# ---- design 1 ----
$ cat src/rtl/fft_iter_pkg.sv
// Shared definitions for the iterative FFT: frame scheduler state encoding
// and the bit-reverse helper used by the scheduler and the address generator.
package fft_iter_pkg;

    typedef enum logic [2:0] {
        SCHED_IDLE    = 3'd0,
        SCHED_LOAD    = 3'd1,
        SCHED_KICK    = 3'd2,
        SCHED_COMPUTE = 3'd3,
        SCHED_UNLOAD  = 3'd4
    } sched_state_t;

    localparam int BITREV_MAX_WL = 16;
    localparam int BITREV_IW     = $clog2(BITREV_MAX_WL);

    // Reverses the low 'width' bits of v; bits at and above 'width' return as zero.
    function automatic logic [BITREV_MAX_WL-1:0] bit_reverse(
        input logic [BITREV_MAX_WL-1:0] v,
        input int                       width
    );
        logic [BITREV_MAX_WL-1:0] r;
        r = '0;
        for (int i = 0; i < BITREV_MAX_WL; i++) begin
            if (i < width) begin
                r[BITREV_IW'(i)] = v[BITREV_IW'(width - 1 - i)];
            end
        end
        return r;
    endfunction

endpackage

$ cat src/rtl/fft_sched_stream_cnt.sv
// Sample position counter for one frame phase; NWL+1 bits wide so a full count
// of N is representable, with a flag marking position N-1.
module fft_sched_stream_cnt #(
    parameter int NWL = 5
) (
    input  logic         clk,
    input  logic         rst_n,
    input  logic         en,
    input  logic         clr,
    input  logic         inc,
    output logic [NWL:0] count,
    output logic         at_last
);

    localparam logic [NWL:0] LAST = {1'b0, {NWL{1'b1}}};
    localparam logic [NWL:0] ONE  = (NWL+1)'(1);

    always_ff @(posedge clk or negedge rst_n) begin
        if (!rst_n) begin
            count <= '0;
        end else if (en) begin
            if (clr) begin
                count <= '0;
            end else if (inc) begin
                count <= count + ONE;
            end
        end
    end

    assign at_last = (count == LAST);

endmodule

$ cat src/rtl/fft_iter_frame_scheduler.sv
// Frame sequencer for the iterative radix-2 FFT: load N samples, run the butterfly engine, unload N results.
// Define FFT_SCHED_BITREV_EN to read results at bit-reversed addresses (natural frequency order out).
module fft_iter_frame_scheduler
    import fft_iter_pkg::*;
#(
    parameter int NWL     = 5,
    parameter int FCNT_WL = 8
) (
    input  logic               clk,
    input  logic               rst_n,
    input  logic               en,
    input  logic               in_valid,
    output logic               in_ready,
    output logic               out_valid,
    input  logic               out_ready,
    output logic               out_last,
    output logic               mem_wr_en,
    output logic [NWL-1:0]     mem_wr_addr,
    output logic               mem_rd_en,
    output logic [NWL-1:0]     mem_rd_addr,
    output logic               mem_sel,
    output logic               core_start,
    input  logic               core_done,
    output logic               busy,
    output logic [FCNT_WL-1:0] frame_cnt
);

    localparam logic [FCNT_WL-1:0] FCNT_ONE = FCNT_WL'(1);

    sched_state_t state, state_next;

    logic [NWL:0] wr_cnt;
    logic [NWL:0] rd_cnt;
    logic         wr_at_last;
    logic         rd_at_last;
    logic         cnt_clr;
    logic         rd_window;
    logic         last_issued;
    logic         out_fire;
    logic         last_fire;

    fft_sched_stream_cnt #(.NWL(NWL)) u_wr_cnt (
        .clk     (clk),
        .rst_n   (rst_n),
        .en      (en),
        .clr     (cnt_clr),
        .inc     (mem_wr_en),
        .count   (wr_cnt),
        .at_last (wr_at_last)
    );

    fft_sched_stream_cnt #(.NWL(NWL)) u_rd_cnt (
        .clk     (clk),
        .rst_n   (rst_n),
        .en      (en),
        .clr     (cnt_clr),
        .inc     (mem_rd_en),
        .count   (rd_cnt),
        .at_last (rd_at_last)
    );

    always_ff @(posedge clk or negedge rst_n) begin
        if (!rst_n) begin
            state <= SCHED_IDLE;
        end else begin
            state <= state_next;
        end
    end

    always_comb begin
        state_next = state;
        cnt_clr    = 1'b0;
        in_ready   = 1'b0;
        mem_sel    = 1'b0;
        core_start = 1'b0;
        rd_window  = 1'b0;
        busy       = (state != SCHED_IDLE);
        case (state)
            SCHED_IDLE: begin
                cnt_clr    = 1'b1;
                state_next = SCHED_LOAD;
            end
            SCHED_LOAD: begin
                in_ready = en & ~wr_cnt[NWL];
                if (in_valid && in_ready && wr_at_last) begin
                    state_next = SCHED_KICK;
                end
            end
            SCHED_KICK: begin
                mem_sel    = 1'b1;
                core_start = 1'b1;
                state_next = SCHED_COMPUTE;
            end
            SCHED_COMPUTE: begin
                mem_sel = 1'b1;
                if (core_done) begin
                    state_next = SCHED_UNLOAD;
                end
            end
            SCHED_UNLOAD: begin
                rd_window = 1'b1;
                if (last_fire) begin
                    state_next = SCHED_IDLE;
                end
            end
            default: state_next = SCHED_IDLE;
        endcase
        if (!en) begin
            state_next = state;
        end
    end

    assign mem_wr_en   = in_valid & in_ready;
    assign mem_wr_addr = wr_cnt[NWL-1:0];

    // At most one read is ever outstanding: a new read issues only when the
    // output register is empty or being drained this cycle.
    assign mem_rd_en = en & rd_window & ~rd_cnt[NWL] & (~out_valid | out_ready);
    assign out_fire  = en & out_valid & out_ready;
    assign out_last  = out_valid & last_issued;
    assign last_fire = out_fire & out_last;

`ifdef FFT_SCHED_BITREV_EN
    logic [BITREV_MAX_WL-1:0] rd_rev;
    assign rd_rev      = bit_reverse(BITREV_MAX_WL'(rd_cnt[NWL-1:0]), NWL);
    assign mem_rd_addr = rd_rev[NWL-1:0];
`else
    assign mem_rd_addr = rd_cnt[NWL-1:0];
`endif

    always_ff @(posedge clk or negedge rst_n) begin
        if (!rst_n) begin
            out_valid   <= 1'b0;
            last_issued <= 1'b0;
            frame_cnt   <= '0;
        end else if (en) begin
            if (mem_rd_en) begin
                out_valid <= 1'b1;
            end else if (out_fire) begin
                out_valid <= 1'b0;
            end
            if (cnt_clr) begin
                last_issued <= 1'b0;
            end else if (mem_rd_en && rd_at_last) begin
                last_issued <= 1'b1;
            end
            if (last_fire) begin
                frame_cnt <= frame_cnt + FCNT_ONE;
            end
        end
    end

endmodule
$ cat config.mk
export PLATFORM = sky130hd
export DESIGN_NAME = fft_iter_frame_scheduler
export DESIGN_NICKNAME = d
export VERILOG_FILES = /design/src/rtl/fft_iter_pkg.sv /design/src/rtl/fft_sched_stream_cnt.sv /design/src/rtl/fft_iter_frame_scheduler.sv
export SDC_FILE = /design/constraint.sdc
export NUM_CORES = 1
export LEC_CHECK = 0
export CORE_UTILIZATION = 39
export DETAILED_ROUTE_END_ITERATION = 16
export GPL_ROUTABILITY_DRIVEN = 1
export PLACE_DENSITY_LB_ADDON = 0.3
export SYNTH_ARGS = -nofsm -noshare
export SYNTH_HDL_FRONTEND = slang
export SYNTH_SLANG_ARGS = --single-unit
$ cat constraint.sdc
create_clock -name clk -period 2.95 [get_ports clk]
set_input_delay 0.4425 -clock clk [delete_from_list [all_inputs] [get_ports clk]]
set_output_delay 0.4425 -clock clk [all_outputs]
set_load 0.1 [all_outputs]
==> impl_metrics.tcl <==
# place-and-route summary
set metrics [dict create \
    grt.overflow.total 0 \
    grt_pass1_wl_mm 4.740 \
    drv_cap 0 \
    drt_iter0_drc 29 \
    grt_max_degree 26 \
    cts_resized 0 \
    synthCells 137 \
    critPathMaxFanout 9 \
    nClkBuffers 3 \
    postCtsHoldBufs 0 \
    num_vias 1012 \
    min_period_ps 2481 \
    max_stage_delay_ps 610 \
    ys.flop_type "dfrtp_1" \
    status "completed" \
    place_worst_setup_slack_ps 604.4 \
    xor_area_share_pct 8.703 \
    critical_path_class "reg -> out" \
]
kinds of logic after synthesis:
family / Yosys count
AOI/OAI and AO/OA: 14
muxes: 2
xor gates and xnor gates: 14
DFF: 25
and+or+nand+nor: 61
buffers and inverters: 18
adders and majority gates: 3
power groups by stage:
stage / registers, W / logic, W / clock network [W]
global placement: 0.000465 / 0.000784 / 0
global route: 0.000479 / 0.000827 / 0.000170
CTS: 0.000464 / 0.000794 / 0.000155
detailed placement: 0.000471 / 0.000793 / 0
finish: 0.000466 / 0.000788 / 0.000147
floorplan: 0.000478 / 0.000672 / 0
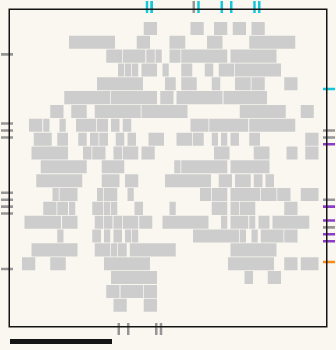
Figure 1: design 1, ports around the boundary.
Bar = 20 um. Pins as bars across the die edge, other pins in grey.
orange -> rst_n  # pins 1, direction input, edge right
cyan -> frame_cnt  # pins 8, direction output, edge 7 top, 1 right
purple -> mem_rd_addr  # pins 5, direction output, edge right

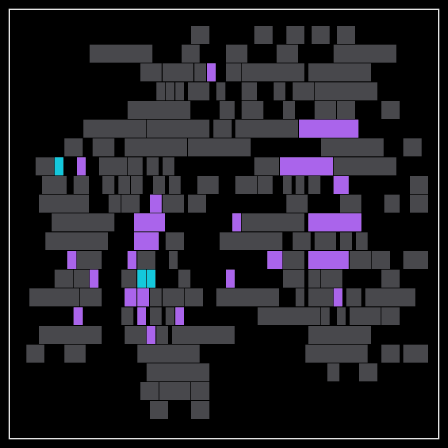
Figure 2: design 1, logic cells by family.
cyan -> inverters  # cells 3, most used inv_1
purple -> NOR gates  # cells 23, most used nor2_1
Comb/total area: 39.13%
Layout Cells excl Fill: 205

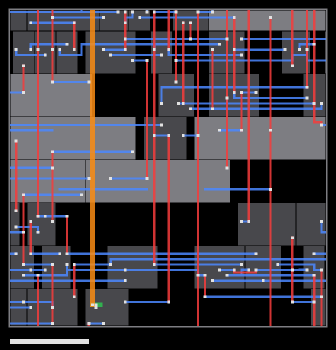
Figure 3: design 1, layout detail.
Bar = 5 um. Window x 21 to 41, y 33 to 53 um. Cells in grey, sequential cells in the stronger grey; small squares are vias.
orange -> met4
blue -> met1
green -> met3
red -> met2
cells with their middle in the window = 27
netlist names of flops here include = frame_cnt (3), state (2)
most frequent = nand2_1 (5), dfrtp_1 (5), nand3_1 (4)
sequential cells in the window = 5


# ---- design 2 ----
Figure 4. Routed metal per tile (design 2).
26 x 33 tiles, from white (low) to dark blue (high), scaled to the fullest tile. Values are wire area over tile area, all layers added.
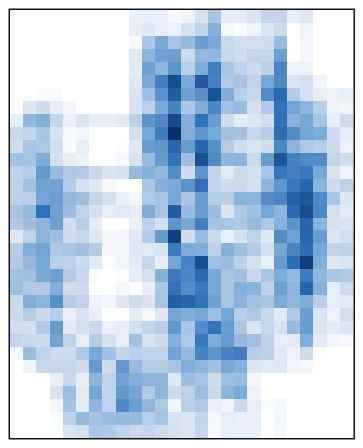
[src/rtl/fetch_unit_pkg.sv]
// Shared definitions for the fetch stage: bubble encoding and fetch FSM state encoding.
package fetch_unit_pkg;

  localparam logic [31:0] NOP = 32'h0000_0000;

  typedef enum logic [1:0] {
    StFill = 2'd0,
    StRun  = 2'd1,
    StHold = 2'd2
  } fetch_state_e;

endpackage

[src/rtl/fetch_unit_if.sv]
// Fetch-stage bus: hazard/redirect inputs, instruction-memory port and FD-latch outputs.
interface fetch_unit_if #(
  parameter int unsigned ADDR_W = 12
) ();

  logic              stall;
  logic              redirect;
  logic [31:0]       redirect_pc;
  logic [ADDR_W-1:0] imem_addr;
  logic [31:0]       imem_q;
  logic [31:0]       out_IR;
  logic [31:0]       out_PC_next;
  logic              fd_wren;
  logic              fetch_valid;

  modport master (
    input  stall,
    input  redirect,
    input  redirect_pc,
    input  imem_q,
    output imem_addr,
    output out_IR,
    output out_PC_next,
    output fd_wren,
    output fetch_valid
  );

  modport slave (
    output stall,
    output redirect,
    output redirect_pc,
    output imem_q,
    input  imem_addr,
    input  out_IR,
    input  out_PC_next,
    input  fd_wren,
    input  fetch_valid
  );

endinterface

[src/rtl/fetch_unit_hold_buf.sv]
// One-entry hold buffer: captures the returning ROM word when a stall hits a live fetch.
module fetch_unit_hold_buf
  import fetch_unit_pkg::*;
(
  input  logic         clk_i,
  input  logic         rst_ni,
  input  fetch_state_e state_i,
  input  logic         stall_i,
  input  logic         redirect_i,
  input  logic [31:0]  imem_q_i,
  output logic [31:0]  hold_ir_o
);

  logic        capture;
  logic [31:0] hold_ir_d, hold_ir_q;

  // Only the first stalled cycle out of RUN captures; HOLD keeps the word until state moves on.
  always_comb begin
    capture   = stall_i && !redirect_i && (state_i == StRun);
    hold_ir_d = capture ? imem_q_i : hold_ir_q;
  end

  always_ff @(posedge clk_i or negedge rst_ni) begin
    if (!rst_ni) begin
      hold_ir_q <= NOP;
    end else begin
      hold_ir_q <= hold_ir_d;
    end
  end

  assign hold_ir_o = hold_ir_q;

endmodule

[src/rtl/fetch_unit.sv]
// Instruction-fetch stage: owns pc, drives the synchronous ROM and feeds the FD latch.
module fetch_unit
  import fetch_unit_pkg::*;
#(
  parameter int unsigned ADDR_W = 12
) (
  input logic          clock,
  input logic          reset,
  fetch_unit_if.master bus
);

  fetch_state_e state_d, state_q;
  logic [31:0]  pc_d, pc_q;
  logic [31:0]  req_pc_d, req_pc_q;
  logic [31:0]  hold_ir;

  always_ff @(posedge clock or negedge reset) begin
    if (!reset) begin
      state_q  <= StFill;
      pc_q     <= '0;
      req_pc_q <= '0;
    end else begin
      state_q  <= state_d;
      pc_q     <= pc_d;
      req_pc_q <= req_pc_d;
    end
  end

  always_comb begin
    state_d = state_q;
    if (bus.redirect) begin
      state_d = StFill;
    end else if (!bus.stall) begin
      state_d = StRun;
    end else begin
      unique case (state_q)
        StRun:   state_d = StHold;
        StHold:  state_d = StHold;
        StFill:  state_d = StFill;
        default: state_d = StFill;
      endcase
    end
  end

  // req_pc tracks the word now in flight in the ROM; a redirect leaves it alone.
  always_comb begin
    pc_d     = pc_q;
    req_pc_d = req_pc_q;
    if (bus.redirect) begin
      pc_d = bus.redirect_pc;
    end else if (!bus.stall) begin
      pc_d     = pc_q + 32'd1;
      req_pc_d = pc_q;
    end
  end

  always_comb begin
    bus.out_IR      = NOP;
    bus.fetch_valid = 1'b0;
    if (!bus.redirect) begin
      unique case (state_q)
        StRun: begin
          bus.out_IR      = bus.imem_q;
          bus.fetch_valid = 1'b1;
        end
        StHold: begin
          bus.out_IR      = hold_ir;
          bus.fetch_valid = 1'b1;
        end
        default: begin
          bus.out_IR      = NOP;
          bus.fetch_valid = 1'b0;
        end
      endcase
    end
  end

  assign bus.out_PC_next = req_pc_q + 32'd1;
  assign bus.fd_wren     = ~bus.stall | bus.redirect;
  assign bus.imem_addr   = pc_q[ADDR_W-1:0];

  fetch_unit_hold_buf u_hold_buf (
    .clk_i      (clock),
    .rst_ni     (reset),
    .state_i    (state_q),
    .stall_i    (bus.stall),
    .redirect_i (bus.redirect),
    .imem_q_i   (bus.imem_q),
    .hold_ir_o  (hold_ir)
  );

endmodule
[src/flat_wrapper.sv]
// flat-port wrapper written by rule: the top's interface ports become plain ports
module fetch_unit_flat import fetch_unit_pkg::*;
#(
  parameter int unsigned ADDR_W = 12
)
  (clock, reset, bus_stall, bus_redirect, bus_redirect_pc, bus_imem_q, bus_imem_addr, bus_out_IR, bus_out_PC_next, bus_fd_wren, bus_fetch_valid);
  fetch_unit_if #(.ADDR_W(ADDR_W)) bus_i ();
  input logic clock;
  input logic reset;
  input wire logic [$bits(bus_i.stall)-1:0] bus_stall;
  input wire logic [$bits(bus_i.redirect)-1:0] bus_redirect;
  input wire logic [$bits(bus_i.redirect_pc)-1:0] bus_redirect_pc;
  input wire logic [$bits(bus_i.imem_q)-1:0] bus_imem_q;
  output wire logic [$bits(bus_i.imem_addr)-1:0] bus_imem_addr;
  output wire logic [$bits(bus_i.out_IR)-1:0] bus_out_IR;
  output wire logic [$bits(bus_i.out_PC_next)-1:0] bus_out_PC_next;
  output wire logic [$bits(bus_i.fd_wren)-1:0] bus_fd_wren;
  output wire logic [$bits(bus_i.fetch_valid)-1:0] bus_fetch_valid;
  assign bus_i.stall = bus_stall;
  assign bus_i.redirect = bus_redirect;
  assign bus_i.redirect_pc = bus_redirect_pc;
  assign bus_i.imem_q = bus_imem_q;
  assign bus_imem_addr = bus_i.imem_addr;
  assign bus_out_IR = bus_i.out_IR;
  assign bus_out_PC_next = bus_i.out_PC_next;
  assign bus_fd_wren = bus_i.fd_wren;
  assign bus_fetch_valid = bus_i.fetch_valid;
  fetch_unit #(.ADDR_W(ADDR_W)) u_core (.clock(clock), .reset(reset), .bus(bus_i));
endmodule
[config.mk]
export PLATFORM = sky130hd
export DESIGN_NAME = fetch_unit_flat
export DESIGN_NICKNAME = d
export VERILOG_FILES = /design/src/rtl/fetch_unit_pkg.sv /design/src/rtl/fetch_unit_if.sv /design/src/rtl/fetch_unit_hold_buf.sv /design/src/rtl/fetch_unit.sv /design/src/flat_wrapper.sv
export SDC_FILE = /design/constraint.sdc
export NUM_CORES = 1
export LEC_CHECK = 0
export ABC_AREA = 1
export ABC_CLOCK_PERIOD_IN_PS = 2300
export CORE_ASPECT_RATIO = 1.25
export CORE_UTILIZATION = 30
export CTS_CLUSTER_DIAMETER = 40
export DETAILED_ROUTE_END_ITERATION = 6
export SLEW_MARGIN = 20
export SYNTH_ARGS = -nofsm -noshare
export SYNTH_HDL_FRONTEND = slang
export SYNTH_SLANG_ARGS = --single-unit
[constraint.sdc]
create_clock -name clock -period 2.3 [get_ports clock]
set_clock_uncertainty 0.15 [all_clocks]
set_input_delay 0.46 -clock clock [delete_from_list [all_inputs] [get_ports clock]]
set_output_delay 0.46 -clock clock [all_outputs]
set_load 0.02 [all_outputs]
==> impl_metrics.tcl <==
# place-and-route summary
set metrics [dict create \
    reg2reg_slack_ps 390 \
    grt.total_usage_pct 18.59 \
    clock.latency.late_pin_ps 350 \
    ys_sh_mux_pct 7.583 \
    cp_slowest_cell "dfrtp_1" \
    layout_top_cell "nand2_1" \
    grtUsageMet2_pct 32.59 \
    xor_area_share_pct 2.387 \
    syn_area_per_cell_um2 7.434 \
    crit_cells 9 \
    clk_share_pct 3.277 \
    arrival_ps 1880 \
    setup_viol 26 \
    grt.overflow.total 0 \
    area_leaders "dfrtp_1, nand2_1, mux2_4" \
    inv_count 85 \
    endpoint "bus_out_PC_next[20]" \
    violations "setup timing" \
    simple_gate_share_pct 33.34 \
    wire_per_inst_um 14.20 \
    place_area_um2 8882 \
    highest_layer "met4" \
    fp.dieH_um 163.2 \
    cts_tree "built" \
    sh_comb_area_pct 37.73 \
    synthCells 839 \
    cts_buffers 9 \
    cp_top_family "simple AND/OR/NAND/NOR gates" \
    status "complete, but fails checks" \
    worst_slack_ps -186.1 \
]
Notes on Figure 4 above:
tiles over half the peak = 19%
fullest tile = 0.52
nearly empty tiles = 19%
mean over tiles = 0.15

[sequential cells by signal, summed over array words and instances (netlist names)]
name,count
u_core.pc_q,32
u_core.u_hold_buf.hold_ir_o,32
u_core.req_pc_q,32
u_core.state_q,2
[where the power goes]
group	internal, W	switching [W]	total, W
logic	0.000975	0.000900	0.00187
registers	0.00200	0.000241	0.00224
clock network	0.000985	0.000668	0.00165
[timing repair]
item | in CTS | in global routing
hold buffers | 1 | 0
setup endpoints to repair | 64 | 63
pin swaps | 24 | 34
endpoints found under the hold margin | 37 | 0
cloned | 0 | 2
buffers inserted | 6 | 11
gates resized | 346 | 129

# ---- design 3 ----
--- config.mk ---
export PLATFORM = sky130hd
export DESIGN_NAME = fifo_rd_stream
export DESIGN_NICKNAME = d
export VERILOG_FILES = /design/src/rtl/fifo_rd_stream.sv
export SDC_FILE = /design/constraint.sdc
export NUM_CORES = 1
export LEC_CHECK = 0
export CAP_MARGIN = 5
export CORE_ASPECT_RATIO = 1.75
export CORE_MARGIN = 2
export CORE_UTILIZATION = 50
export CTS_CLUSTER_DIAMETER = 60
export DETAILED_ROUTE_END_ITERATION = 10
export PLACE_DENSITY = 0.83
export SLEW_MARGIN = 5
export SYNTH_ARGS = -nofsm -noshare
export SYNTH_HDL_FRONTEND = slang
export SYNTH_SLANG_ARGS = --single-unit
--- constraint.sdc ---
create_clock -name clk -period 5.1 [get_ports clk]
set_clock_uncertainty 0.15 [all_clocks]
set_input_delay 1.275 -clock clk [delete_from_list [all_inputs] [get_ports clk]]
set_output_delay 1.275 -clock clk [all_outputs]
set_load 0.005 [all_outputs]
--- src/rtl/fifo_rd_stream.sv ---
// fifo_rd_stream: drains a standard-mode FIFO into a 3-entry buffer and presents it as a valid/ready stream
module fifo_rd_stream #(
   parameter int DW = 8,
   parameter int CW = 16
) (
   input  logic          clk,
   input  logic          rst_n,
   input  logic          fifo_empty,
   output logic          fifo_rd_en,
   input  logic [DW-1:0] fifo_dout,
   output logic          m_valid,
   input  logic          m_ready,
   output logic [DW-1:0] m_data,
   output logic [CW-1:0] cnt
);
   logic          r_run;
   logic          r_inflight;
   logic [DW-1:0] r_buf [3];
   logic [1:0]    r_wptr;
   logic [1:0]    r_rptr;
   logic [1:0]    r_occ;
   logic [CW-1:0] r_cnt;
   logic          w_pop;

   // reads are gated by registered occupancy plus the word in flight, so m_ready never reaches fifo_rd_en
   always_comb begin
      fifo_rd_en = r_run & ~fifo_empty & (({1'b0, r_occ} + {2'b00, r_inflight}) < 3'd3);
      m_valid    = r_occ != 2'd0;
      m_data     = r_buf[r_rptr];
      w_pop      = m_valid & m_ready;
      cnt        = r_cnt;
   end

   // control state; reset discards buffered and in-flight words at once
   always_ff @(posedge clk or negedge rst_n) begin
      if (!rst_n) begin
         r_run      <= 1'b0;
         r_inflight <= 1'b0;
         r_wptr     <= 2'd0;
         r_rptr     <= 2'd0;
         r_occ      <= 2'd0;
         r_cnt      <= '0;
      end else begin
         r_run      <= 1'b1;
         r_inflight <= fifo_rd_en;
         if (r_inflight)
            r_wptr <= (r_wptr == 2'd2) ? 2'd0 : r_wptr + 2'd1;
         if (w_pop) begin
            r_rptr <= (r_rptr == 2'd2) ? 2'd0 : r_rptr + 2'd1;
            r_cnt  <= r_cnt + CW'(1);
         end
         if (r_inflight != w_pop)
            r_occ <= r_inflight ? r_occ + 2'd1 : r_occ - 2'd1;
      end
   end

   // capture the word returned one cycle after each read; storage needs no reset
   always_ff @(posedge clk) begin
      if (r_inflight)
         r_buf[r_wptr] <= fifo_dout;
   end
endmodule

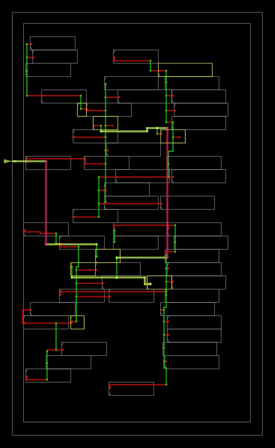
Figure 5: design 3, clock wiring as the flow saved it.
layout clock buffer count: 5
CTS buffer count: 5
Flops: 48
later-pin clock latency in the skew report: 300 ps

==> impl_metrics.tcl <==
# place-and-route summary
set metrics [dict create \
    p_switching_w 0.0003229 \
    slew_headroom_pct 18.72 \
    hold_violations 0 \
    num_vias 1221 \
    ys_sh_mux_pct 4.685 \
    status "completed" \
    area_leaders "edfxtp_1, dfrtp_1, xnor2_1" \
    critPathMostFrequentCell "clkdlybuf4s50_1" \
    synth-async-reset-ratio_pct 50.00 \
    crit_cells 3 \
    ys_warn_count 0 \
    final_cells 237 \
    clock_power_share_pct 23.4 \
    place_worst_setup_slack_ps 892.3 \
    grt_max_degree 25 \
    critical_path_buf_inv_count 2 \
    syn_area_per_cell_um2 13.26 \
    tightestPinTransition_ps 1210 \
    slew_violations 0 \
    place_area_um2 2360 \
    startpoint "fifo_empty" \
    p_sw_share_pct 28.46 \
    regArea_um2 1321 \
    ys_sh_adder_pct 1.926 \
    ys_ff 48 \
    wl_met2_mm 1.813 \
    fp.dieH_um 86.60 \
    top_register "r_buf" \
    place_congestion 0.7124 \
    dp.cells 228 \
    synthTopCellsByCount "dfrtp_1, edfxtp_1, nand2_1, xnor2_1, o21ai_0" \
    cts_resized 0 \
    num-fill-cells 307 \
    min_period_ps 4160 \
    pg_seq_w 0.000566 \
    hp-start "cnt[15]" \
    postCtsHoldBufs 0 \
    cts_setup_buffers 0 \
    tns_ps 0 \
    internal-power_w 0.0008118 \
]
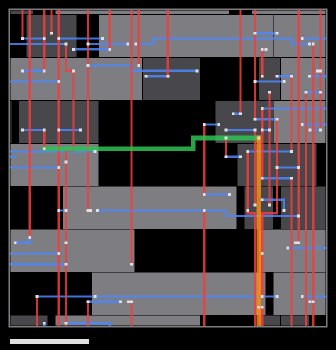
Figure 6: design 3, layout detail.
Bar = 5 um. Window x 16 to 36, y 51 to 71 um. Cells in grey, sequential cells in the stronger grey; small squares are vias.
green -> met3
red -> met2
orange -> met4
blue -> met1
netlist names of flops here include = cnt (3), r_buf (3)
sequential cells in the window = 6
cells with their middle in the window = 14
most frequent = dfrtp_1 (3), edfxtp_1 (3)

worst register-to-register path: cells and delay by family (launching register included):
family,cells,cell delay [ps]
flip-flops,1,430
AND/OR/NAND/NOR,1,930
buffers and inverters,1,130
area by class of cell:
class / instances / area share (%)
repair buffers: 38 / 15.16
multi-input cells: 91 / 23.95
clock inverters: 3 / 1.718
inverters: 4 / 0.6064
well taps: 48 / 2.425
clock buffers: 5 / 2.779
flip-flops and latches: 48 / 53.36

# ---- design 4 ----
### src/rtl/uart_pkg.sv
// Shared types and constants for the UART receive path.
package uart_pkg;

    typedef enum logic [2:0] {
        IDLE,
        START,
        DATA,
        PARITY,
        STOP,
        BREAK
    } uart_rx_state_t;

    localparam int   UART_DATA_BITS  = 8;
    localparam logic UART_IDLE_LEVEL = 1'b1;

endpackage

### src/rtl/sync_2ff.sv
// Two-flop synchronizer for a single asynchronous bit, resetting to RESET_VAL.
module sync_2ff #(
    parameter logic RESET_VAL = 1'b0
) (
    input  logic clk,
    input  logic rst,
    input  logic d,
    output logic q
);

    logic meta;

    always_ff @(posedge clk or posedge rst) begin
        if (rst) begin
            meta <= RESET_VAL;
            q    <= RESET_VAL;
        end else begin
            meta <= d;
            q    <= meta;
        end
    end

endmodule

### src/rtl/uart_rx_framer.sv
// UART receiver: 8N1 by default, 8E1 when UART_RX_PARITY_EN is defined.
// Mid-bit sampling from a single down-counting baud counter.
module uart_rx_framer
    import uart_pkg::*;
#(
    parameter int CLKS_PER_BIT = 868
) (
    input  logic       clk,
    input  logic       rst,
    input  logic       rx_serial,
    output logic [7:0] rx_byte,
    output logic       rx_byte_valid,
    output logic       rx_frame_error,
    output logic       rx_parity_error
);

    localparam int                CNT_W       = $clog2(CLKS_PER_BIT);
    localparam logic [CNT_W-1:0]  BIT_RELOAD  = CNT_W'(CLKS_PER_BIT - 1);
    localparam logic [CNT_W-1:0]  HALF_RELOAD = CNT_W'(CLKS_PER_BIT / 2 - 1);
    localparam logic [2:0]        LAST_BIT    = 3'(UART_DATA_BITS - 1);

    uart_rx_state_t              state;
    logic [CNT_W-1:0]            baud_cnt;
    logic [2:0]                  bit_idx;
    logic [UART_DATA_BITS-1:0]   shift_reg;
    logic                        rx_s;

    sync_2ff #(
        .RESET_VAL (UART_IDLE_LEVEL)
    ) u_sync (
        .clk (clk),
        .rst (rst),
        .d   (rx_serial),
        .q   (rx_s)
    );

`ifdef UART_RX_PARITY_EN
    logic parity_bad;
`else
    assign rx_parity_error = 1'b0;
`endif

    // Every sampling state counts down to zero, samples, then reloads exactly one bit period.
    always_ff @(posedge clk or posedge rst) begin
        if (rst) begin
            state          <= IDLE;
            baud_cnt       <= '0;
            bit_idx        <= '0;
            shift_reg      <= '0;
            rx_byte        <= 8'h00;
            rx_byte_valid  <= 1'b0;
            rx_frame_error <= 1'b0;
`ifdef UART_RX_PARITY_EN
            rx_parity_error <= 1'b0;
            parity_bad      <= 1'b0;
`endif
        end else begin
            rx_byte_valid  <= 1'b0;
            rx_frame_error <= 1'b0;
`ifdef UART_RX_PARITY_EN
            rx_parity_error <= 1'b0;
`endif
            case (state)
                IDLE: begin
                    if (!rx_s) begin
                        baud_cnt <= HALF_RELOAD;
                        state    <= START;
                    end
                end
                START: begin
                    if (baud_cnt != '0) begin
                        baud_cnt <= baud_cnt - CNT_W'(1);
                    end else if (rx_s) begin
                        state <= IDLE;
                    end else begin
                        baud_cnt <= BIT_RELOAD;
                        bit_idx  <= 3'd0;
                        state    <= DATA;
                    end
                end
                DATA: begin
                    if (baud_cnt != '0) begin
                        baud_cnt <= baud_cnt - CNT_W'(1);
                    end else begin
                        shift_reg[bit_idx] <= rx_s;
                        baud_cnt           <= BIT_RELOAD;
                        bit_idx            <= bit_idx + 3'd1;
                        if (bit_idx == LAST_BIT) begin
`ifdef UART_RX_PARITY_EN
                            state <= PARITY;
`else
                            state <= STOP;
`endif
                        end
                    end
                end
`ifdef UART_RX_PARITY_EN
                PARITY: begin
                    if (baud_cnt != '0) begin
                        baud_cnt <= baud_cnt - CNT_W'(1);
                    end else begin
                        parity_bad <= (rx_s != ^shift_reg);
                        baud_cnt   <= BIT_RELOAD;
                        state      <= STOP;
                    end
                end
`endif
                STOP: begin
                    if (baud_cnt != '0) begin
                        baud_cnt <= baud_cnt - CNT_W'(1);
                    end else if (rx_s) begin
`ifdef UART_RX_PARITY_EN
                        if (parity_bad) begin
                            rx_parity_error <= 1'b1;
                        end else begin
                            rx_byte       <= shift_reg;
                            rx_byte_valid <= 1'b1;
                        end
`else
                        rx_byte       <= shift_reg;
                        rx_byte_valid <= 1'b1;
`endif
                        state <= IDLE;
                    end else begin
                        // A low stop bit reports only the framing error, even if parity was also bad.
                        rx_frame_error <= 1'b1;
                        state          <= BREAK;
                    end
                end
                BREAK: begin
                    if (rx_s) begin
                        state <= IDLE;
                    end
                end
                default: state <= IDLE;
            endcase
        end
    end

endmodule

### config.mk
export PLATFORM = sky130hd
export DESIGN_NAME = uart_rx_framer
export DESIGN_NICKNAME = d
export VERILOG_FILES = /design/src/rtl/uart_pkg.sv /design/src/rtl/sync_2ff.sv /design/src/rtl/uart_rx_framer.sv
export SDC_FILE = /design/constraint.sdc
export NUM_CORES = 1
export LEC_CHECK = 0
export CAP_MARGIN = 5
export CORE_ASPECT_RATIO = 0.5
export CORE_MARGIN = 1
export CORE_UTILIZATION = 36
export CTS_BUF_LIST = sky130_fd_sc_hd__clkbuf_16
export DETAILED_ROUTE_END_ITERATION = 10
export PLACE_DENSITY = 0.66
export SETUP_SLACK_MARGIN = 0.1
export SYNTH_ARGS = -nofsm -noshare
export SYNTH_HDL_FRONTEND = slang
export SYNTH_SLANG_ARGS = --single-unit
export TNS_END_PERCENT = 1
### constraint.sdc
create_clock -name clk -period 1.93 [get_ports clk]
set_input_delay 0.386 -clock clk [delete_from_list [all_inputs] [get_ports clk]]
set_output_delay 0.386 -clock clk [all_outputs]
set_load 0.03 [all_outputs]
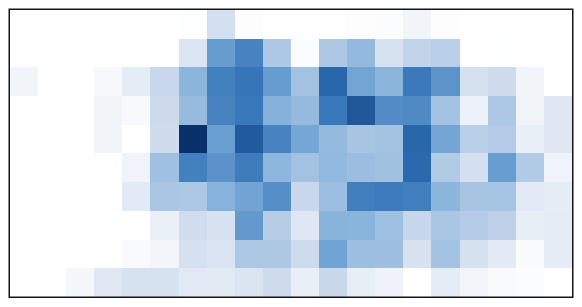
Figure 7: design 4, routed metal per tile.
20 x 10 tiles, from white (low) to dark blue (high), scaled to the fullest tile. Values are wire area over tile area, all layers added.
emptiest ninth of the die = upper left
mean over tiles = 0.10
fullest tile = 0.44
tiles over half the peak = 17%
via count: 1,334
routed wire length: 3.543 mm
WL/cell: 13.63 um
GRT Overall Usage: 16.17%

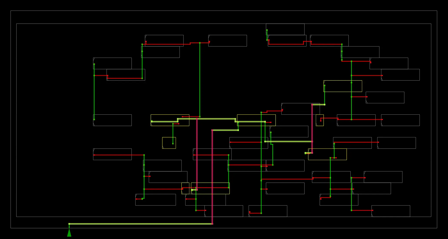
Figure 8: design 4, clock wiring as the flow saved it.
Flops: 36
layout clock buffer count: 5
later-pin clock latency in the skew report: 280 ps

==> impl_metrics.tcl <==
# place-and-route summary
set metrics [dict create \
    status "completed" \
    most_common_cell "dfrtp_1" \
    reg2reg_slack_ps 30 \
    area_leaders "dfrtp_1, mux2_2, mux2_1" \
    fin_area_um2 2263 \
    rr_worst_depth 7 \
    initial_core_util_pct 39.30 \
    synthTopCellsByCount "dfrtp_1, nor2_1, mux2_2" \
    dp_hpwl_mm 2.481 \
    startpoint "baud_cnt[0]" \
    cts_buffers 5 \
    tns_ps 0 \
    final_cells 260 \
    pg_seq_w 0.000763 \
    fin_nets 199 \
    endpoint "shift_reg[4]" \
    synthDistinctLibCells 48 \
    p_sw_share_pct 21.07 \
    ant_nets 0 \
    met3_usage_pct 4.435 \
    simple_gate_share_pct 18.78 \
    grt_pass1_vias 1379 \
    ys_warn_count 0 \
    grt.overflow.total 0 \
    fp.dieH_um 52.08 \
]
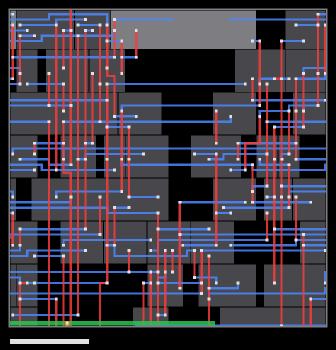
Figure 9: design 4, layout detail.
Bar = 5 um. Window x 41 to 61, y 26 to 46 um. Cells in grey, sequential cells in the stronger grey; small squares are vias.
red -> met2
blue -> met1
green -> met3
orange -> met4
most frequent = buf_4 (8), nor2_1 (4), a31oi_1 (2)
cells with their middle in the window = 34
netlist names of flops here include = baud_cnt (1)
sequential cells in the window = 1

## repair_timing
action,4_1_cts,5_1_grt
pin swaps,0,1
gates resized,1,2
endpoints found under the hold margin,0,0
buffers inserted,0,0
setup endpoints to repair,21,27
## area by class of cell
| class | instances | area, um^2 | area share [%] |
|---|---|---|---|
| sequential | 36 | 903.4 | 39.91 |
| multi-input combinational | 115 | 859.6 | 37.98 |
| timing repair buffer | 30 | 255.2 | 11.28 |
| clock buffer | 5 | 125.1 | 5.528 |
| tap | 66 | 82.58 | 3.648 |
| clock inverter | 3 | 18.77 | 0.8292 |
| inverter | 5 | 18.77 | 0.8292 |

# ---- design 5 ----
Figure 10. Logic cells by family (design 5).
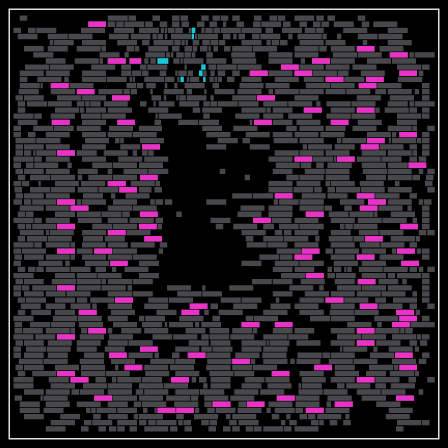
Figure 11. Ports around the boundary (design 5).
Bar = 50 um. Pins as bars across the die edge, other pins in grey.
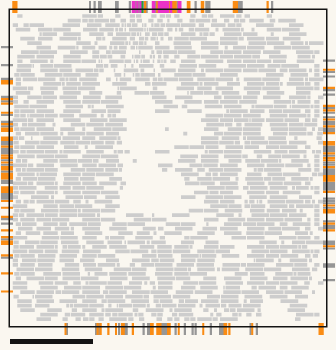
[src/rtl/systolic_output_collector_if.sv]
// Column-result input bus and aligned-row output stream
// of the systolic output collector.
interface systolic_output_collector_if #(
  parameter int DATAWIDTH = 8,
  parameter int COLS      = 4
);
  localparam int W = 3 * DATAWIDTH;

  logic [COLS-1:0]   col_valid;
  logic [COLS*W-1:0] col_data;
  logic              out_valid;
  logic              out_ready;
  logic [COLS*W-1:0] out_data;

  modport master (
    output col_valid, col_data, out_ready,
    input  out_valid, out_data
  );

  modport slave (
    input  col_valid, col_data, out_ready,
    output out_valid, out_data
  );
endinterface

[src/rtl/systolic_output_collector.sv]
// Deskews bottom-row systolic outputs into full rows and
// buffers them in a small FIFO with a valid/ready output.
module systolic_output_collector #(
  parameter int DATAWIDTH  = 8,
  parameter int COLS       = 4,
  parameter int FIFO_DEPTH = 4
) (
  input  logic        clk,
  input  logic        rst,
  systolic_output_collector_if.slave bus,
  output logic        almost_full,
  output logic        overflow,
  output logic        skew_err,
  input  logic        clear_err,
  output logic [15:0] rows_out
);
  localparam int W  = 3 * DATAWIDTH;
  localparam int RW = COLS * W;
  localparam int AW = $clog2(FIFO_DEPTH);
  localparam int CW = $clog2(FIFO_DEPTH + 1);

  logic [COLS-1:0] al_v;
  logic [RW-1:0]   al_d;

  // Column c waits COLS-1-c cycles so all columns of a row
  // line up with the live last column.
  for (genvar c = 0; c < COLS - 1; c++) begin : g_dl
    localparam int N = COLS - 1 - c;
    logic [N-1:0] v;
    logic [W-1:0] d [N];

    // Shift valid and data one stage per cycle, unconditionally.
    always_ff @(posedge clk or posedge rst) begin
      if (rst) begin
        v <= '0;
        for (int i = 0; i < N; i++) d[i] <= '0;
      end else begin
        v[0] <= bus.col_valid[c];
        d[0] <= bus.col_data[c*W +: W];
        for (int i = 1; i < N; i++) begin
          v[i] <= v[i-1];
          d[i] <= d[i-1];
        end
      end
    end

    assign al_v[c]       = v[N-1];
    assign al_d[c*W +: W] = d[N-1];
  end

  assign al_v[COLS-1] = bus.col_valid[COLS-1];
  assign al_d[(COLS-1)*W +: W] =
    bus.col_data[(COLS-1)*W +: W];

  logic [RW-1:0] mem [FIFO_DEPTH];
  logic [AW-1:0] wr_ptr;
  logic [AW-1:0] rd_ptr;
  logic [CW-1:0] count;
  logic          all_v;
  logic          mixed;
  logic          full;
  logic          pop;
  logic          push;
  logic          drop;

  // Row classification and FIFO push/pop decisions.
  always_comb begin
    all_v = &al_v;
    mixed = (|al_v) & ~all_v;
    full  = count == CW'(FIFO_DEPTH);
    pop   = bus.out_valid & bus.out_ready;
    push  = all_v & (~full | pop);
    drop  = all_v & full & ~pop;
  end

  assign bus.out_valid = count != '0;
  assign bus.out_data  = bus.out_valid ? mem[rd_ptr] : '0;
  assign almost_full   = count >= CW'(FIFO_DEPTH - 1);

  // Row storage needs no reset: it is only read when count != 0.
  always_ff @(posedge clk) begin
    if (push) mem[wr_ptr] <= al_d;
  end

  // Pointers, occupancy, handoff counter and sticky flags.
  always_ff @(posedge clk or posedge rst) begin
    if (rst) begin
      wr_ptr   <= '0;
      rd_ptr   <= '0;
      count    <= '0;
      rows_out <= '0;
      overflow <= 1'b0;
      skew_err <= 1'b0;
    end else begin
      if (push) wr_ptr <= wr_ptr + AW'(1);
      if (pop)  rd_ptr <= rd_ptr + AW'(1);
      count    <= count + CW'(push) - CW'(pop);
      rows_out <= rows_out + 16'(pop);
      overflow <= (overflow & ~clear_err) | drop;
      skew_err <= (skew_err & ~clear_err) | mixed;
    end
  end
endmodule

[src/flat_wrapper.sv]
// flat-port wrapper written by rule: the top's interface ports become plain ports
module systolic_output_collector_flat 
#(
  parameter int DATAWIDTH  = 8,
  parameter int COLS       = 4,
  parameter int FIFO_DEPTH = 4
)
  (clk, rst, almost_full, overflow, skew_err, clear_err, rows_out, bus_col_valid, bus_col_data, bus_out_ready, bus_out_valid, bus_out_data);
  systolic_output_collector_if #(.DATAWIDTH(DATAWIDTH), .COLS(COLS)) bus_i ();
  input  logic clk;
  input  logic rst;
  output logic almost_full;
  output logic overflow;
  output logic skew_err;
  input  logic clear_err;
  output logic [15:0] rows_out;
  input wire logic [$bits(bus_i.col_valid)-1:0] bus_col_valid;
  input wire logic [$bits(bus_i.col_data)-1:0] bus_col_data;
  input wire logic [$bits(bus_i.out_ready)-1:0] bus_out_ready;
  output wire logic [$bits(bus_i.out_valid)-1:0] bus_out_valid;
  output wire logic [$bits(bus_i.out_data)-1:0] bus_out_data;
  assign bus_i.col_valid = bus_col_valid;
  assign bus_i.col_data = bus_col_data;
  assign bus_i.out_ready = bus_out_ready;
  assign bus_out_valid = bus_i.out_valid;
  assign bus_out_data = bus_i.out_data;
  systolic_output_collector #(.DATAWIDTH(DATAWIDTH), .COLS(COLS), .FIFO_DEPTH(FIFO_DEPTH)) u_core (.clk(clk), .rst(rst), .bus(bus_i), .almost_full(almost_full), .overflow(overflow), .skew_err(skew_err), .clear_err(clear_err), .rows_out(rows_out));
endmodule
[config.mk]
export PLATFORM = sky130hd
export DESIGN_NAME = systolic_output_collector_flat
export DESIGN_NICKNAME = d
export VERILOG_FILES = /design/src/rtl/systolic_output_collector_if.sv /design/src/rtl/systolic_output_collector.sv /design/src/flat_wrapper.sv
export SDC_FILE = /design/constraint.sdc
export NUM_CORES = 1
export LEC_CHECK = 0
export CORE_UTILIZATION = 55
export DETAILED_ROUTE_END_ITERATION = 10
export HOLD_SLACK_MARGIN = 0.05
export PLACE_DENSITY = 0.78
export SYNTH_ARGS = -nofsm -noshare
export SYNTH_HDL_FRONTEND = slang
export SYNTH_SLANG_ARGS = --single-unit
[constraint.sdc]
create_clock -name clk -period 6.9 [get_ports clk]
set_input_delay 1.035 -clock clk [delete_from_list [all_inputs] [get_ports clk]]
set_output_delay 1.035 -clock clk [all_outputs]
set_load 0.01 [all_outputs]
==> impl_metrics.tcl <==
# place-and-route summary
set metrics [dict create \
    status "completed" \
    min_to "u_core.g_dl[0].d[33]" \
    r2r-start "u_core.count[1]" \
    synth-compound-area-share_pct 0.08375 \
    synthCells 867 \
    min_period_ps 4395 \
    highest_layer "met5" \
    top_area_share_pct 59.37 \
    hold_ws_ps 343.7 \
    flops 559 \
    cts_tree "built" \
    wire_per_inst_um 21.19 \
    cellPowerDensity_nw_per_um2 385.4 \
    fin_skew_ps 18.65 \
    area.growth.synth_to_final_pct 22.93 \
    cts.sinks 559 \
    cts_buffers 52 \
    place_worst_setup_slack_ps 2984 \
    layout_top_cells "edfxtp_1, clkdlybuf4s50_1, dfrtp_1" \
    num_vias 8748 \
    grt.overflow.total 0 \
    grt_pass1_wl_mm 53.13 \
    simple_gate_share_pct 4.187 \
    fin_nets 1227 \
    drt-met1-wl_mm 14.49 \
    ys_area_um2 19420 \
    fp.dieW_um 189.9 \
    ant_nets 0 \
    ys_cells 867 \
    drt-pass1-iter-count 5 \
    seq_area_share_pct 66.67 \
    cts_setup_buffers 0 \
    synthDistinctLibCells 28 \
    slew_violations 0 \
    io_pins 220 \
    p_seq_share_pct 43.1 \
    worstReg2RegEnd "u_core.count[2]" \
    largest_reg_flops 384 \
    wl_met2_mm 17.01 \
    fmax_ghz 0.2275 \
    bufAreaShareNonClock_pct 9.485 \
    drt_iter0_drc 489 \
    slew_headroom_pct 31.87 \
]
About Figure 10:
cyan -> NOR gates  # cells 7, most used nor3_1, where top centre
magenta -> multiplexers  # cells 97, most used mux4_2, where widely spread
Comb/total area: 13.81%
most numerous logic cell after layout: edfxtp_1
Layout Cells excl Fill: 1,613

About Figure 11:
green -> overflow  # pins 1, direction output, edge top
magenta -> rows_out  # pins 16, direction output, edge top
orange -> bus_col_data  # pins 96, direction input, edge 32 left, 24 bottom, 23 right, 17 top
all pins by edge = 61 right, 57 left, 55 top, 47 bottom

[Yosys cell counts]
cell,number
and2_1,97
and2_2,4
and3_1,2
and3_2,1
buf_2,13
buf_6,4
clkbuf_1,17
dfrtp_1,175
edfxtp_1,384
fa_1,1
ha_1,8
inv_1,11
inv_2,1
mux2_4,1
mux4_2,96
nand2_1,11
nand3_1,7
nand4_1,3
nor2_1,2
nor2b_4,1
nor3_1,3
nor4_1,1
o21ai_0,2
o22ai_1,1
or4_1,1
or4_4,1
xnor2_1,16
xor2_1,3

# ---- design 6 ----
===== config.mk =====
export PLATFORM = sky130hd
export DESIGN_NAME = pwm_array_flat
export DESIGN_NICKNAME = d
export VERILOG_FILES = /design/src/rtl/pwm_array_if.sv /design/src/rtl/pwm_array.sv /design/src/flat_wrapper.sv
export SDC_FILE = /design/constraint.sdc
export NUM_CORES = 1
export LEC_CHECK = 0
export ABC_AREA = 1
export CORE_UTILIZATION = 55
export CTS_CLUSTER_DIAMETER = 200
export DETAILED_ROUTE_END_ITERATION = 7
export GPL_ROUTABILITY_DRIVEN = 1
export PLACE_DENSITY = 0.82
export SLEW_MARGIN = 20
export SYNTH_ARGS = -nofsm -noshare
export SYNTH_HDL_FRONTEND = slang
export SYNTH_SLANG_ARGS = --single-unit

===== constraint.sdc =====
create_clock -name clk -period 2 [get_ports clk]
set_input_delay 0.2 -clock clk [delete_from_list [all_inputs] [get_ports clk]]
set_output_delay 0.2 -clock clk [all_outputs]
set_load 0.01 [all_outputs]

===== src/rtl/pwm_array_if.sv =====
// Bus bundle for pwm_array: shadow write port, start/cont controls and PWM status.
// The pol field exists only when PWM_POLARITY_EN is defined.
interface pwm_array_if #(
  parameter int DWIDTH = 8,
  parameter int NCH    = 4,
  parameter int CHW    = (NCH > 1) ? $clog2(NCH) : 1
);
  logic              wr_en;
  logic [CHW-1:0]    wr_ch;
  logic [DWIDTH-1:0] wr_data;
  logic              start;
  logic              cont;
`ifdef PWM_POLARITY_EN
  logic [NCH-1:0]    pol;
`endif
  logic [NCH-1:0]    out;
  logic              busy;
  logic              period_done;
  logic [DWIDTH-1:0] cnt;

  modport master (
    output wr_en, wr_ch, wr_data, start, cont,
`ifdef PWM_POLARITY_EN
    output pol,
`endif
    input  out, busy, period_done, cnt
  );

  modport slave (
    input  wr_en, wr_ch, wr_data, start, cont,
`ifdef PWM_POLARITY_EN
    input  pol,
`endif
    output out, busy, period_done, cnt
  );
endinterface


===== src/rtl/pwm_array.sv =====
// NCH-channel PWM with double-buffered duty registers and a shared 2^DWIDTH-cycle period counter.
// Optional output polarity inversion is enabled by defining PWM_POLARITY_EN.
module pwm_array #(
  parameter int DWIDTH = 8,
  parameter int NCH    = 4,
  parameter int CHW    = (NCH > 1) ? $clog2(NCH) : 1
) (
  input logic       clk,
  input logic       rst_n,
  pwm_array_if.slave bus
);
  localparam logic [DWIDTH-1:0] CNT_MAX = {DWIDTH{1'b1}};

  typedef enum logic {IDLE, RUN} state_t;

  state_t            state_q, state_d;
  logic [DWIDTH-1:0] cnt_q, cnt_d;
  logic [NCH-1:0]    lvl;
  logic              at_end;
  logic              reload;
  logic              stop;
  logic              busy;
  logic              period_done;

  assign at_end = (state_q == RUN) && (cnt_q == CNT_MAX);
  assign reload = ((state_q == IDLE) && bus.start) || (at_end && bus.cont);
  assign stop   = at_end && !bus.cont;

  always_ff @(posedge clk or negedge rst_n) begin
    if (!rst_n) begin
      state_q <= IDLE;
      cnt_q   <= '0;
    end else begin
      state_q <= state_d;
      cnt_q   <= cnt_d;
    end
  end

  // The counter wraps to 0 on its own at period end, which covers both restart and stop.
  always_comb begin
    state_d = state_q;
    cnt_d   = '0;
    case (state_q)
      IDLE: if (bus.start) state_d = RUN;
      RUN: begin
        cnt_d = cnt_q + 1'b1;
        if (stop) state_d = IDLE;
      end
      default: state_d = IDLE;
    endcase
  end

  always_comb begin
    busy        = (state_q == RUN);
    period_done = at_end;
  end

  generate
    for (genvar gi = 0; gi < NCH; gi++) begin : g_ch
      logic [DWIDTH-1:0] shadow_q;
      logic [DWIDTH-1:0] active_q;
      logic              pwm_q;

      // Reload reads shadow_q before this edge's write lands, so a coincident write waits a period.
      always_ff @(posedge clk or negedge rst_n) begin
        if (!rst_n) begin
          shadow_q <= '0;
          active_q <= '0;
          pwm_q    <= 1'b0;
        end else begin
          if (bus.wr_en && (bus.wr_ch == CHW'(gi))) shadow_q <= bus.wr_data;
          if (reload) begin
            active_q <= shadow_q;
            pwm_q    <= (shadow_q != '0);
          end else if (stop) begin
            pwm_q <= 1'b0;
          end else if ((state_q == RUN) && (active_q != '0) &&
                       (cnt_q == active_q - 1'b1)) begin
            pwm_q <= 1'b0;
          end
        end
      end

      assign lvl[gi] = pwm_q;
    end
  endgenerate

`ifdef PWM_POLARITY_EN
  logic [NCH-1:0] pol_q;

  always_ff @(posedge clk or negedge rst_n) begin
    if (!rst_n)      pol_q <= '0;
    else if (reload) pol_q <= bus.pol;
  end

  assign bus.out = lvl ^ pol_q;
`else
  assign bus.out = lvl;
`endif

  assign bus.busy        = busy;
  assign bus.period_done = period_done;
  assign bus.cnt         = cnt_q;
endmodule


===== src/flat_wrapper.sv =====
// flat-port wrapper written by rule: the top's interface ports become plain ports
module pwm_array_flat 
#(
  parameter int DWIDTH = 8,
  parameter int NCH    = 4,
  parameter int CHW    = (NCH > 1) ? $clog2(NCH) : 1
)
  (clk, rst_n, bus_wr_en, bus_wr_ch, bus_wr_data, bus_start, bus_cont, bus_out, bus_busy, bus_period_done, bus_cnt);
  pwm_array_if #(.DWIDTH(DWIDTH), .NCH(NCH), .CHW(CHW)) bus_i ();
  input logic clk;
  input logic rst_n;
  input wire logic [$bits(bus_i.wr_en)-1:0] bus_wr_en;
  input wire logic [$bits(bus_i.wr_ch)-1:0] bus_wr_ch;
  input wire logic [$bits(bus_i.wr_data)-1:0] bus_wr_data;
  input wire logic [$bits(bus_i.start)-1:0] bus_start;
  input wire logic [$bits(bus_i.cont)-1:0] bus_cont;
  output wire logic [$bits(bus_i.out)-1:0] bus_out;
  output wire logic [$bits(bus_i.busy)-1:0] bus_busy;
  output wire logic [$bits(bus_i.period_done)-1:0] bus_period_done;
  output wire logic [$bits(bus_i.cnt)-1:0] bus_cnt;
  assign bus_i.wr_en = bus_wr_en;
  assign bus_i.wr_ch = bus_wr_ch;
  assign bus_i.wr_data = bus_wr_data;
  assign bus_i.start = bus_start;
  assign bus_i.cont = bus_cont;
  assign bus_out = bus_i.out;
  assign bus_busy = bus_i.busy;
  assign bus_period_done = bus_i.period_done;
  assign bus_cnt = bus_i.cnt;
  pwm_array #(.DWIDTH(DWIDTH), .NCH(NCH), .CHW(CHW)) u_core (.clk(clk), .rst_n(rst_n), .bus(bus_i));
endmodule

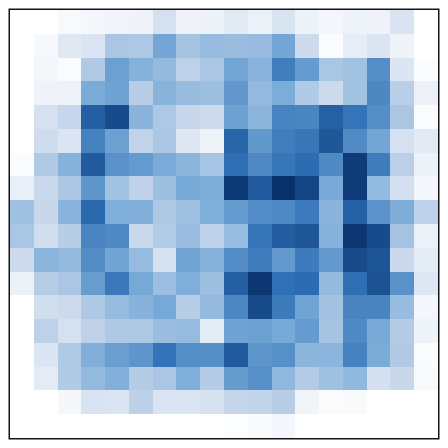
Figure 12: design 6, routed metal per tile.
18 x 18 tiles, from white (low) to dark blue (high), scaled to the fullest tile. Values are wire area over tile area, all layers added.
mean over tiles = 0.19
nearly empty tiles = 11%
tiles over half the peak = 31%
fullest tile = 0.52

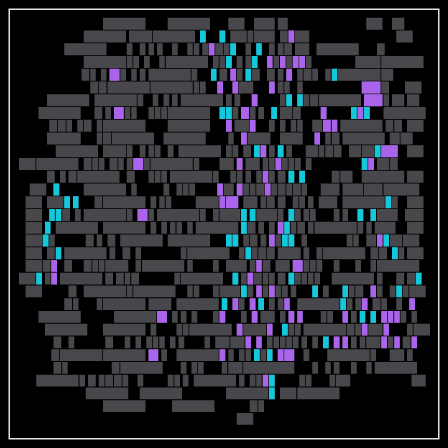
Figure 13: design 6, logic cells by family.
cyan -> inverters  # cells 64, most used inv_1
purple -> NOR gates  # cells 79, most used nor2_1

==> impl_metrics.tcl <==
# place-and-route summary
set metrics [dict create \
    grt_busiest_layer "met2" \
    netlist_area_um2 4388 \
    dp_hpwl_mm 7.267 \
    antenna_found_initial 0 \
    cts_tree "built" \
    logic_area_um2 2087 \
    ys_cells 620 \
    synth-async-reset-ratio_pct 100.0 \
    drive_above_1_share_pct 5.954 \
    cellPowerDensity_nw_per_um2 634.9 \
    grt.overflow.total 0 \
    status "completed" \
    max_stage_delay_ps 370 \
    layout_top_cells "nand2_1, dfrtp_1, nor2_1" \
    crit_chain "ha_2 -> nand2_1 -> nor2_4 -> nand2_2 -> nor2_4 -> nand4_4 -> inv_2 -> clkdlybuf4s15_2" \
    edf_count 0 \
    pg_seq_w 0.00176 \
    cts.sinks 77 \
    ys_sh_mux_pct 0 \
    viasPerCell 5.287 \
    flops 77 \
    fmax_ghz 0.5163 \
    ant_nets 0 \
    cts_buffers 9 \
    hold_ws_ps 405.8 \
]
[Yosys cell counts (3+ instances only)]
cell type / number / area share (%)
nand2_1: 269 / 23
dfrtp_1: 77 / 44
nor2_1: 65 / 5.6
inv_1: 62 / 5.3
o21ai_0: 41 / 4.7
nand3_1: 30 / 3.4
xor2_1: 10 / 2.0
ha_1: 9 / 2.6
nor4_1: 8 / 1.1
clkbuf_1: 7 / 0.60
a21oi_1: 5 / 0.57
xnor2_1: 5 / 1.0
buf_4: 4 / 0.68
buf_6: 3 / 0.77
buf_8: 3 / 1.0
nand2_4: 3 / 0.77

# ---- design 7 ----
### config.mk
export PLATFORM = sky130hd
export DESIGN_NAME = elevator_scheduler_flat
export DESIGN_NICKNAME = d
export VERILOG_FILES = /design/src/rtl/elevator_scheduler_if.sv /design/src/rtl/elevator_scheduler.sv /design/src/flat_wrapper.sv
export SDC_FILE = /design/constraint.sdc
export NUM_CORES = 1
export LEC_CHECK = 0
export ABC_CLOCK_PERIOD_IN_PS = 3500
export CORE_UTILIZATION = 40
export DETAILED_ROUTE_END_ITERATION = 6
export PLACE_DENSITY = 0.72
export SLEW_MARGIN = 20
export SYNTH_ARGS = -nofsm -noshare
export SYNTH_HDL_FRONTEND = slang
export SYNTH_SLANG_ARGS = --single-unit
export TNS_END_PERCENT = 30
### constraint.sdc
create_clock -name clk -period 3.5 [get_ports clk]
set_input_delay 0.525 -clock clk [delete_from_list [all_inputs] [get_ports clk]]
set_output_delay 0.525 -clock clk [all_outputs]
set_load 0.1 [all_outputs]
### src/rtl/elevator_scheduler_if.sv
// Scheduler <-> button-latch bundle: demand vectors in, car position/direction/door out.
// master = scheduler side; fireRecall exists only when FIRE_RECALL_EN is defined.
interface elevator_scheduler_if;
  logic        tick;
  logic [13:0] floorButton;
  logic [9:1]  internalButton;
  logic [2:0]  currentFloor;
  logic [1:0]  currentDirection;
  logic        doorState;
  logic        move;
  logic        enable;
`ifdef FIRE_RECALL_EN
  logic        fireRecall;

  modport master (input tick, floorButton, internalButton, fireRecall,
                  output currentFloor, currentDirection, doorState, move, enable);
  modport slave  (output tick, floorButton, internalButton, fireRecall,
                  input currentFloor, currentDirection, doorState, move, enable);
`else
  modport master (input tick, floorButton, internalButton,
                  output currentFloor, currentDirection, doorState, move, enable);
  modport slave  (output tick, floorButton, internalButton,
                  input currentFloor, currentDirection, doorState, move, enable);
`endif
endinterface

### src/rtl/elevator_scheduler.sv
// SCAN car-motion controller for 7 floors; optional fire recall via FIRE_RECALL_EN.
// Latency: state/outputs register on the tick cycle; enable is tick delayed by one cycle.
// No backpressure: demand vectors are level inputs sampled on every tick.
module elevator_scheduler #(
  parameter logic [3:0] TRAVEL_TICKS = 4'd4,
  parameter logic [3:0] DOOR_TICKS   = 4'd6
) (
  input logic           clk,
  input logic           reset,
  elevator_scheduler_if.master bus
);

  localparam logic [1:0] DIR_STOP = 2'b00;
  localparam logic [1:0] DIR_UP   = 2'b10;
  localparam logic [1:0] DIR_DN   = 2'b01;

  typedef enum logic [1:0] {IDLE, DOOR_OPEN, MOVING} state_t;

  state_t     state;
  logic [2:0] floor;
  logic [1:0] dir;
  logic       door;
  logic       moving;
  logic       enable_q;
  logic [3:0] timer;
`ifdef FIRE_RECALL_EN
  logic       fire_hold;
`endif

  logic [7:1] car, hup, hdn, req;

  assign car = bus.internalButton[7:1];
  for (genvar f = 1; f <= 7; f++) begin : g_floor
    assign hup[f] = bus.floorButton[2*f-1];
    assign hdn[f] = bus.floorButton[2*f-2];
    assign req[f] = car[f] | hup[f] | hdn[f];
  end

  function automatic logic [7:1] above_mask(input logic [2:0] fl);
    return 7'h7f << fl;
  endfunction

  function automatic logic [7:1] below_mask(input logic [2:0] fl);
    return ~(7'h7f << (fl - 3'd1));
  endfunction

  logic       open_b, close_b;
  logic       here, above, below, go_up, go_dn;
  logic [1:0] idle_dir;
  logic [2:0] nf;
  logic       above_n, below_n, ahead_n, match_n, opp_n, stop_n;

  assign open_b  = bus.internalButton[9];
  assign close_b = bus.internalButton[8];

  assign here  = req[floor];
  assign above = |(req & above_mask(floor));
  assign below = |(req & below_mask(floor));
  assign idle_dir = hup[floor] ? DIR_UP : (hdn[floor] ? DIR_DN : DIR_STOP);

  // Leaving a stop: keep going the same way if there is work ahead, else reverse.
  assign go_up = above & ((dir != DIR_DN) | ~below);
  assign go_dn = below & ~go_up;

  // Stop test is evaluated against the floor the car is about to arrive at.
  assign nf = (dir == DIR_UP) ? ((floor == 3'd7) ? 3'd7 : floor + 3'd1)
                              : ((floor == 3'd1) ? 3'd1 : floor - 3'd1);
  assign above_n = |(req & above_mask(nf));
  assign below_n = |(req & below_mask(nf));
  assign ahead_n = (dir == DIR_UP) ? above_n : below_n;
  assign match_n = (dir == DIR_UP) ? hup[nf] : hdn[nf];
  assign opp_n   = (dir == DIR_UP) ? hdn[nf] : hup[nf];
  assign stop_n  = car[nf] | match_n | ~ahead_n;

  always_ff @(posedge clk or posedge reset) begin
    if (reset) begin
      state    <= IDLE;
      floor    <= 3'd1;
      dir      <= DIR_STOP;
      door     <= 1'b0;
      moving   <= 1'b0;
      enable_q <= 1'b0;
      timer    <= 4'd0;
`ifdef FIRE_RECALL_EN
      fire_hold <= 1'b0;
`endif
    end else begin
      enable_q <= bus.tick;
      if (bus.tick) begin
`ifdef FIRE_RECALL_EN
        if (bus.fireRecall) begin
          if (state == MOVING) begin
            if (timer > 4'd1) begin
              timer <= timer - 4'd1;
            end else begin
              floor <= nf;
              if (nf == 3'd1) begin
                state     <= DOOR_OPEN;
                moving    <= 1'b0;
                door      <= 1'b1;
                dir       <= DIR_STOP;
                fire_hold <= 1'b1;
              end else begin
                dir   <= DIR_DN;
                timer <= TRAVEL_TICKS;
              end
            end
          end else if (floor == 3'd1) begin
            // Parked at the lobby with the door held; the door timer stays frozen.
            state     <= DOOR_OPEN;
            door      <= 1'b1;
            moving    <= 1'b0;
            dir       <= DIR_STOP;
            fire_hold <= 1'b1;
          end else begin
            state  <= MOVING;
            door   <= 1'b0;
            moving <= 1'b1;
            dir    <= DIR_DN;
            timer  <= TRAVEL_TICKS;
          end
        end else if (fire_hold) begin
          timer     <= DOOR_TICKS;
          fire_hold <= 1'b0;
        end else
`endif
        begin
          case (state)
            IDLE: begin
              if (here || open_b) begin
                state <= DOOR_OPEN;
                door  <= 1'b1;
                dir   <= idle_dir;
                timer <= DOOR_TICKS;
              end else if (above || below) begin
                state  <= MOVING;
                moving <= 1'b1;
                dir    <= above ? DIR_UP : DIR_DN;
                timer  <= TRAVEL_TICKS;
              end
            end
            DOOR_OPEN: begin
              if (open_b) begin
                timer <= DOOR_TICKS;
              end else if (close_b || timer <= 4'd1) begin
                door <= 1'b0;
                if (go_up || go_dn) begin
                  state  <= MOVING;
                  moving <= 1'b1;
                  dir    <= go_up ? DIR_UP : DIR_DN;
                  timer  <= TRAVEL_TICKS;
                end else begin
                  state <= IDLE;
                  dir   <= DIR_STOP;
                  timer <= 4'd0;
                end
              end else begin
                timer <= timer - 4'd1;
              end
            end
            MOVING: begin
              if (timer > 4'd1) begin
                timer <= timer - 4'd1;
              end else begin
                floor <= nf;
                if (stop_n) begin
                  state  <= DOOR_OPEN;
                  moving <= 1'b0;
                  door   <= 1'b1;
                  timer  <= DOOR_TICKS;
                  if (!ahead_n && !match_n && opp_n)
                    dir <= (dir == DIR_UP) ? DIR_DN : DIR_UP;
                end else begin
                  timer <= TRAVEL_TICKS;
                end
              end
            end
            default: state <= IDLE;
          endcase
        end
      end
    end
  end

  assign bus.currentFloor     = floor;
  assign bus.currentDirection = dir;
  assign bus.doorState        = door;
  assign bus.move             = moving;
  assign bus.enable           = enable_q;

endmodule

### src/flat_wrapper.sv
// flat-port wrapper written by rule: the top's interface ports become plain ports
module elevator_scheduler_flat 
#(
  parameter logic [3:0] TRAVEL_TICKS = 4'd4,
  parameter logic [3:0] DOOR_TICKS   = 4'd6
)
  (clk, reset, bus_tick, bus_floorButton, bus_internalButton, bus_currentFloor, bus_currentDirection, bus_doorState, bus_move, bus_enable);
  elevator_scheduler_if bus_i ();
  input logic clk;
  input logic reset;
  input wire logic [$bits(bus_i.tick)-1:0] bus_tick;
  input wire logic [$bits(bus_i.floorButton)-1:0] bus_floorButton;
  input wire logic [$bits(bus_i.internalButton)-1:0] bus_internalButton;
  output wire logic [$bits(bus_i.currentFloor)-1:0] bus_currentFloor;
  output wire logic [$bits(bus_i.currentDirection)-1:0] bus_currentDirection;
  output wire logic [$bits(bus_i.doorState)-1:0] bus_doorState;
  output wire logic [$bits(bus_i.move)-1:0] bus_move;
  output wire logic [$bits(bus_i.enable)-1:0] bus_enable;
  assign bus_i.tick = bus_tick;
  assign bus_i.floorButton = bus_floorButton;
  assign bus_i.internalButton = bus_internalButton;
  assign bus_currentFloor = bus_i.currentFloor;
  assign bus_currentDirection = bus_i.currentDirection;
  assign bus_doorState = bus_i.doorState;
  assign bus_move = bus_i.move;
  assign bus_enable = bus_i.enable;
  elevator_scheduler #(.TRAVEL_TICKS(TRAVEL_TICKS), .DOOR_TICKS(DOOR_TICKS)) u_core (.clk(clk), .reset(reset), .bus(bus_i));
endmodule
==> impl_metrics.tcl <==
# place-and-route summary
set metrics [dict create \
    fin_area_um2 2525 \
    die_area_um2 5295 \
    initial_core_util_pct 41.86 \
    endpoint "u_core.state[1]" \
    clkTransAtPathRegs_ps 70 \
    seq_area_share_pct 14.22 \
    postCtsHoldBufs 0 \
    slew_headroom_pct 34.14 \
    synthTopCellsByCount "ha_1, inv_1, nand2_1, nor2_1" \
    layout_top_cell "clkdlybuf4s50_1" \
    fp.dieW_um 72.77 \
    finalPower_w 0.002669 \
    ant_nets 0 \
    p_sw_share_pct 54.78 \
    top_area_share_pct 16.24 \
    drt_iter0_drc 139 \
    hold_class "reg -> reg" \
    root_buffer "clkbuf_8" \
    crit_chain "inv_2 -> ha_4 -> nor2_1 -> mux2i_1 -> nand2_2 -> buf_4 -> inv_4 -> ha_1 -> o22ai_1 -> o21bai_1 -> a32oi_2 -> o211ai_2 -> o2111ai_2 -> mux2_1" \
    cts_resized 0 \
    grt.overflow.total 0 \
    min_period_ps 3286 \
    p_seq_share_pct 12.7 \
    status "completed" \
    p_clk_w 0.000167 \
    num-fill-cells 435 \
    hp-start "u_core.bus.move" \
    crit_path_end_kind "register" \
    critical_path_buf_inv_count 3 \
    syn_area_per_cell_um2 8.672 \
    layout_top_cells "clkdlybuf4s50_1, inv_1, nand2_1, ha_1, nor2_1" \
]
==> sequential cells by signal, indices dropped and copies added, names as in the netlist <==
name	cells
u_core.state	2
u_core.bus.currentDirection	2
u_core.bus.doorState	1
u_core.timer	4
u_core.bus.enable	1
u_core.bus.currentFloor	3
u_core.bus.move	1
==> cells by family after synthesis <==
group	Yosys count	share of synthesized area [%]
simple gates	71	19.11
mux	23	15.74
compound gates	75	28.36
flops	14	17.55
buf+inv	28	6.933
xor+xnor	1	0.4373
fa+ha+maj	19	11.87
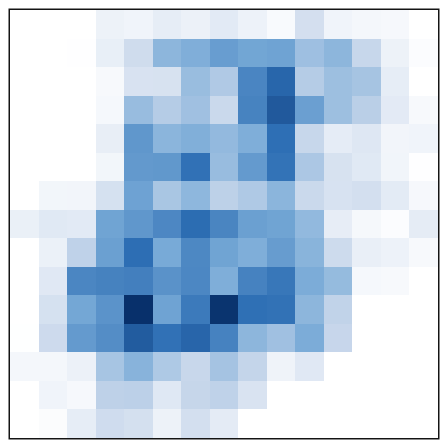
Figure 14: design 7, routed metal per tile.
15 x 15 tiles, from white (low) to dark blue (high), scaled to the fullest tile. Values are wire area over tile area, all layers added.
mean over tiles = 0.18
fullest tile = 0.67
emptiest ninth of the die = lower right
tiles over half the peak = 22%
nearly empty tiles = 24%
WL/cell: 16.76 um
GRT Overall Usage: 22.63%
via count: 1,978
routed wire length: 5.699 mm

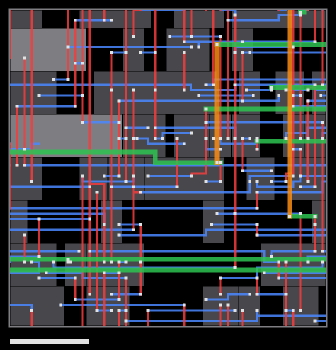
Figure 15: design 7, layout detail.
Bar = 5 um. Window x 26 to 46, y 41 to 61 um. Cells in grey, sequential cells in the stronger grey; small squares are vias.
blue -> met1
orange -> met4
green -> met3
red -> met2
sequential cells in the window = 2
cells with their middle in the window = 30
netlist names of flops here include = u_core.state (2)
most frequent = nand2_1 (5), inv_1 (3)

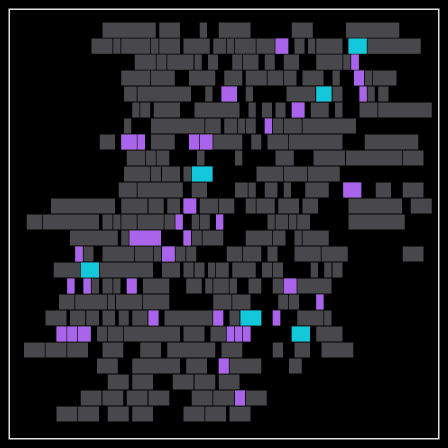
Figure 16: design 7, logic cells by family.
purple -> NOR gates  # cells 35, most used nor2_1
cyan -> AND-OR and OR-AND gates  # cells 6


# ---- design 8 ----
Figure 17. Routed metal per tile (design 8).
18 x 31 tiles, from white (low) to dark blue (high), scaled to the fullest tile. Values are wire area over tile area, all layers added.
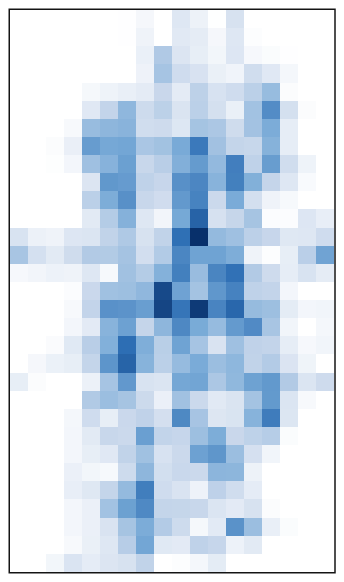
Figure 18. Ports around the boundary (design 8).
Bar = 20 um. Pins as bars across the die edge, other pins in grey.
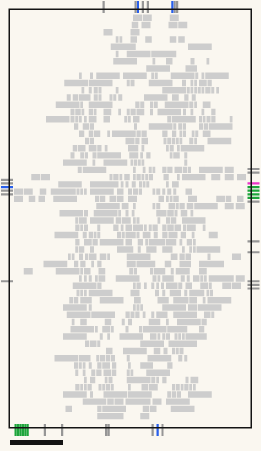
[config.mk]
export PLATFORM = sky130hd
export DESIGN_NAME = deploy_scheduler_flat
export DESIGN_NICKNAME = d
export VERILOG_FILES = /design/src/rtl/gate_pkg.sv /design/src/rtl/deploy_scheduler_if.sv /design/src/rtl/unit_slot_fsm.sv /design/src/rtl/deploy_scheduler.sv /design/src/flat_wrapper.sv
export SDC_FILE = /design/constraint.sdc
export NUM_CORES = 1
export LEC_CHECK = 0
export ABC_AREA = 1
export CORE_ASPECT_RATIO = 1.75
export CORE_UTILIZATION = 30
export CTS_CLUSTER_SIZE = 24
export DETAILED_ROUTE_END_ITERATION = 7
export GPL_TIMING_DRIVEN = 0
export PLACE_DENSITY = 0.58
export SLEW_MARGIN = 20
export SYNTH_ARGS = -nofsm -noshare
export SYNTH_HDL_FRONTEND = slang
export SYNTH_SLANG_ARGS = --single-unit
[constraint.sdc]
create_clock -name Clk -period 2.7 [get_ports Clk]
set_clock_uncertainty 0.05 [all_clocks]
set_input_delay 0.54 -clock Clk [delete_from_list [all_inputs] [get_ports Clk]]
set_output_delay 0.54 -clock Clk [all_outputs]
set_load 0.03 [all_outputs]
[src/rtl/gate_pkg.sv]
// Shared types and constants for the unit deployment logic:
// unit lifecycle states, unit slot indices and the elixir cost of each card.
package gate_pkg;

  typedef enum logic [2:0] {
    HAND   = 3'd0,
    HELD   = 3'd1,
    LAUNCH = 3'd2,
    FIELD  = 3'd3,
    COOL   = 3'd4
  } unit_state_t;

  localparam int UNIT_AND  = 0;
  localparam int UNIT_OR   = 1;
  localparam int UNIT_NOT  = 2;
  localparam int UNIT_NERD = 3;

  // Entry [i] is the elixir cost of unit i: and=3, or=3, not=2, nerd=4.
  localparam logic [3:0][3:0] COST = {4'd4, 4'd2, 4'd3, 4'd3};

endpackage

[src/rtl/deploy_scheduler_if.sv]
// Bundle between the keyboard/mouse decode (master) and the deploy scheduler (slave).
// The scheduler only gates on MouseX, so MouseY is carried but not part of its modport.
interface deploy_scheduler_if #(
  parameter int NUM_UNITS = 4
);
  logic                 frame_tick;
  logic [NUM_UNITS-1:0] card_sel;
  logic                 click_l;
  logic                 click_r;
  logic [9:0]           MouseX;
  logic [9:0]           MouseY;
  logic [NUM_UNITS-1:0] unit_infield;
  logic [NUM_UNITS-1:0] idle_o;
  logic [NUM_UNITS-1:0] instate_o;
  logic [NUM_UNITS-1:0] deploy_o;
  logic [3:0]           elixir;
  logic                 reject;

  modport master (
    output frame_tick, card_sel, click_l, click_r, MouseX, MouseY, unit_infield,
    input  idle_o, instate_o, deploy_o, elixir, reject
  );

  modport slave (
    input  frame_tick, card_sel, click_l, click_r, MouseX, unit_infield,
    output idle_o, instate_o, deploy_o, elixir, reject
  );
endinterface

[src/rtl/unit_slot_fsm.sv]
// Lifecycle of one unit card, from hand to field and back via a frame-based cooldown.
//
//   state  | meaning
//   HAND   | card in hand, sprite held idle
//   HELD   | card picked up, sprite follows the mouse
//   LAUNCH | deploy level held until a vsync tick is seen
//   FIELD  | unit active on the field
//   COOL   | unit died, counting down frames before returning to hand
module unit_slot_fsm
  import gate_pkg::*;
#(
  parameter int COOLDOWN_FRAMES = 120
) (
  input  logic        Clk,
  input  logic        reset_n,
  input  logic        frame_tick,
  input  logic        grant,
  input  logic        cancel,
  input  logic        launch,
  input  logic        infield,
  output unit_state_t state,
  output logic        idle_o,
  output logic        instate_o,
  output logic        deploy_o
);

  localparam int CW = $clog2(COOLDOWN_FRAMES);

  unit_state_t   state_q, state_d;
  logic [CW-1:0] cool_q, cool_d;
  logic          infield_q;
  logic          infield_fall;

  assign infield_fall = infield_q & ~infield;
  assign state        = state_q;

  // Outputs are decoded from the next state so they appear with the state change.
  always_ff @(posedge Clk or negedge reset_n) begin
    if (!reset_n) begin
      state_q   <= HAND;
      cool_q    <= '0;
      infield_q <= 1'b0;
      idle_o    <= 1'b1;
      instate_o <= 1'b0;
      deploy_o  <= 1'b0;
    end else begin
      state_q   <= state_d;
      cool_q    <= cool_d;
      infield_q <= infield;
      idle_o    <= (state_d == HAND) || (state_d == COOL);
      instate_o <= (state_d == HELD);
      deploy_o  <= (state_d == LAUNCH);
    end
  end

  always_comb begin
    state_d = state_q;
    cool_d  = cool_q;
    case (state_q)
      HAND: begin
        if (grant) state_d = HELD;
      end
      HELD: begin
        if (cancel)      state_d = HAND;
        else if (launch) state_d = LAUNCH;
      end
      LAUNCH: begin
        if (frame_tick) state_d = FIELD;
      end
      FIELD: begin
        if (infield_fall) begin
          state_d = COOL;
          cool_d  = CW'(COOLDOWN_FRAMES - 1);
        end
      end
      COOL: begin
        if (frame_tick) begin
          if (cool_q == '0) state_d = HAND;
          else              cool_d  = cool_q - 1'b1;
        end
      end
      default: state_d = HAND;
    endcase
  end

endmodule

[src/rtl/deploy_scheduler.sv]
// Moves unit cards from hand to field: owns the elixir budget, the single held-card
// slot and reject generation; each unit's lifecycle lives in its own unit_slot_fsm.
module deploy_scheduler
  import gate_pkg::*;
#(
  parameter int NUM_UNITS       = 4,
  parameter int ELIXIR_MAX      = 10,
  parameter int REGEN_FRAMES    = 90,
  parameter int COOLDOWN_FRAMES = 120,
  parameter int DEPLOY_XMAX     = 319
) (
  input logic               Clk,
  input logic               reset_n,
  deploy_scheduler_if.slave bus
);

  localparam int         IW    = $clog2(NUM_UNITS);
  localparam int         RW    = $clog2(REGEN_FRAMES);
  localparam logic [9:0] XMAX  = 10'(DEPLOY_XMAX);
  localparam logic [3:0] EMAX  = 4'(ELIXIR_MAX);
  localparam logic [3:0] E_RST = 4'd5;

  unit_state_t          state [NUM_UNITS];
  logic [NUM_UNITS-1:0] grant, cancel, launch;
  logic [NUM_UNITS-1:0] idle_v, instate_v, deploy_v;

  logic [RW-1:0] regen_q;
  logic [3:0]    elixir_q, elixir_d, elixir_dec, debit;
  logic          regen_wrap;
  logic          reject_q, reject_d;
  logic          busy, held_any;
  logic [IW-1:0] held_idx, sel_idx;

  always_comb begin
    busy     = 1'b0;
    held_any = 1'b0;
    held_idx = '0;
    sel_idx  = '0;
    grant    = '0;
    cancel   = '0;
    launch   = '0;
    debit    = '0;
    reject_d = 1'b0;

    for (int i = 0; i < NUM_UNITS; i++) begin
      if (state[i] == HELD) begin
        held_any = 1'b1;
        held_idx = IW'(i);
      end
      if ((state[i] == HELD) || (state[i] == LAUNCH)) busy = 1'b1;
    end

    for (int i = NUM_UNITS - 1; i >= 0; i--) begin
      if (bus.card_sel[i]) sel_idx = IW'(i);
    end

    // Re-pressing the key of the card already held is silently ignored.
    if (|bus.card_sel) begin
      if ((state[sel_idx] == HAND) && !busy && (elixir_q >= COST[sel_idx]))
        grant[sel_idx] = 1'b1;
      else if (state[sel_idx] != HELD)
        reject_d = 1'b1;
    end

    if (held_any) begin
      if (bus.click_r) begin
        cancel[held_idx] = 1'b1;
      end else if (bus.click_l) begin
        if ((bus.MouseX <= XMAX) && (elixir_q >= COST[held_idx])) begin
          launch[held_idx] = 1'b1;
          debit            = COST[held_idx];
        end else begin
          reject_d = 1'b1;
        end
      end
    end
  end

  // Debit first, then regen, so a coincident pair yields elixir - cost + 1.
  assign regen_wrap = bus.frame_tick && (regen_q == RW'(REGEN_FRAMES - 1));
  assign elixir_dec = elixir_q - debit;
  assign elixir_d   = (regen_wrap && (elixir_dec < EMAX)) ? elixir_dec + 4'd1 : elixir_dec;

  always_ff @(posedge Clk or negedge reset_n) begin
    if (!reset_n) begin
      regen_q  <= '0;
      elixir_q <= E_RST;
      reject_q <= 1'b0;
    end else begin
      if (bus.frame_tick) regen_q <= regen_wrap ? '0 : regen_q + 1'b1;
      elixir_q <= elixir_d;
      reject_q <= reject_d;
    end
  end

  for (genvar g = 0; g < NUM_UNITS; g++) begin : g_slot
    unit_slot_fsm #(
      .COOLDOWN_FRAMES(COOLDOWN_FRAMES)
    ) u_slot (
      .Clk       (Clk),
      .reset_n   (reset_n),
      .frame_tick(bus.frame_tick),
      .grant     (grant[g]),
      .cancel    (cancel[g]),
      .launch    (launch[g]),
      .infield   (bus.unit_infield[g]),
      .state     (state[g]),
      .idle_o    (idle_v[g]),
      .instate_o (instate_v[g]),
      .deploy_o  (deploy_v[g])
    );
  end

  assign bus.idle_o    = idle_v;
  assign bus.instate_o = instate_v;
  assign bus.deploy_o  = deploy_v;
  assign bus.elixir    = elixir_q;
  assign bus.reject    = reject_q;

endmodule
[src/flat_wrapper.sv]
// flat-port wrapper written by rule: the top's interface ports become plain ports
module deploy_scheduler_flat import gate_pkg::*;
#(
  parameter int NUM_UNITS       = 4,
  parameter int ELIXIR_MAX      = 10,
  parameter int REGEN_FRAMES    = 90,
  parameter int COOLDOWN_FRAMES = 120,
  parameter int DEPLOY_XMAX     = 319
)
  (Clk, reset_n, bus_frame_tick, bus_card_sel, bus_click_l, bus_click_r, bus_MouseX, bus_unit_infield, bus_idle_o, bus_instate_o, bus_deploy_o, bus_elixir, bus_reject);
  deploy_scheduler_if #(.NUM_UNITS(NUM_UNITS)) bus_i ();
  input logic Clk;
  input logic reset_n;
  input wire logic [$bits(bus_i.frame_tick)-1:0] bus_frame_tick;
  input wire logic [$bits(bus_i.card_sel)-1:0] bus_card_sel;
  input wire logic [$bits(bus_i.click_l)-1:0] bus_click_l;
  input wire logic [$bits(bus_i.click_r)-1:0] bus_click_r;
  input wire logic [$bits(bus_i.MouseX)-1:0] bus_MouseX;
  input wire logic [$bits(bus_i.unit_infield)-1:0] bus_unit_infield;
  output wire logic [$bits(bus_i.idle_o)-1:0] bus_idle_o;
  output wire logic [$bits(bus_i.instate_o)-1:0] bus_instate_o;
  output wire logic [$bits(bus_i.deploy_o)-1:0] bus_deploy_o;
  output wire logic [$bits(bus_i.elixir)-1:0] bus_elixir;
  output wire logic [$bits(bus_i.reject)-1:0] bus_reject;
  assign bus_i.frame_tick = bus_frame_tick;
  assign bus_i.card_sel = bus_card_sel;
  assign bus_i.click_l = bus_click_l;
  assign bus_i.click_r = bus_click_r;
  assign bus_i.MouseX = bus_MouseX;
  assign bus_i.unit_infield = bus_unit_infield;
  assign bus_idle_o = bus_i.idle_o;
  assign bus_instate_o = bus_i.instate_o;
  assign bus_deploy_o = bus_i.deploy_o;
  assign bus_elixir = bus_i.elixir;
  assign bus_reject = bus_i.reject;
  deploy_scheduler #(.NUM_UNITS(NUM_UNITS), .ELIXIR_MAX(ELIXIR_MAX), .REGEN_FRAMES(REGEN_FRAMES), .COOLDOWN_FRAMES(COOLDOWN_FRAMES), .DEPLOY_XMAX(DEPLOY_XMAX)) u_core (.Clk(Clk), .reset_n(reset_n), .bus(bus_i));
endmodule
==> impl_metrics.tcl <==
# place-and-route summary
set metrics [dict create \
    final_cells 751 \
    hold_ws_ps 32.10 \
    worstReg2RegEnd "u_core.bus.elixir[2]" \
    htree_levels 3 \
    ys_sh_mux_pct 0 \
    die_area_um2 14150 \
    fin_nets 613 \
    crit_path_end_kind "register" \
    violations "setup timing" \
    tns_ps -419.7 \
    tool_warnings 38 \
    highest_layer "met4" \
    port-buffer-count 32 \
    status "complete, but fails checks" \
    critical_path_class "reg -> reg" \
    place_worst_setup_slack_ps -337.5 \
    layout_top_cells "inv_1, nand2_1, dfrtp_1" \
    rsz0062_at_grt "true" \
    top_register "u_core.g_slot.u_slot.cool_q" \
    setup_viol 4 \
    slew_violations 0 \
    endpoint "u_core.bus.elixir[2]" \
    cts_setup_buffers 15 \
    ant_nets 0 \
    edf_count 0 \
    cts_resized 9 \
    most_common_cell "inv_1" \
    fin_util_pct 39.15 \
    worst_slack_ps -131.4 \
]
About Figure 17:
densest ninth of the die = centre
mean over tiles = 0.10
tiles over half the peak = 12%

About Figure 18:
green -> bus_MouseX  # pins 10, direction input, edge 6 bottom, 4 right
magenta -> bus_reject  # pins 1, direction output, edge right
blue -> bus_deploy_o  # pins 4, direction output, edge 2 top, 1 bottom, 1 left
all pins by edge = 13 bottom, 13 right, 8 top, 6 left

-- worst max-delay path: cells and delay by family, from the launching register on --
family | cells | cell delay, ps
flip-flops | 1 | 390
AND/OR/NAND/NOR | 9 | 790
adder cells (fa/ha/maj) | 4 | 1130
XOR/XNOR | 1 | 140
buffers and inverters | 4 | 270
-- layout make-up --
type	count	area (um^2)	area share, %
Timing Repair Buffer	53	495.5	9.458
Inverter	93	354.1	6.759
Clock buffer	10	239.0	4.562
Sequential cell	68	1709	32.62
Clock inverter	6	87.58	1.672
Tap cell	174	217.7	4.156
Buffer	16	120.1	2.293
Multi-Input combinational cell	331	2016	38.48

# ---- design 9 ----
Figure 19. Layout detail (design 9).
Bar = 5 um. Window x 20 to 40, y 32 to 52 um. Cells in grey, sequential cells in the stronger grey; small squares are vias.
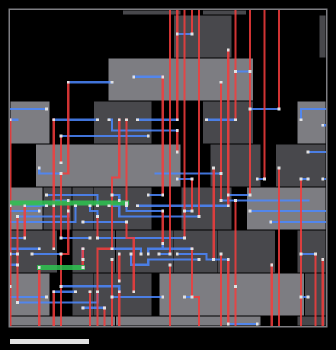
Figure 20. Ports around the boundary (design 9).
Bar = 20 um. Pins as bars across the die edge, other pins in grey.
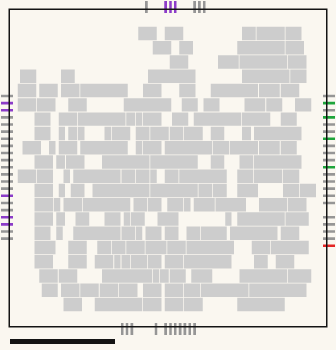
Figure 21. Clock wiring as the flow saved it (design 9).
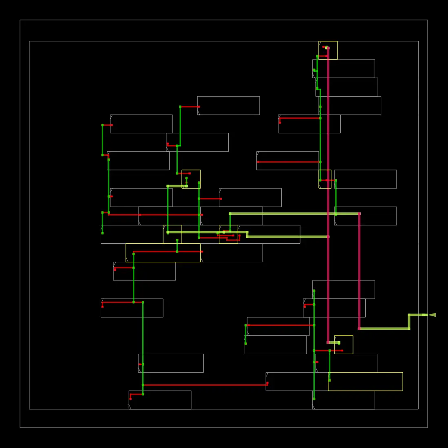
<file path="src/rtl/dmem_arbiter.sv">
`default_nettype none
// ============================================================================
// Module   : dmem_arbiter
// Brief    : Two-port (CPU / debug) round-robin arbiter for a single-port data memory.
// Revision : 1.0
// ============================================================================
module dmem_arbiter #(
    parameter int ADDR_W = 8,
    parameter int DATA_W = 4
) (
    input  logic              clk,
    input  logic              reset,
    input  logic              c_req,
    input  logic              c_we,
    input  logic [ADDR_W-1:0] c_addr,
    input  logic [DATA_W-1:0] c_wdata,
    output logic              c_gnt,
    output logic              c_done,
    output logic [DATA_W-1:0] c_rdata,
    input  logic              d_req,
    input  logic              d_we,
    input  logic [ADDR_W-1:0] d_addr,
    input  logic [DATA_W-1:0] d_wdata,
    output logic              d_gnt,
    output logic              d_done,
    output logic [DATA_W-1:0] d_rdata,
    output logic              mem_we,
    output logic [ADDR_W-1:0] mem_addr,
    output logic [DATA_W-1:0] mem_wdata,
    input  logic [DATA_W-1:0] mem_rdata,
    output logic              busy
);

    typedef enum logic [1:0] {
        IDLE   = 2'd0,
        ACCESS = 2'd1,
        RESP   = 2'd2
    } state_t;

    state_t            state_q, state_d;
    logic              last_q, last_d;      // 1 = debug port won the last arbitration
    logic              sel_q, sel_d;        // 1 = debug port owns the current access
    logic              mem_we_q, mem_we_d;
    logic [ADDR_W-1:0] mem_addr_q, mem_addr_d;
    logic [DATA_W-1:0] mem_wdata_q, mem_wdata_d;
    logic              c_gnt_q, c_gnt_d, d_gnt_q, d_gnt_d;
    logic              c_done_q, c_done_d, d_done_q, d_done_d;
    logic [DATA_W-1:0] c_rdata_q, c_rdata_d, d_rdata_q, d_rdata_d;
    logic              pick_dbg;

    // Debug wins when it asks alone, or on a tie when the CPU was served last.
    assign pick_dbg = d_req & (~c_req | ~last_q);

    always_comb begin
        state_d     = state_q;
        last_d      = last_q;
        sel_d       = sel_q;
        mem_we_d    = 1'b0;
        mem_addr_d  = mem_addr_q;
        mem_wdata_d = mem_wdata_q;
        c_gnt_d     = 1'b0;
        d_gnt_d     = 1'b0;
        c_done_d    = 1'b0;
        d_done_d    = 1'b0;
        c_rdata_d   = c_rdata_q;
        d_rdata_d   = d_rdata_q;
        case (state_q)
            IDLE: begin
                if (c_req || d_req) begin
                    state_d     = ACCESS;
                    sel_d       = pick_dbg;
                    last_d      = pick_dbg;
                    mem_we_d    = pick_dbg ? d_we    : c_we;
                    mem_addr_d  = pick_dbg ? d_addr  : c_addr;
                    mem_wdata_d = pick_dbg ? d_wdata : c_wdata;
                    c_gnt_d     = ~pick_dbg;
                    d_gnt_d     = pick_dbg;
                end
            end
            ACCESS: begin
                state_d  = RESP;
                c_done_d = ~sel_q;
                d_done_d = sel_q;
                // mem_rdata reflects mem_addr_q, so it is captured on the way out of ACCESS.
                if (!mem_we_q) begin
                    if (sel_q) begin
                        d_rdata_d = mem_rdata;
                    end else begin
                        c_rdata_d = mem_rdata;
                    end
                end
            end
            RESP: begin
                state_d = IDLE;
            end
            default: begin
                state_d = IDLE;
            end
        endcase
    end

    always_ff @(posedge clk or negedge reset) begin
        if (!reset) begin
            state_q     <= IDLE;
            last_q      <= 1'b1;
            sel_q       <= 1'b0;
            mem_we_q    <= 1'b0;
            mem_addr_q  <= '0;
            mem_wdata_q <= '0;
            c_gnt_q     <= 1'b0;
            d_gnt_q     <= 1'b0;
            c_done_q    <= 1'b0;
            d_done_q    <= 1'b0;
            c_rdata_q   <= '0;
            d_rdata_q   <= '0;
        end else begin
            state_q     <= state_d;
            last_q      <= last_d;
            sel_q       <= sel_d;
            mem_we_q    <= mem_we_d;
            mem_addr_q  <= mem_addr_d;
            mem_wdata_q <= mem_wdata_d;
            c_gnt_q     <= c_gnt_d;
            d_gnt_q     <= d_gnt_d;
            c_done_q    <= c_done_d;
            d_done_q    <= d_done_d;
            c_rdata_q   <= c_rdata_d;
            d_rdata_q   <= d_rdata_d;
        end
    end

    assign c_gnt     = c_gnt_q;
    assign d_gnt     = d_gnt_q;
    assign c_done    = c_done_q;
    assign d_done    = d_done_q;
    assign c_rdata   = c_rdata_q;
    assign d_rdata   = d_rdata_q;
    assign mem_we    = mem_we_q;
    assign mem_addr  = mem_addr_q;
    assign mem_wdata = mem_wdata_q;
    assign busy      = (state_q != IDLE);

endmodule
`default_nettype wire

</file>
<file path="config.mk">
export PLATFORM = sky130hd
export DESIGN_NAME = dmem_arbiter
export DESIGN_NICKNAME = d
export VERILOG_FILES = /design/src/rtl/dmem_arbiter.sv
export SDC_FILE = /design/constraint.sdc
export NUM_CORES = 1
export LEC_CHECK = 0
export ABC_CLOCK_PERIOD_IN_PS = 1300
export CAP_MARGIN = 20
export CORE_UTILIZATION = 35
export CTS_BUF_LIST = sky130_fd_sc_hd__clkbuf_4 sky130_fd_sc_hd__clkbuf_8
export DETAILED_ROUTE_END_ITERATION = 7
export PLACE_DENSITY = 0.86
export SYNTH_ARGS = -nofsm -noshare
export SYNTH_HDL_FRONTEND = slang
export SYNTH_SLANG_ARGS = --single-unit
</file>
<file path="constraint.sdc">
create_clock -name clk -period 1.3 [get_ports clk]
set_input_delay 0.13 -clock clk [delete_from_list [all_inputs] [get_ports clk]]
set_output_delay 0.13 -clock clk [all_outputs]
set_load 0.005 [all_outputs]
</file>
==> impl_metrics.tcl <==
# place-and-route summary
set metrics [dict create \
    largest_area_cell "dfrtp_1" \
    buffers 81 \
    rows 20 \
    cp_slowest_cell "dfrtp_1" \
    edf_count 0 \
    vdd_drop_max_mv 1.126 \
    bufAreaShareNonClock_pct 35.47 \
    syn_nets 130 \
    worst_slack_ps -99.88 \
    nWellTaps 44 \
    met3_usage_pct 6.061 \
    clk_path_buf_depth 2 \
    status "complete, but fails checks" \
    place_area_um2 1894 \
    ys_ff 29 \
    xor_area_share_pct 0 \
    period_used_pct 107.7 \
    simple_gate_share_pct 14.23 \
    fin_nets 212 \
    grt.overflow.total 0 \
    antenna_found_initial 0 \
    p_seq_share_pct 32.8 \
    min_period_ps 1400 \
    die_area_um2 3629 \
    cellPowerDensity_nw_per_um2 2258 \
    violations "setup timing" \
    highest_layer "met4" \
    setup_viol 17 \
    fmax_ghz 0.7143 \
    ys_cells 96 \
    synth-async-reset-ratio_pct 100.0 \
    grt_pass1_wl_mm 5.002 \
    synthCells 96 \
    largest_reg_flops 8 \
    leakagePower_nw 1.050 \
    coreArea_um2 3128 \
    tool_warnings 29 \
    internal-power_w 0.003356 \
    drt-met1-wl_mm 1.266 \
]
About Figure 19:
red -> met2
green -> met3
blue -> met1
cells with their middle in the window = 21
most frequent = dfrtp_1 (4), a221o_1 (3), dlygate4sd2_1 (3)
netlist names of flops here include = mem_addr (2)
sequential cells in the window = 4

About Figure 20:
green -> d_rdata  # pins 4, direction output, edge right
purple -> d_addr  # pins 8, direction input, edge 5 left, 3 top
red -> reset  # pins 1, direction input, edge right
all pins by edge = 21 left, 21 right, 11 bottom, 7 top

About Figure 21:
layout clock buffer count: 5
Final Skew: 11.08 ps
clock-net power: 0.000918 W
later-pin clock latency in the skew report: 330 ps
clock sink count: 29

-- worst register-to-register path: stages, from the launching register on --
cell,delay [ps]
dfrtp_1,440
and3b_1,260
and2b_2,210
mux2_2,360
-- metrics by stage --
stage	hold WS, ps	cells	power (W)
4_1_cts	141.1	219	0.004484
2_1_floorplan	-165.6	96	0.002443
3_5_place_dp	494.7	205	0.003674
3_3_place_gp	488.7	205	0.003584
5_1_grt	162.8	223	0.005137
6_report	148.4	223	0.004851

# ---- design 10 ----
[config.mk]
export PLATFORM = sky130hd
export DESIGN_NAME = mem_port_arbiter
export DESIGN_NICKNAME = d
export VERILOG_FILES = /design/src/rtl/mem_arb_pkg.sv /design/src/rtl/mem_port_arbiter.sv
export SDC_FILE = /design/constraint.sdc
export NUM_CORES = 1
export LEC_CHECK = 0
export CAP_MARGIN = 20
export CORE_AREA = 2 2 110 112
export CTS_BUF_LIST = sky130_fd_sc_hd__clkbuf_16
export DETAILED_ROUTE_END_ITERATION = 8
export DIE_AREA = 0 0 112 114
export GPL_ROUTABILITY_DRIVEN = 0
export PLACE_DENSITY = 0.58
export REMOVE_ABC_BUFFERS = 1
export SYNTH_ARGS = -nofsm -noshare
export SYNTH_HDL_FRONTEND = slang
export SYNTH_SLANG_ARGS = --single-unit
[constraint.sdc]
create_clock -name clk -period 1.33 [get_ports clk]
set_input_delay 0.266 -clock clk [delete_from_list [all_inputs] [get_ports clk]]
set_output_delay 0.266 -clock clk [all_outputs]
set_load 0.02 [all_outputs]
[src/rtl/mem_arb_pkg.sv]
// Shared types for the instruction/data memory port arbiter: FSM states and
// the encodings presented on the grant output.
package mem_arb_pkg;

    typedef enum logic [1:0] {
        IDLE  = 2'd0,
        GNT_I = 2'd1,
        GNT_D = 2'd2
    } arb_state_t;

    localparam logic [1:0] GRANT_NONE = 2'b00;
    localparam logic [1:0] GRANT_I    = 2'b01;
    localparam logic [1:0] GRANT_D    = 2'b10;

endpackage

[src/rtl/mem_port_arbiter.sv]
// Arbitrates an instruction (read-only) master and a data master onto one shared
// memory port; data wins ties unless the instruction master has waited STARVE_MAX grants.
module mem_port_arbiter
    import mem_arb_pkg::*;
#(
    parameter int ADDR_W     = 32,
    parameter int DATA_W     = 32,
    parameter int STARVE_MAX = 4
) (
    input  logic                clk,
    input  logic                reset,

    input  logic [ADDR_W-1:0]   i_addr,
    input  logic                i_read_en,
    input  logic [DATA_W/8-1:0] i_byteenable,
    output logic [DATA_W-1:0]   i_readdata,
    output logic                i_waitrequest,

    input  logic [ADDR_W-1:0]   d_addr,
    input  logic [DATA_W-1:0]   d_writedata,
    input  logic                d_read_en,
    input  logic                d_write_en,
    input  logic [DATA_W/8-1:0] d_byteenable,
    output logic [DATA_W-1:0]   d_readdata,
    output logic                d_waitrequest,

    output logic [ADDR_W-1:0]   m_addr,
    output logic [DATA_W-1:0]   m_writedata,
    output logic                m_read_en,
    output logic                m_write_en,
    output logic [DATA_W/8-1:0] m_byteenable,
    input  logic [DATA_W-1:0]   m_readdata,
    input  logic                m_waitrequest,

    output logic [1:0]          grant
);

    localparam int CNT_W = (STARVE_MAX < 1) ? 1 : $clog2(STARVE_MAX + 1);
    localparam logic [CNT_W-1:0] STARVE_LIM = CNT_W'(STARVE_MAX);

    arb_state_t       r_state;
    arb_state_t       w_next_state;
    logic [CNT_W-1:0] r_starve_cnt;
    logic [CNT_W-1:0] w_next_cnt;
    logic             w_i_req;
    logic             w_d_req;

    assign w_i_req = i_read_en;
    assign w_d_req = d_read_en | d_write_en;

    // NOTE: non-blocking assignments here so every flop samples pre-edge values together.
    always_ff @(posedge clk or posedge reset) begin
        if (reset) begin
            r_state      <= IDLE;
            r_starve_cnt <= '0;
        end else begin
            r_state      <= w_next_state;
            r_starve_cnt <= w_next_cnt;
        end
    end

    // Arbitration only happens from IDLE; a grant is held until the memory accepts.
    always_comb begin
        // NOTE: defaults first so no branch leaves a signal unassigned and infers a latch.
        w_next_state = r_state;
        w_next_cnt   = r_starve_cnt;
        case (r_state)
            IDLE: begin
                if (w_d_req && ((r_starve_cnt < STARVE_LIM) || !w_i_req)) begin
                    w_next_state = GNT_D;
                    if (!w_i_req)
                        w_next_cnt = '0;
                    else if (r_starve_cnt != STARVE_LIM)
                        w_next_cnt = r_starve_cnt + CNT_W'(1);
                end else if (w_i_req) begin
                    w_next_state = GNT_I;
                    w_next_cnt   = '0;
                end
            end
            GNT_I, GNT_D: begin
                if (!m_waitrequest)
                    w_next_state = IDLE;
            end
            default: w_next_state = IDLE;
        endcase
    end

    // Requests are forwarded unfiltered, including a data read+write pair.
    always_comb begin
        m_addr        = '0;
        m_writedata   = '0;
        m_read_en     = 1'b0;
        m_write_en    = 1'b0;
        m_byteenable  = '0;
        i_waitrequest = 1'b1;
        d_waitrequest = 1'b1;
        grant         = GRANT_NONE;
        case (r_state)
            GNT_I: begin
                m_addr        = i_addr;
                m_read_en     = i_read_en;
                m_byteenable  = i_byteenable;
                i_waitrequest = m_waitrequest;
                grant         = GRANT_I;
            end
            GNT_D: begin
                m_addr        = d_addr;
                m_writedata   = d_writedata;
                m_read_en     = d_read_en;
                m_write_en    = d_write_en;
                m_byteenable  = d_byteenable;
                d_waitrequest = m_waitrequest;
                grant         = GRANT_D;
            end
            default: ;
        endcase
    end

    assign i_readdata = m_readdata;
    assign d_readdata = m_readdata;

endmodule

==> impl_metrics.tcl <==
# place-and-route summary
set metrics [dict create \
    status "complete, but fails checks" \
    violations "setup timing" \
    drt_iter0_drc 85 \
    hold_ws_ps 259.4 \
    tool_warnings 33 \
    root_buffer "clkbuf_16" \
    synth-compound-area-share_pct 20.42 \
    slew_violations 0 \
    largest_area_cell "buf_4" \
    critical_path_class "reg -> out" \
    ys_warn_count 0 \
    crit_chain "inv_2 -> ha_4 -> buf_12 -> nor2b_1 -> buf_4" \
    most_common_cell "buf_4" \
    p_switching_w 0.002956 \
    slew_headroom_pct 80.36 \
    critical_path_buf_inv_count 3 \
    setup_viol 76 \
    reg2reg_slack_ps -110 \
    grt_busiest_layer "met2" \
    drt-total-wl_mm 10.78 \
    worst_slack_ps -463.1 \
    num_antenna_cells 0 \
    num-multi-input-gates 131 \
    period_used_pct 134.8 \
    synthDistinctLibCells 22 \
    crit_path_end_kind "primary output" \
    finalPower_w 0.006774 \
    max_stage_delay_ps 370 \
    initial_core_util_pct 14.34 \
    dp_hpwl_mm 7.999 \
    fin_nets 503 \
    met3_usage_pct 14.61 \
]
## worst reg2reg max path, stage by stage (launching register included)
cell and delay (ps):
dfrtp_1 390, inv_2 120, ha_4 250, clkbuf_16 180
and2_4 170, a21oi_2 130, o32ai_2 90
## per-stage QoR
stage | util, % | instances | cell area [um^2]
floorplan | - | 142 | 1084
global placement | 27.83 | 487 | 3259
detailed placement | 27.83 | 487 | 3259
CTS | 28.77 | 499 | 3369
global route | 31.25 | 500 | 3660
finish | 31.25 | 500 | 3660
## registers in the layout, summed over array words and instances (netlist names)
register and cells:
r_state 2, r_starve_cnt 3
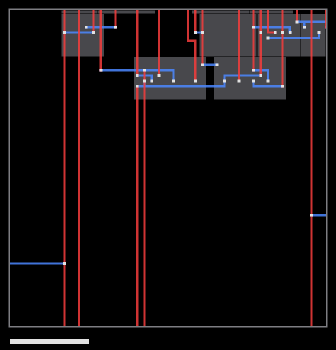
Figure 22: design 10, layout detail.
Bar = 5 um. Window x 46 to 66, y 70 to 90 um. Cells in grey, sequential cells in the stronger grey; small squares are vias.
blue -> met1
red -> met2
sequential cells in the window = 0
cells with their middle in the window = 6
most frequent = a22oi_2 (2)

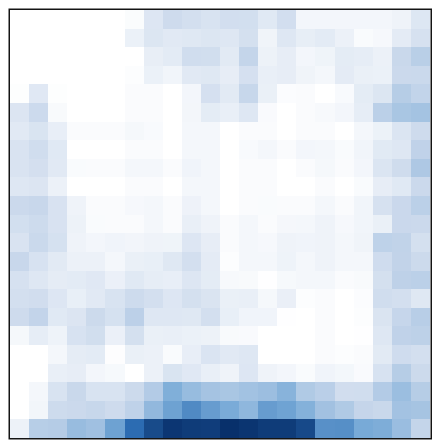
Figure 23: design 10, routed metal per tile.
22 x 23 tiles, from white (low) to dark blue (high), scaled to the fullest tile. Values are wire area over tile area, all layers added.
densest ninth of the die = bottom centre
tiles over half the peak = 3.8%
fullest tile = 1.1
nearly empty tiles = 17%
emptiest ninth of the die = upper left


# ---- design 11 ----
===== config.mk =====
export PLATFORM = sky130hd
export DESIGN_NAME = fg_prog_sequencer
export DESIGN_NICKNAME = d
export VERILOG_FILES = /design/src/rtl/fg_prog_sequencer.sv
export SDC_FILE = /design/constraint.sdc
export NUM_CORES = 1
export LEC_CHECK = 0
export CORE_MARGIN = 4
export CORE_UTILIZATION = 53
export CTS_CLUSTER_SIZE = 30
export DETAILED_ROUTE_END_ITERATION = 6
export HOLD_SLACK_MARGIN = 0.1
export PLACE_DENSITY = 0.81
export SYNTH_ARGS = -nofsm -noshare
export SYNTH_HDL_FRONTEND = slang
export SYNTH_SLANG_ARGS = --single-unit

===== constraint.sdc =====
create_clock -name clk -period 2.88 [get_ports clk]
set_clock_uncertainty 0.15 [all_clocks]
set_input_delay 0.864 -clock clk [delete_from_list [all_inputs] [get_ports clk]]
set_output_delay 0.864 -clock clk [all_outputs]
set_load 0.005 [all_outputs]

===== src/rtl/fg_prog_sequencer.sv =====
// Floating-gate programming sequencer: accepts one (row, col, pulses, width) command and drives decoders, enables and injection pulses.
// Latency: outputs registered; enables appear the cycle after accept, done strobes SETTLE_CYC cycles after the last pulse (or abort).
// Backpressure: cmd_ready is high only in IDLE; a held cmd_valid is accepted the cycle after done.
module fg_prog_sequencer #(
  parameter int NUM_ROWS   = 8,
  parameter int NUM_COLS   = 16,
  parameter int ADDR_W     = 5,
  parameter int SETTLE_CYC = 4,
  parameter int GAP_CYC    = 2,
  parameter int CNT_W      = 16
) (
  input  logic              clk,
  input  logic              rst,
  input  logic              cmd_valid,
  output logic              cmd_ready,
  input  logic [ADDR_W-1:0] cmd_row,
  input  logic [ADDR_W-1:0] cmd_col,
  input  logic [7:0]        cmd_pulses,
  input  logic [CNT_W-1:0]  cmd_width,
  input  logic              abort,
  output logic [ADDR_W-1:0] dec_v_addr,
  output logic [ADDR_W-1:0] dec_h_addr,
  output logic              dec_v_en,
  output logic              dec_h_en,
  output logic              drain_sel_en,
  output logic              gate_sel_en,
  output logic              prog_en,
  output logic              busy,
  output logic              done,
  output logic              err,
  output logic [7:0]        pulses_done
);

  typedef enum logic [2:0] {
    S_IDLE, S_SETUP, S_PULSE, S_GAP, S_RELEASE, S_DONE
  } state_t;

  // Timers count down to zero, so each phase loads its duration minus one.
  localparam logic [CNT_W-1:0]  SETTLE_LD = CNT_W'(SETTLE_CYC - 1);
  localparam logic [CNT_W-1:0]  GAP_LD    = CNT_W'(GAP_CYC - 1);
  localparam logic [ADDR_W:0]   ROWS_LIM  = (ADDR_W+1)'(NUM_ROWS);
  localparam logic [ADDR_W:0]   COLS_LIM  = (ADDR_W+1)'(NUM_COLS);

  state_t              state_q, state_d;
  logic [CNT_W-1:0]    timer_q, timer_d;
  logic [CNT_W-1:0]    width_q, width_d;   // pulse length minus one, zero width clamped to one cycle
  logic [7:0]          remain_q, remain_d;  // pulses still to issue, including the one in flight
  logic [7:0]          pcnt_q, pcnt_d;
  logic [ADDR_W-1:0]   v_addr_q, v_addr_d;
  logic [ADDR_W-1:0]   h_addr_q, h_addr_d;
  logic                en_q, en_d;
  logic                prog_q, prog_d;
  logic                busy_q, busy_d;
  logic                done_q, done_d;
  logic                err_q, err_d;
  logic                out_of_range;
  logic                timer_zero;

  assign out_of_range = ({1'b0, cmd_row} >= ROWS_LIM) || ({1'b0, cmd_col} >= COLS_LIM);
  assign timer_zero   = (timer_q == '0);

  // State and registered outputs; reset wins over every state, dropping enables and prog_en on the same edge.
  always_ff @(posedge clk) begin
    if (rst) begin
      state_q  <= S_IDLE;
      timer_q  <= '0;
      width_q  <= '0;
      remain_q <= '0;
      pcnt_q   <= '0;
      v_addr_q <= '0;
      h_addr_q <= '0;
      en_q     <= 1'b0;
      prog_q   <= 1'b0;
      busy_q   <= 1'b0;
      done_q   <= 1'b0;
      err_q    <= 1'b0;
    end else begin
      state_q  <= state_d;
      timer_q  <= timer_d;
      width_q  <= width_d;
      remain_q <= remain_d;
      pcnt_q   <= pcnt_d;
      v_addr_q <= v_addr_d;
      h_addr_q <= h_addr_d;
      en_q     <= en_d;
      prog_q   <= prog_d;
      busy_q   <= busy_d;
      done_q   <= done_d;
      err_q    <= err_d;
    end
  end

  // Next-state: phase sequencing, phase timers, pulse bookkeeping and command latching.
  always_comb begin
    state_d  = state_q;
    timer_d  = timer_q;
    width_d  = width_q;
    remain_d = remain_q;
    pcnt_d   = pcnt_q;
    v_addr_d = v_addr_q;
    h_addr_d = h_addr_q;
    err_d    = 1'b0;
    case (state_q)
      S_IDLE: begin
        if (cmd_valid) begin
          if (out_of_range) begin
            err_d = 1'b1;
          end else begin
            state_d  = S_SETUP;
            timer_d  = SETTLE_LD;
            v_addr_d = cmd_row;
            h_addr_d = cmd_col;
            remain_d = cmd_pulses;
            width_d  = (cmd_width == '0) ? '0 : cmd_width - 1'b1;
            pcnt_d   = '0;
          end
        end
      end
      S_SETUP: begin
        if (abort || (timer_zero && remain_q == 8'd0)) begin
          state_d = S_RELEASE;
          timer_d = SETTLE_LD;
        end else if (timer_zero) begin
          state_d = S_PULSE;
          timer_d = width_q;
        end else begin
          timer_d = timer_q - 1'b1;
        end
      end
      S_PULSE: begin
        // A pulse that reaches its full width is counted even if abort arrives on that same cycle.
        if (timer_zero) begin
          remain_d = remain_q - 8'd1;
          if (pcnt_q != 8'hFF) pcnt_d = pcnt_q + 8'd1;
        end
        if (abort || (timer_zero && remain_q == 8'd1)) begin
          state_d = S_RELEASE;
          timer_d = SETTLE_LD;
        end else if (timer_zero) begin
          state_d = S_GAP;
          timer_d = GAP_LD;
        end else begin
          timer_d = timer_q - 1'b1;
        end
      end
      S_GAP: begin
        if (abort) begin
          state_d = S_RELEASE;
          timer_d = SETTLE_LD;
        end else if (timer_zero) begin
          state_d = S_PULSE;
          timer_d = width_q;
        end else begin
          timer_d = timer_q - 1'b1;
        end
      end
      S_RELEASE: begin
        if (timer_zero) state_d = S_DONE;
        else            timer_d = timer_q - 1'b1;
      end
      S_DONE:  state_d = S_IDLE;
      default: state_d = S_IDLE;
    endcase
  end

  // Output decode from the next state so every output lines up with the state it describes.
  always_comb begin
    en_d   = (state_d == S_SETUP) || (state_d == S_PULSE) ||
             (state_d == S_GAP)   || (state_d == S_RELEASE);
    prog_d = (state_d == S_PULSE);
    busy_d = en_d;
    done_d = (state_d == S_DONE);
  end

  assign cmd_ready    = (state_q == S_IDLE) && !rst;
  assign dec_v_addr   = v_addr_q;
  assign dec_h_addr   = h_addr_q;
  assign dec_v_en     = en_q;
  assign dec_h_en     = en_q;
  assign drain_sel_en = en_q;
  assign gate_sel_en  = en_q;
  assign prog_en      = prog_q;
  assign busy         = busy_q;
  assign done         = done_q;
  assign err          = err_q;
  assign pulses_done  = pcnt_q;

endmodule


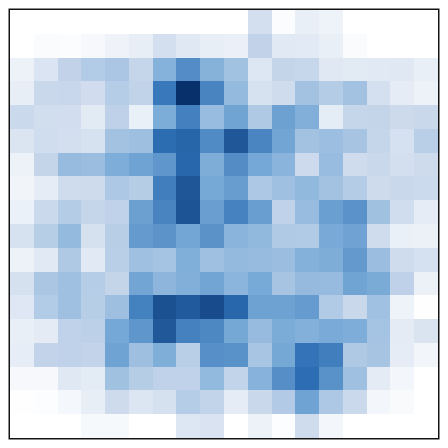
Figure 24: design 11, routed metal per tile.
18 x 18 tiles, from white (low) to dark blue (high), scaled to the fullest tile. Values are wire area over tile area, all layers added.
tiles over half the peak = 20%
densest ninth of the die = centre
mean over tiles = 0.21
fullest tile = 0.68
nearly empty tiles = 11%

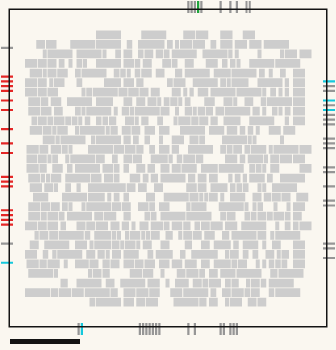
Figure 25: design 11, ports around the boundary.
Bar = 20 um. Pins as bars across the die edge, other pins in grey.
cyan -> dec_v_addr  # pins 5, direction output, edge 3 right, 1 bottom, 1 left
red -> cmd_width  # pins 16, direction input, edge left
green -> drain_sel_en  # pins 1, direction output, edge top
die width: 90.04 um
die height: 90.04 um

==> impl_metrics.tcl <==
# place-and-route summary
set metrics [dict create \
    sh_comb_area_pct 43.31 \
    postCtsHoldBufs 0 \
    r2r-start "timer_q[7]" \
    status "completed" \
    syn_area_per_cell_um2 7.998 \
    fmax_ghz 0.3479 \
    grt.total_usage_pct 25.58 \
    synth-compound-area-share_pct 28.03 \
    dp_hpwl_mm 7.576 \
    grt_pass1_vias 3700 \
    logic_family "AND-OR/OR-AND gates" \
    drc 0 \
    drive_above_1_share_pct 16.88 \
    tns_ps 0 \
    drt-met1-wl_mm 4.443 \
    drv_cap 0 \
    logic_area_um2 2105 \
    place_worst_setup_slack_ps -406.6 \
    min_to "width_q[10]" \
    endpoint "pulses_done[5]" \
    p_sw_share_pct 43.22 \
    nClkBuffers 13 \
    place_area_um2 4617 \
    grt_pass1_wl_mm 17.27 \
    worst_slack_ps 5.532 \
    tool_warnings 29 \
    synthDistinctLibCells 65 \
    cts_setup_buffers 0 \
    largest_area_cell "dfxtp_1" \
    internal-power_w 0.002489 \
    syn_nets 490 \
    clk_path_buf_depth 2 \
    reg2reg_slack_ps 300 \
    most_common_cell "dfxtp_1" \
    cts_resized 6 \
    dp.cells 617 \
    num_antenna_cells 0 \
    wire_per_inst_um 16.24 \
]
## cells in the final DEF (no fill, tap or decap), drive strengths merged, types with 8 or more instances in the layout
master	n
nor3	16
xnor2	8
nor2	29
o21ai	39
nand2	58
buf	60
inv	12
or4	8
a21oi	39
a211oi	9
dfxtp	65
nand3	11
clkdlybuf4s50	60
clkbuf	13
## power by group through the flow
stage,combinational (W),clock (W),sequential (W)
detailed placement,0.00231,0,0.00117
global placement,0.00229,0,0.00116
floorplan,0.00146,0,0.00111
finish,0.00240,0.000825,0.00116
CTS,0.00235,0.000834,0.00115
global route,0.00261,0.000872,0.00117

# ---- design 12 ----
### src/rtl/mips_cpu_harvard_tb_pkg.sv
`default_nettype none
// ============================================================================
//  Module      : mips_cpu_harvard_tb_pkg
//  Description : Shared types for the mips_cpu_harvard run controller:
//                controller state encoding and the reported status codes.
//  Revision    : 1.0 - initial release
// ============================================================================
package mips_cpu_harvard_tb_pkg;

    typedef enum logic [2:0] {
        IDLE  = 3'd0,
        RESET = 3'd1,
        CHECK = 3'd2,
        RUN   = 3'd3,
        DRAIN = 3'd4,
        DONE  = 3'd5
    } state_t;

    typedef enum logic [1:0] {
        ST_NONE    = 2'd0,
        ST_PASS    = 2'd1,
        ST_FAIL    = 2'd2,
        ST_TIMEOUT = 2'd3
    } status_t;

    localparam int c_count_w = 32;

    // States in which the CPU is clocked and a run is in progress
    function automatic logic is_busy(input state_t s);
        return (s == RESET) || (s == CHECK) || (s == RUN) || (s == DRAIN);
    endfunction

endpackage
`default_nettype wire

### src/rtl/mips_cpu_harvard_cycle_counter.sv
`default_nettype none
// ============================================================================
//  Module      : mips_cpu_harvard_cycle_counter
//  Description : Saturating 32-bit cycle counter with synchronous clear and a
//                terminal-count flag raised when the count is TIMEOUT_CYCLES-1.
//  Revision    : 1.0 - initial release
// ============================================================================
module mips_cpu_harvard_cycle_counter
    import mips_cpu_harvard_tb_pkg::*;
#(
    parameter int unsigned TIMEOUT_CYCLES = 100
) (
    input  logic                 clk,
    input  logic                 rst,
    input  logic                 i_clear,
    input  logic                 i_enable,
    output logic [c_count_w-1:0] o_count,
    output logic                 o_terminal
);

    localparam logic [c_count_w-1:0] c_terminal = c_count_w'(TIMEOUT_CYCLES - 1);

    logic [c_count_w-1:0] r_count;

    // Count enabled cycles, holding at all-ones instead of wrapping
    always_ff @(posedge clk) begin
        if (rst || i_clear) begin
            r_count <= '0;
        end else if (i_enable && (r_count != '1)) begin
            r_count <= r_count + 1'b1;
        end
    end

    assign o_count    = r_count;
    assign o_terminal = (r_count == c_terminal);

endmodule
`default_nettype wire

### src/rtl/mips_cpu_harvard_run_ctrl.sv
`default_nettype none
// ============================================================================
//  Module      : mips_cpu_harvard_run_ctrl
//  Description : Run controller for a mips_cpu_harvard instance. Sequences the
//                CPU reset, confirms active rises, times the run to halt or
//                timeout, captures register_v0 and reports a status word.
//  Revision    : 1.0 - initial release
// ============================================================================
module mips_cpu_harvard_run_ctrl
    import mips_cpu_harvard_tb_pkg::*;
#(
    parameter int unsigned TIMEOUT_CYCLES = 100,
    parameter int unsigned RESET_CYCLES   = 1,
    parameter bit          CHECK_V0       = 1'b1,
    parameter logic [31:0] EXPECTED_V0    = 32'h0
) (
    input  logic        clk,
    input  logic        reset,
    input  logic        start,
    output logic        cpu_reset,
    output logic        cpu_clk_enable,
    input  logic        cpu_active,
    input  logic [31:0] cpu_register_v0,
    output logic        busy,
    output logic        done,
    output logic [1:0]  status,
    output logic [31:0] result_v0,
    output logic [31:0] cycle_count
);

    if (TIMEOUT_CYCLES < 2) begin : g_bad_timeout
        $error("mips_cpu_harvard_run_ctrl: TIMEOUT_CYCLES must be >= 2");
    end

    if (RESET_CYCLES < 1) begin : g_bad_reset_cycles
        $error("mips_cpu_harvard_run_ctrl: RESET_CYCLES must be >= 1");
    end

    localparam int c_rst_w = (RESET_CYCLES > 1) ? $clog2(RESET_CYCLES) : 1;
    localparam logic [c_rst_w-1:0] c_rst_last = c_rst_w'(RESET_CYCLES - 1);

    state_t               r_state;
    state_t               w_state_next;
    logic                 w_start_ok;
    logic [c_rst_w-1:0]   r_rst_cnt;
    logic                 r_cpu_reset;
    logic                 r_cpu_clk_enable;
    logic                 r_busy;
    logic                 r_done;
    status_t              r_status;
    logic [31:0]          r_result_v0;
    logic [c_count_w-1:0] w_count;
    logic                 w_terminal;
    logic                 w_count_en;
    logic                 w_v0_ok;

    // The release cycle counts, so CHECK contributes when the CPU is active
    assign w_count_en = ((r_state == CHECK) || (r_state == RUN)) && cpu_active;
    assign w_v0_ok    = !CHECK_V0 || (cpu_register_v0 == EXPECTED_V0);

    mips_cpu_harvard_cycle_counter #(
        .TIMEOUT_CYCLES (TIMEOUT_CYCLES)
    ) u_cycle_counter (
        .clk        (clk),
        .rst        (reset),
        .i_clear    (w_start_ok),
        .i_enable   (w_count_en),
        .o_count    (w_count),
        .o_terminal (w_terminal)
    );

    // State register
    always_ff @(posedge clk) begin
        if (reset) begin
            r_state <= IDLE;
        end else begin
            r_state <= w_state_next;
        end
    end

    // Next-state decode; a halt seen on the terminal cycle takes priority
    always_comb begin
        w_state_next = r_state;
        w_start_ok   = 1'b0;
        case (r_state)
            IDLE, DONE: begin
                if (start) begin
                    w_state_next = RESET;
                    w_start_ok   = 1'b1;
                end
            end
            RESET: begin
                if (r_rst_cnt == c_rst_last) begin
                    w_state_next = CHECK;
                end
            end
            CHECK: begin
                w_state_next = cpu_active ? RUN : DONE;
            end
            RUN: begin
                if (!cpu_active) begin
                    w_state_next = DRAIN;
                end else if (w_terminal) begin
                    w_state_next = DONE;
                end
            end
            DRAIN: begin
                w_state_next = DONE;
            end
            default: begin
                w_state_next = IDLE;
            end
        endcase
    end

    // Counts the cycles spent holding the CPU in reset
    always_ff @(posedge clk) begin
        if (reset || (r_state != RESET)) begin
            r_rst_cnt <= '0;
        end else begin
            r_rst_cnt <= r_rst_cnt + 1'b1;
        end
    end

    // Registered CPU controls and handshake flags, decoded from the next state
    always_ff @(posedge clk) begin
        if (reset) begin
            r_cpu_reset      <= 1'b1;
            r_cpu_clk_enable <= 1'b0;
            r_busy           <= 1'b0;
            r_done           <= 1'b0;
        end else begin
            r_cpu_reset      <= (w_state_next == IDLE) || (w_state_next == RESET);
            r_cpu_clk_enable <= is_busy(w_state_next);
            r_busy           <= is_busy(w_state_next);
            r_done           <= (w_state_next == DONE);
        end
    end

    // Run outcome: cleared on a new run, set on failure, timeout or drain end
    always_ff @(posedge clk) begin
        if (reset) begin
            r_status    <= ST_NONE;
            r_result_v0 <= '0;
        end else begin
            case (r_state)
                IDLE, DONE: begin
                    if (start) begin
                        r_status    <= ST_NONE;
                        r_result_v0 <= '0;
                    end
                end
                CHECK: begin
                    if (!cpu_active) begin
                        r_status <= ST_FAIL;
                    end
                end
                RUN: begin
                    if (cpu_active && w_terminal) begin
                        r_status <= ST_TIMEOUT;
                    end
                end
                DRAIN: begin
                    r_result_v0 <= cpu_register_v0;
                    r_status    <= w_v0_ok ? ST_PASS : ST_FAIL;
                end
                default: begin
                    r_status <= r_status;
                end
            endcase
        end
    end

    assign cpu_reset      = r_cpu_reset;
    assign cpu_clk_enable = r_cpu_clk_enable;
    assign busy           = r_busy;
    assign done           = r_done;
    assign status         = r_status;
    assign result_v0      = r_result_v0;
    assign cycle_count    = w_count;

endmodule
`default_nettype wire

### config.mk
export PLATFORM = sky130hd
export DESIGN_NAME = mips_cpu_harvard_run_ctrl
export DESIGN_NICKNAME = d
export VERILOG_FILES = /design/src/rtl/mips_cpu_harvard_tb_pkg.sv /design/src/rtl/mips_cpu_harvard_cycle_counter.sv /design/src/rtl/mips_cpu_harvard_run_ctrl.sv
export SDC_FILE = /design/constraint.sdc
export NUM_CORES = 1
export LEC_CHECK = 0
export CAP_MARGIN = 25
export CORE_ASPECT_RATIO = 1.1
export CORE_MARGIN = 2
export CORE_UTILIZATION = 46
export CTS_CLUSTER_DIAMETER = 40
export DETAILED_ROUTE_END_ITERATION = 12
export PLACE_DENSITY = 0.8
export SLEW_MARGIN = 20
export SYNTH_ARGS = -nofsm -noshare
export SYNTH_HDL_FRONTEND = slang
export SYNTH_SLANG_ARGS = --single-unit
### constraint.sdc
create_clock -name clk -period 3.34 [get_ports clk]
set_clock_uncertainty 0.05 [all_clocks]
set_input_delay 0.668 -clock clk [delete_from_list [all_inputs] [get_ports clk]]
set_output_delay 0.668 -clock clk [all_outputs]
set_load 0.005 [all_outputs]
==> impl_metrics.tcl <==
# place-and-route summary
set metrics [dict create \
    met3_usage_pct 7.843 \
    logic_area_um2 1694 \
    cts_setup_buffers 0 \
    simple_gate_share_pct 26.31 \
    arrival_ps 3020 \
    drt-total-wl_mm 8.807 \
    cts.sinks 73 \
    postCtsHoldBufs 0 \
    netlist_area_um2 3267 \
    p_comb_w 0.000240 \
    drt_iter0_drc 159 \
    root_buffer "clkbuf_8" \
    most_common_cell "dfxtp_1" \
    htree_levels 3 \
    cellPowerDensity_nw_per_um2 417.6 \
    status "completed" \
    rsz0062_at_grt "false" \
    drv_cap 0 \
    num-multi-input-gates 281 \
    cts_resized 0 \
    fin_util_pct 66.04 \
    hp-start "result_v0[30]" \
    flops 73 \
    clk_path_buf_depth 2 \
    drc 0 \
    p_clk_w 0.000765 \
    rr_worst_depth 6 \
    largest_cell_class "combinational gates" \
    ys.flop_type "dfxtp_1" \
    startpoint "cpu_active" \
    logic_family "simple AND/OR/NAND/NOR gates" \
    internal-power_w 0.001438 \
    grt_pass1_wl_mm 14.65 \
    ys_ff 73 \
    clkTransAtPathRegs_ps 80 \
    tool_warnings 26 \
    hold_violations 0 \
    seq_area_share_pct 31.77 \
    clk_share_pct 4.787 \
    cts_buffers 9 \
    cp_top_family "simple AND/OR/NAND/NOR gates" \
    die_area_um2 7793 \
    largest_area_cell "dfxtp_1" \
    grt_max_degree 36 \
    ys_sh_adder_pct 0.3830 \
]
[per-layer routing]
| layer | vias up | routed length [um] |
|---|---|---|
| li1 | 1646 | - |
| met1 | 1551 | 3633 |
| met2 | 120 | 4195 |
| met3 | 17 | 769 |
| met4 | 0 | 208 |
| met5 | - | 0 |
[metrics by stage]
step	power (W)	hold slack (ps)	cells	worst slack, ps	cell area, um^2
floorplan	0.001058	436.7	383	930.2	3267
global placement	0.001172	438.0	556	302.9	4380
detailed placement	0.001177	453.8	556	204.1	4380
CTS	0.001938	473.4	572	578.5	4601
global route	0.001997	496.2	572	501.4	4601
finish	0.001921	465.0	572	557.0	4601
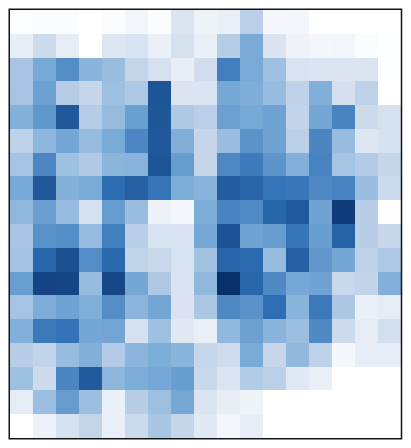
Figure 26: design 12, routed metal per tile.
17 x 18 tiles, from white (low) to dark blue (high), scaled to the fullest tile. Values are wire area over tile area, all layers added.
nearly empty tiles = 9.5%
tiles over half the peak = 31%
fullest tile = 0.51
mean over tiles = 0.19

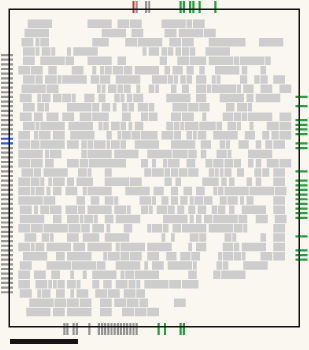
Figure 27: design 12, ports around the boundary.
Bar = 20 um. Pins as bars across the die edge, other pins in grey.
green -> cycle_count  # pins 32, direction output, edge 22 right, 6 top, 4 bottom
red -> reset  # pins 1, direction input, edge top
blue -> status  # pins 2, direction output, edge left
all pins by edge = 52 left, 22 bottom, 22 right, 10 top



==> layout pictures side by side <==
Layout detail.
(a)
Bar = 5 um. Window x 35 to 55, y 100 to 120 um. Cells in grey, sequential cells in the stronger grey; small squares are vias.
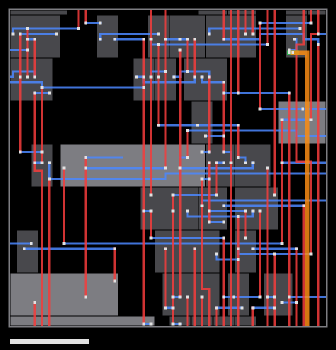
(b)
Bar = 5 um. Window x 32 to 52, y 55 to 75 um. Cells in grey, sequential cells in the stronger grey; small squares are vias.
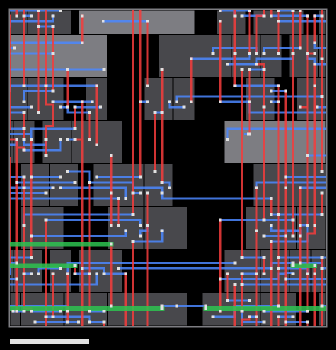
(c)
Bar = 5 um. Window x 35 to 55, y 53 to 73 um. Cells in grey, sequential cells in the stronger grey; small squares are vias.
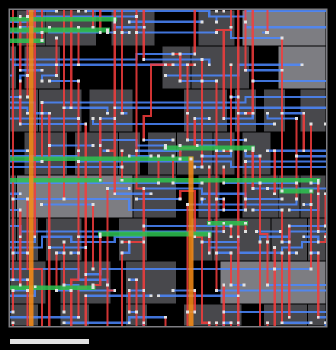
(d)
Bar = 5 um. Window x 36 to 56, y 54 to 74 um. Cells in grey, sequential cells in the stronger grey; small squares are vias.
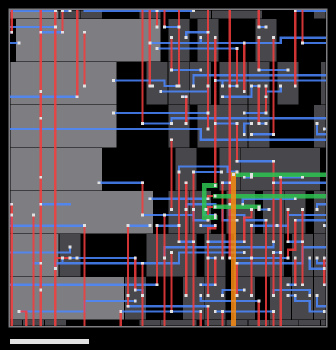
(e)
Bar = 5 um. Window x 85 to 105, y 123 to 143 um. Cells in grey, sequential cells in the stronger grey; small squares are vias.
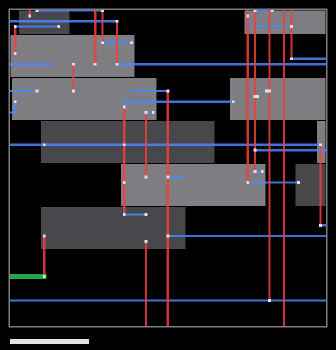
(f)
Bar = 5 um. Window x 55 to 75, y 104 to 124 um. Cells in grey, sequential cells in the stronger grey; small squares are vias.
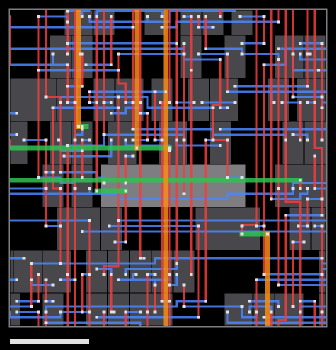
| from | picture |
|---|---|
| design 11 | (c) |
| design 8 | (a) |
| design 6 | (d) |
| design 5 | (e) |
| design 2 | (f) |
| design 12 | (b) |
The one with the largest die is (e).

Key to (a):
blue -> met1
green -> met3
orange -> met4
red -> met2
most frequent = inv_1 (4)
netlist names of flops here include = u_core.g_slot.u_slot.cool_q (1), u_core.g_slot.u_slot.state (1)
cells with their middle in the window = 25
sequential cells in the window = 2


## Gallery

Logic cells by family.
panel A
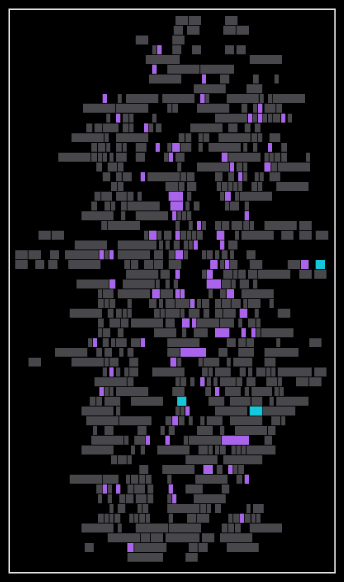
panel B
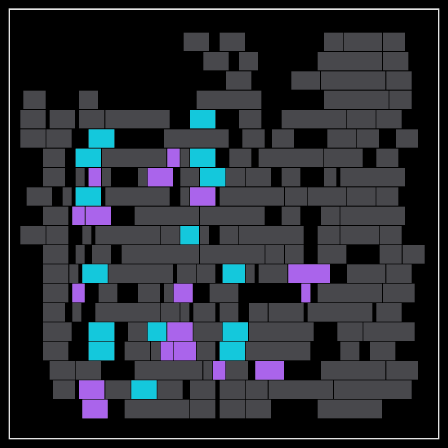
panel C
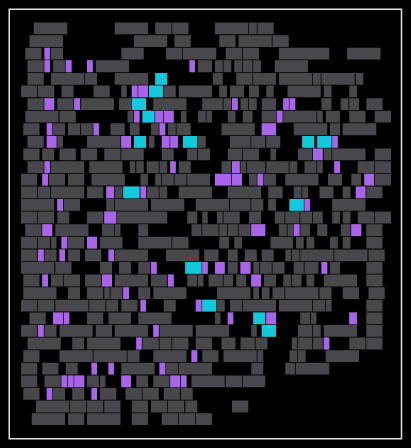
panel D
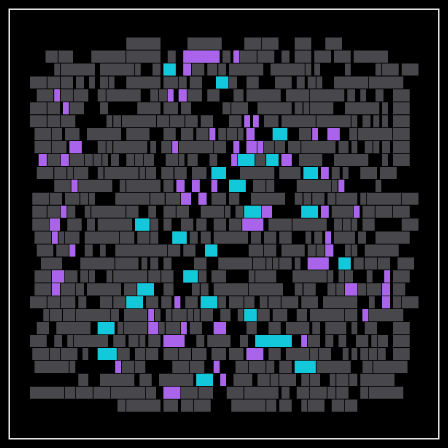
panel E
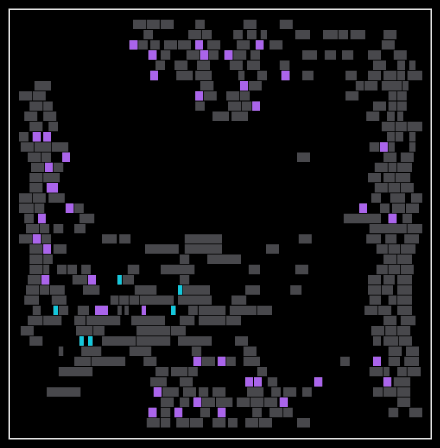
panel F
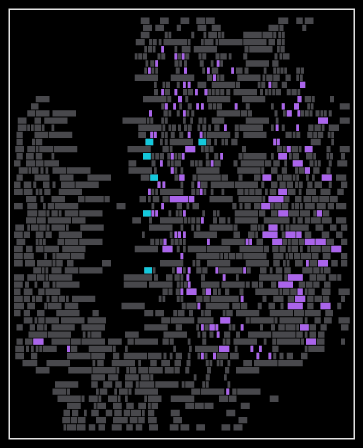
Panel F is design 2.
Panel B is design 9.
Panel D is design 11.
Panel E is design 10.
Panel A is design 8.
Panel C is design 12.
The one with the most cells is panel F.
The one with the fewest cells is panel B.

Key to panel B:
cyan -> AND-OR and OR-AND gates  # cells 15, most used a221o_1
purple -> NOR gates  # cells 17

Power and IR drop assume default switching activity.
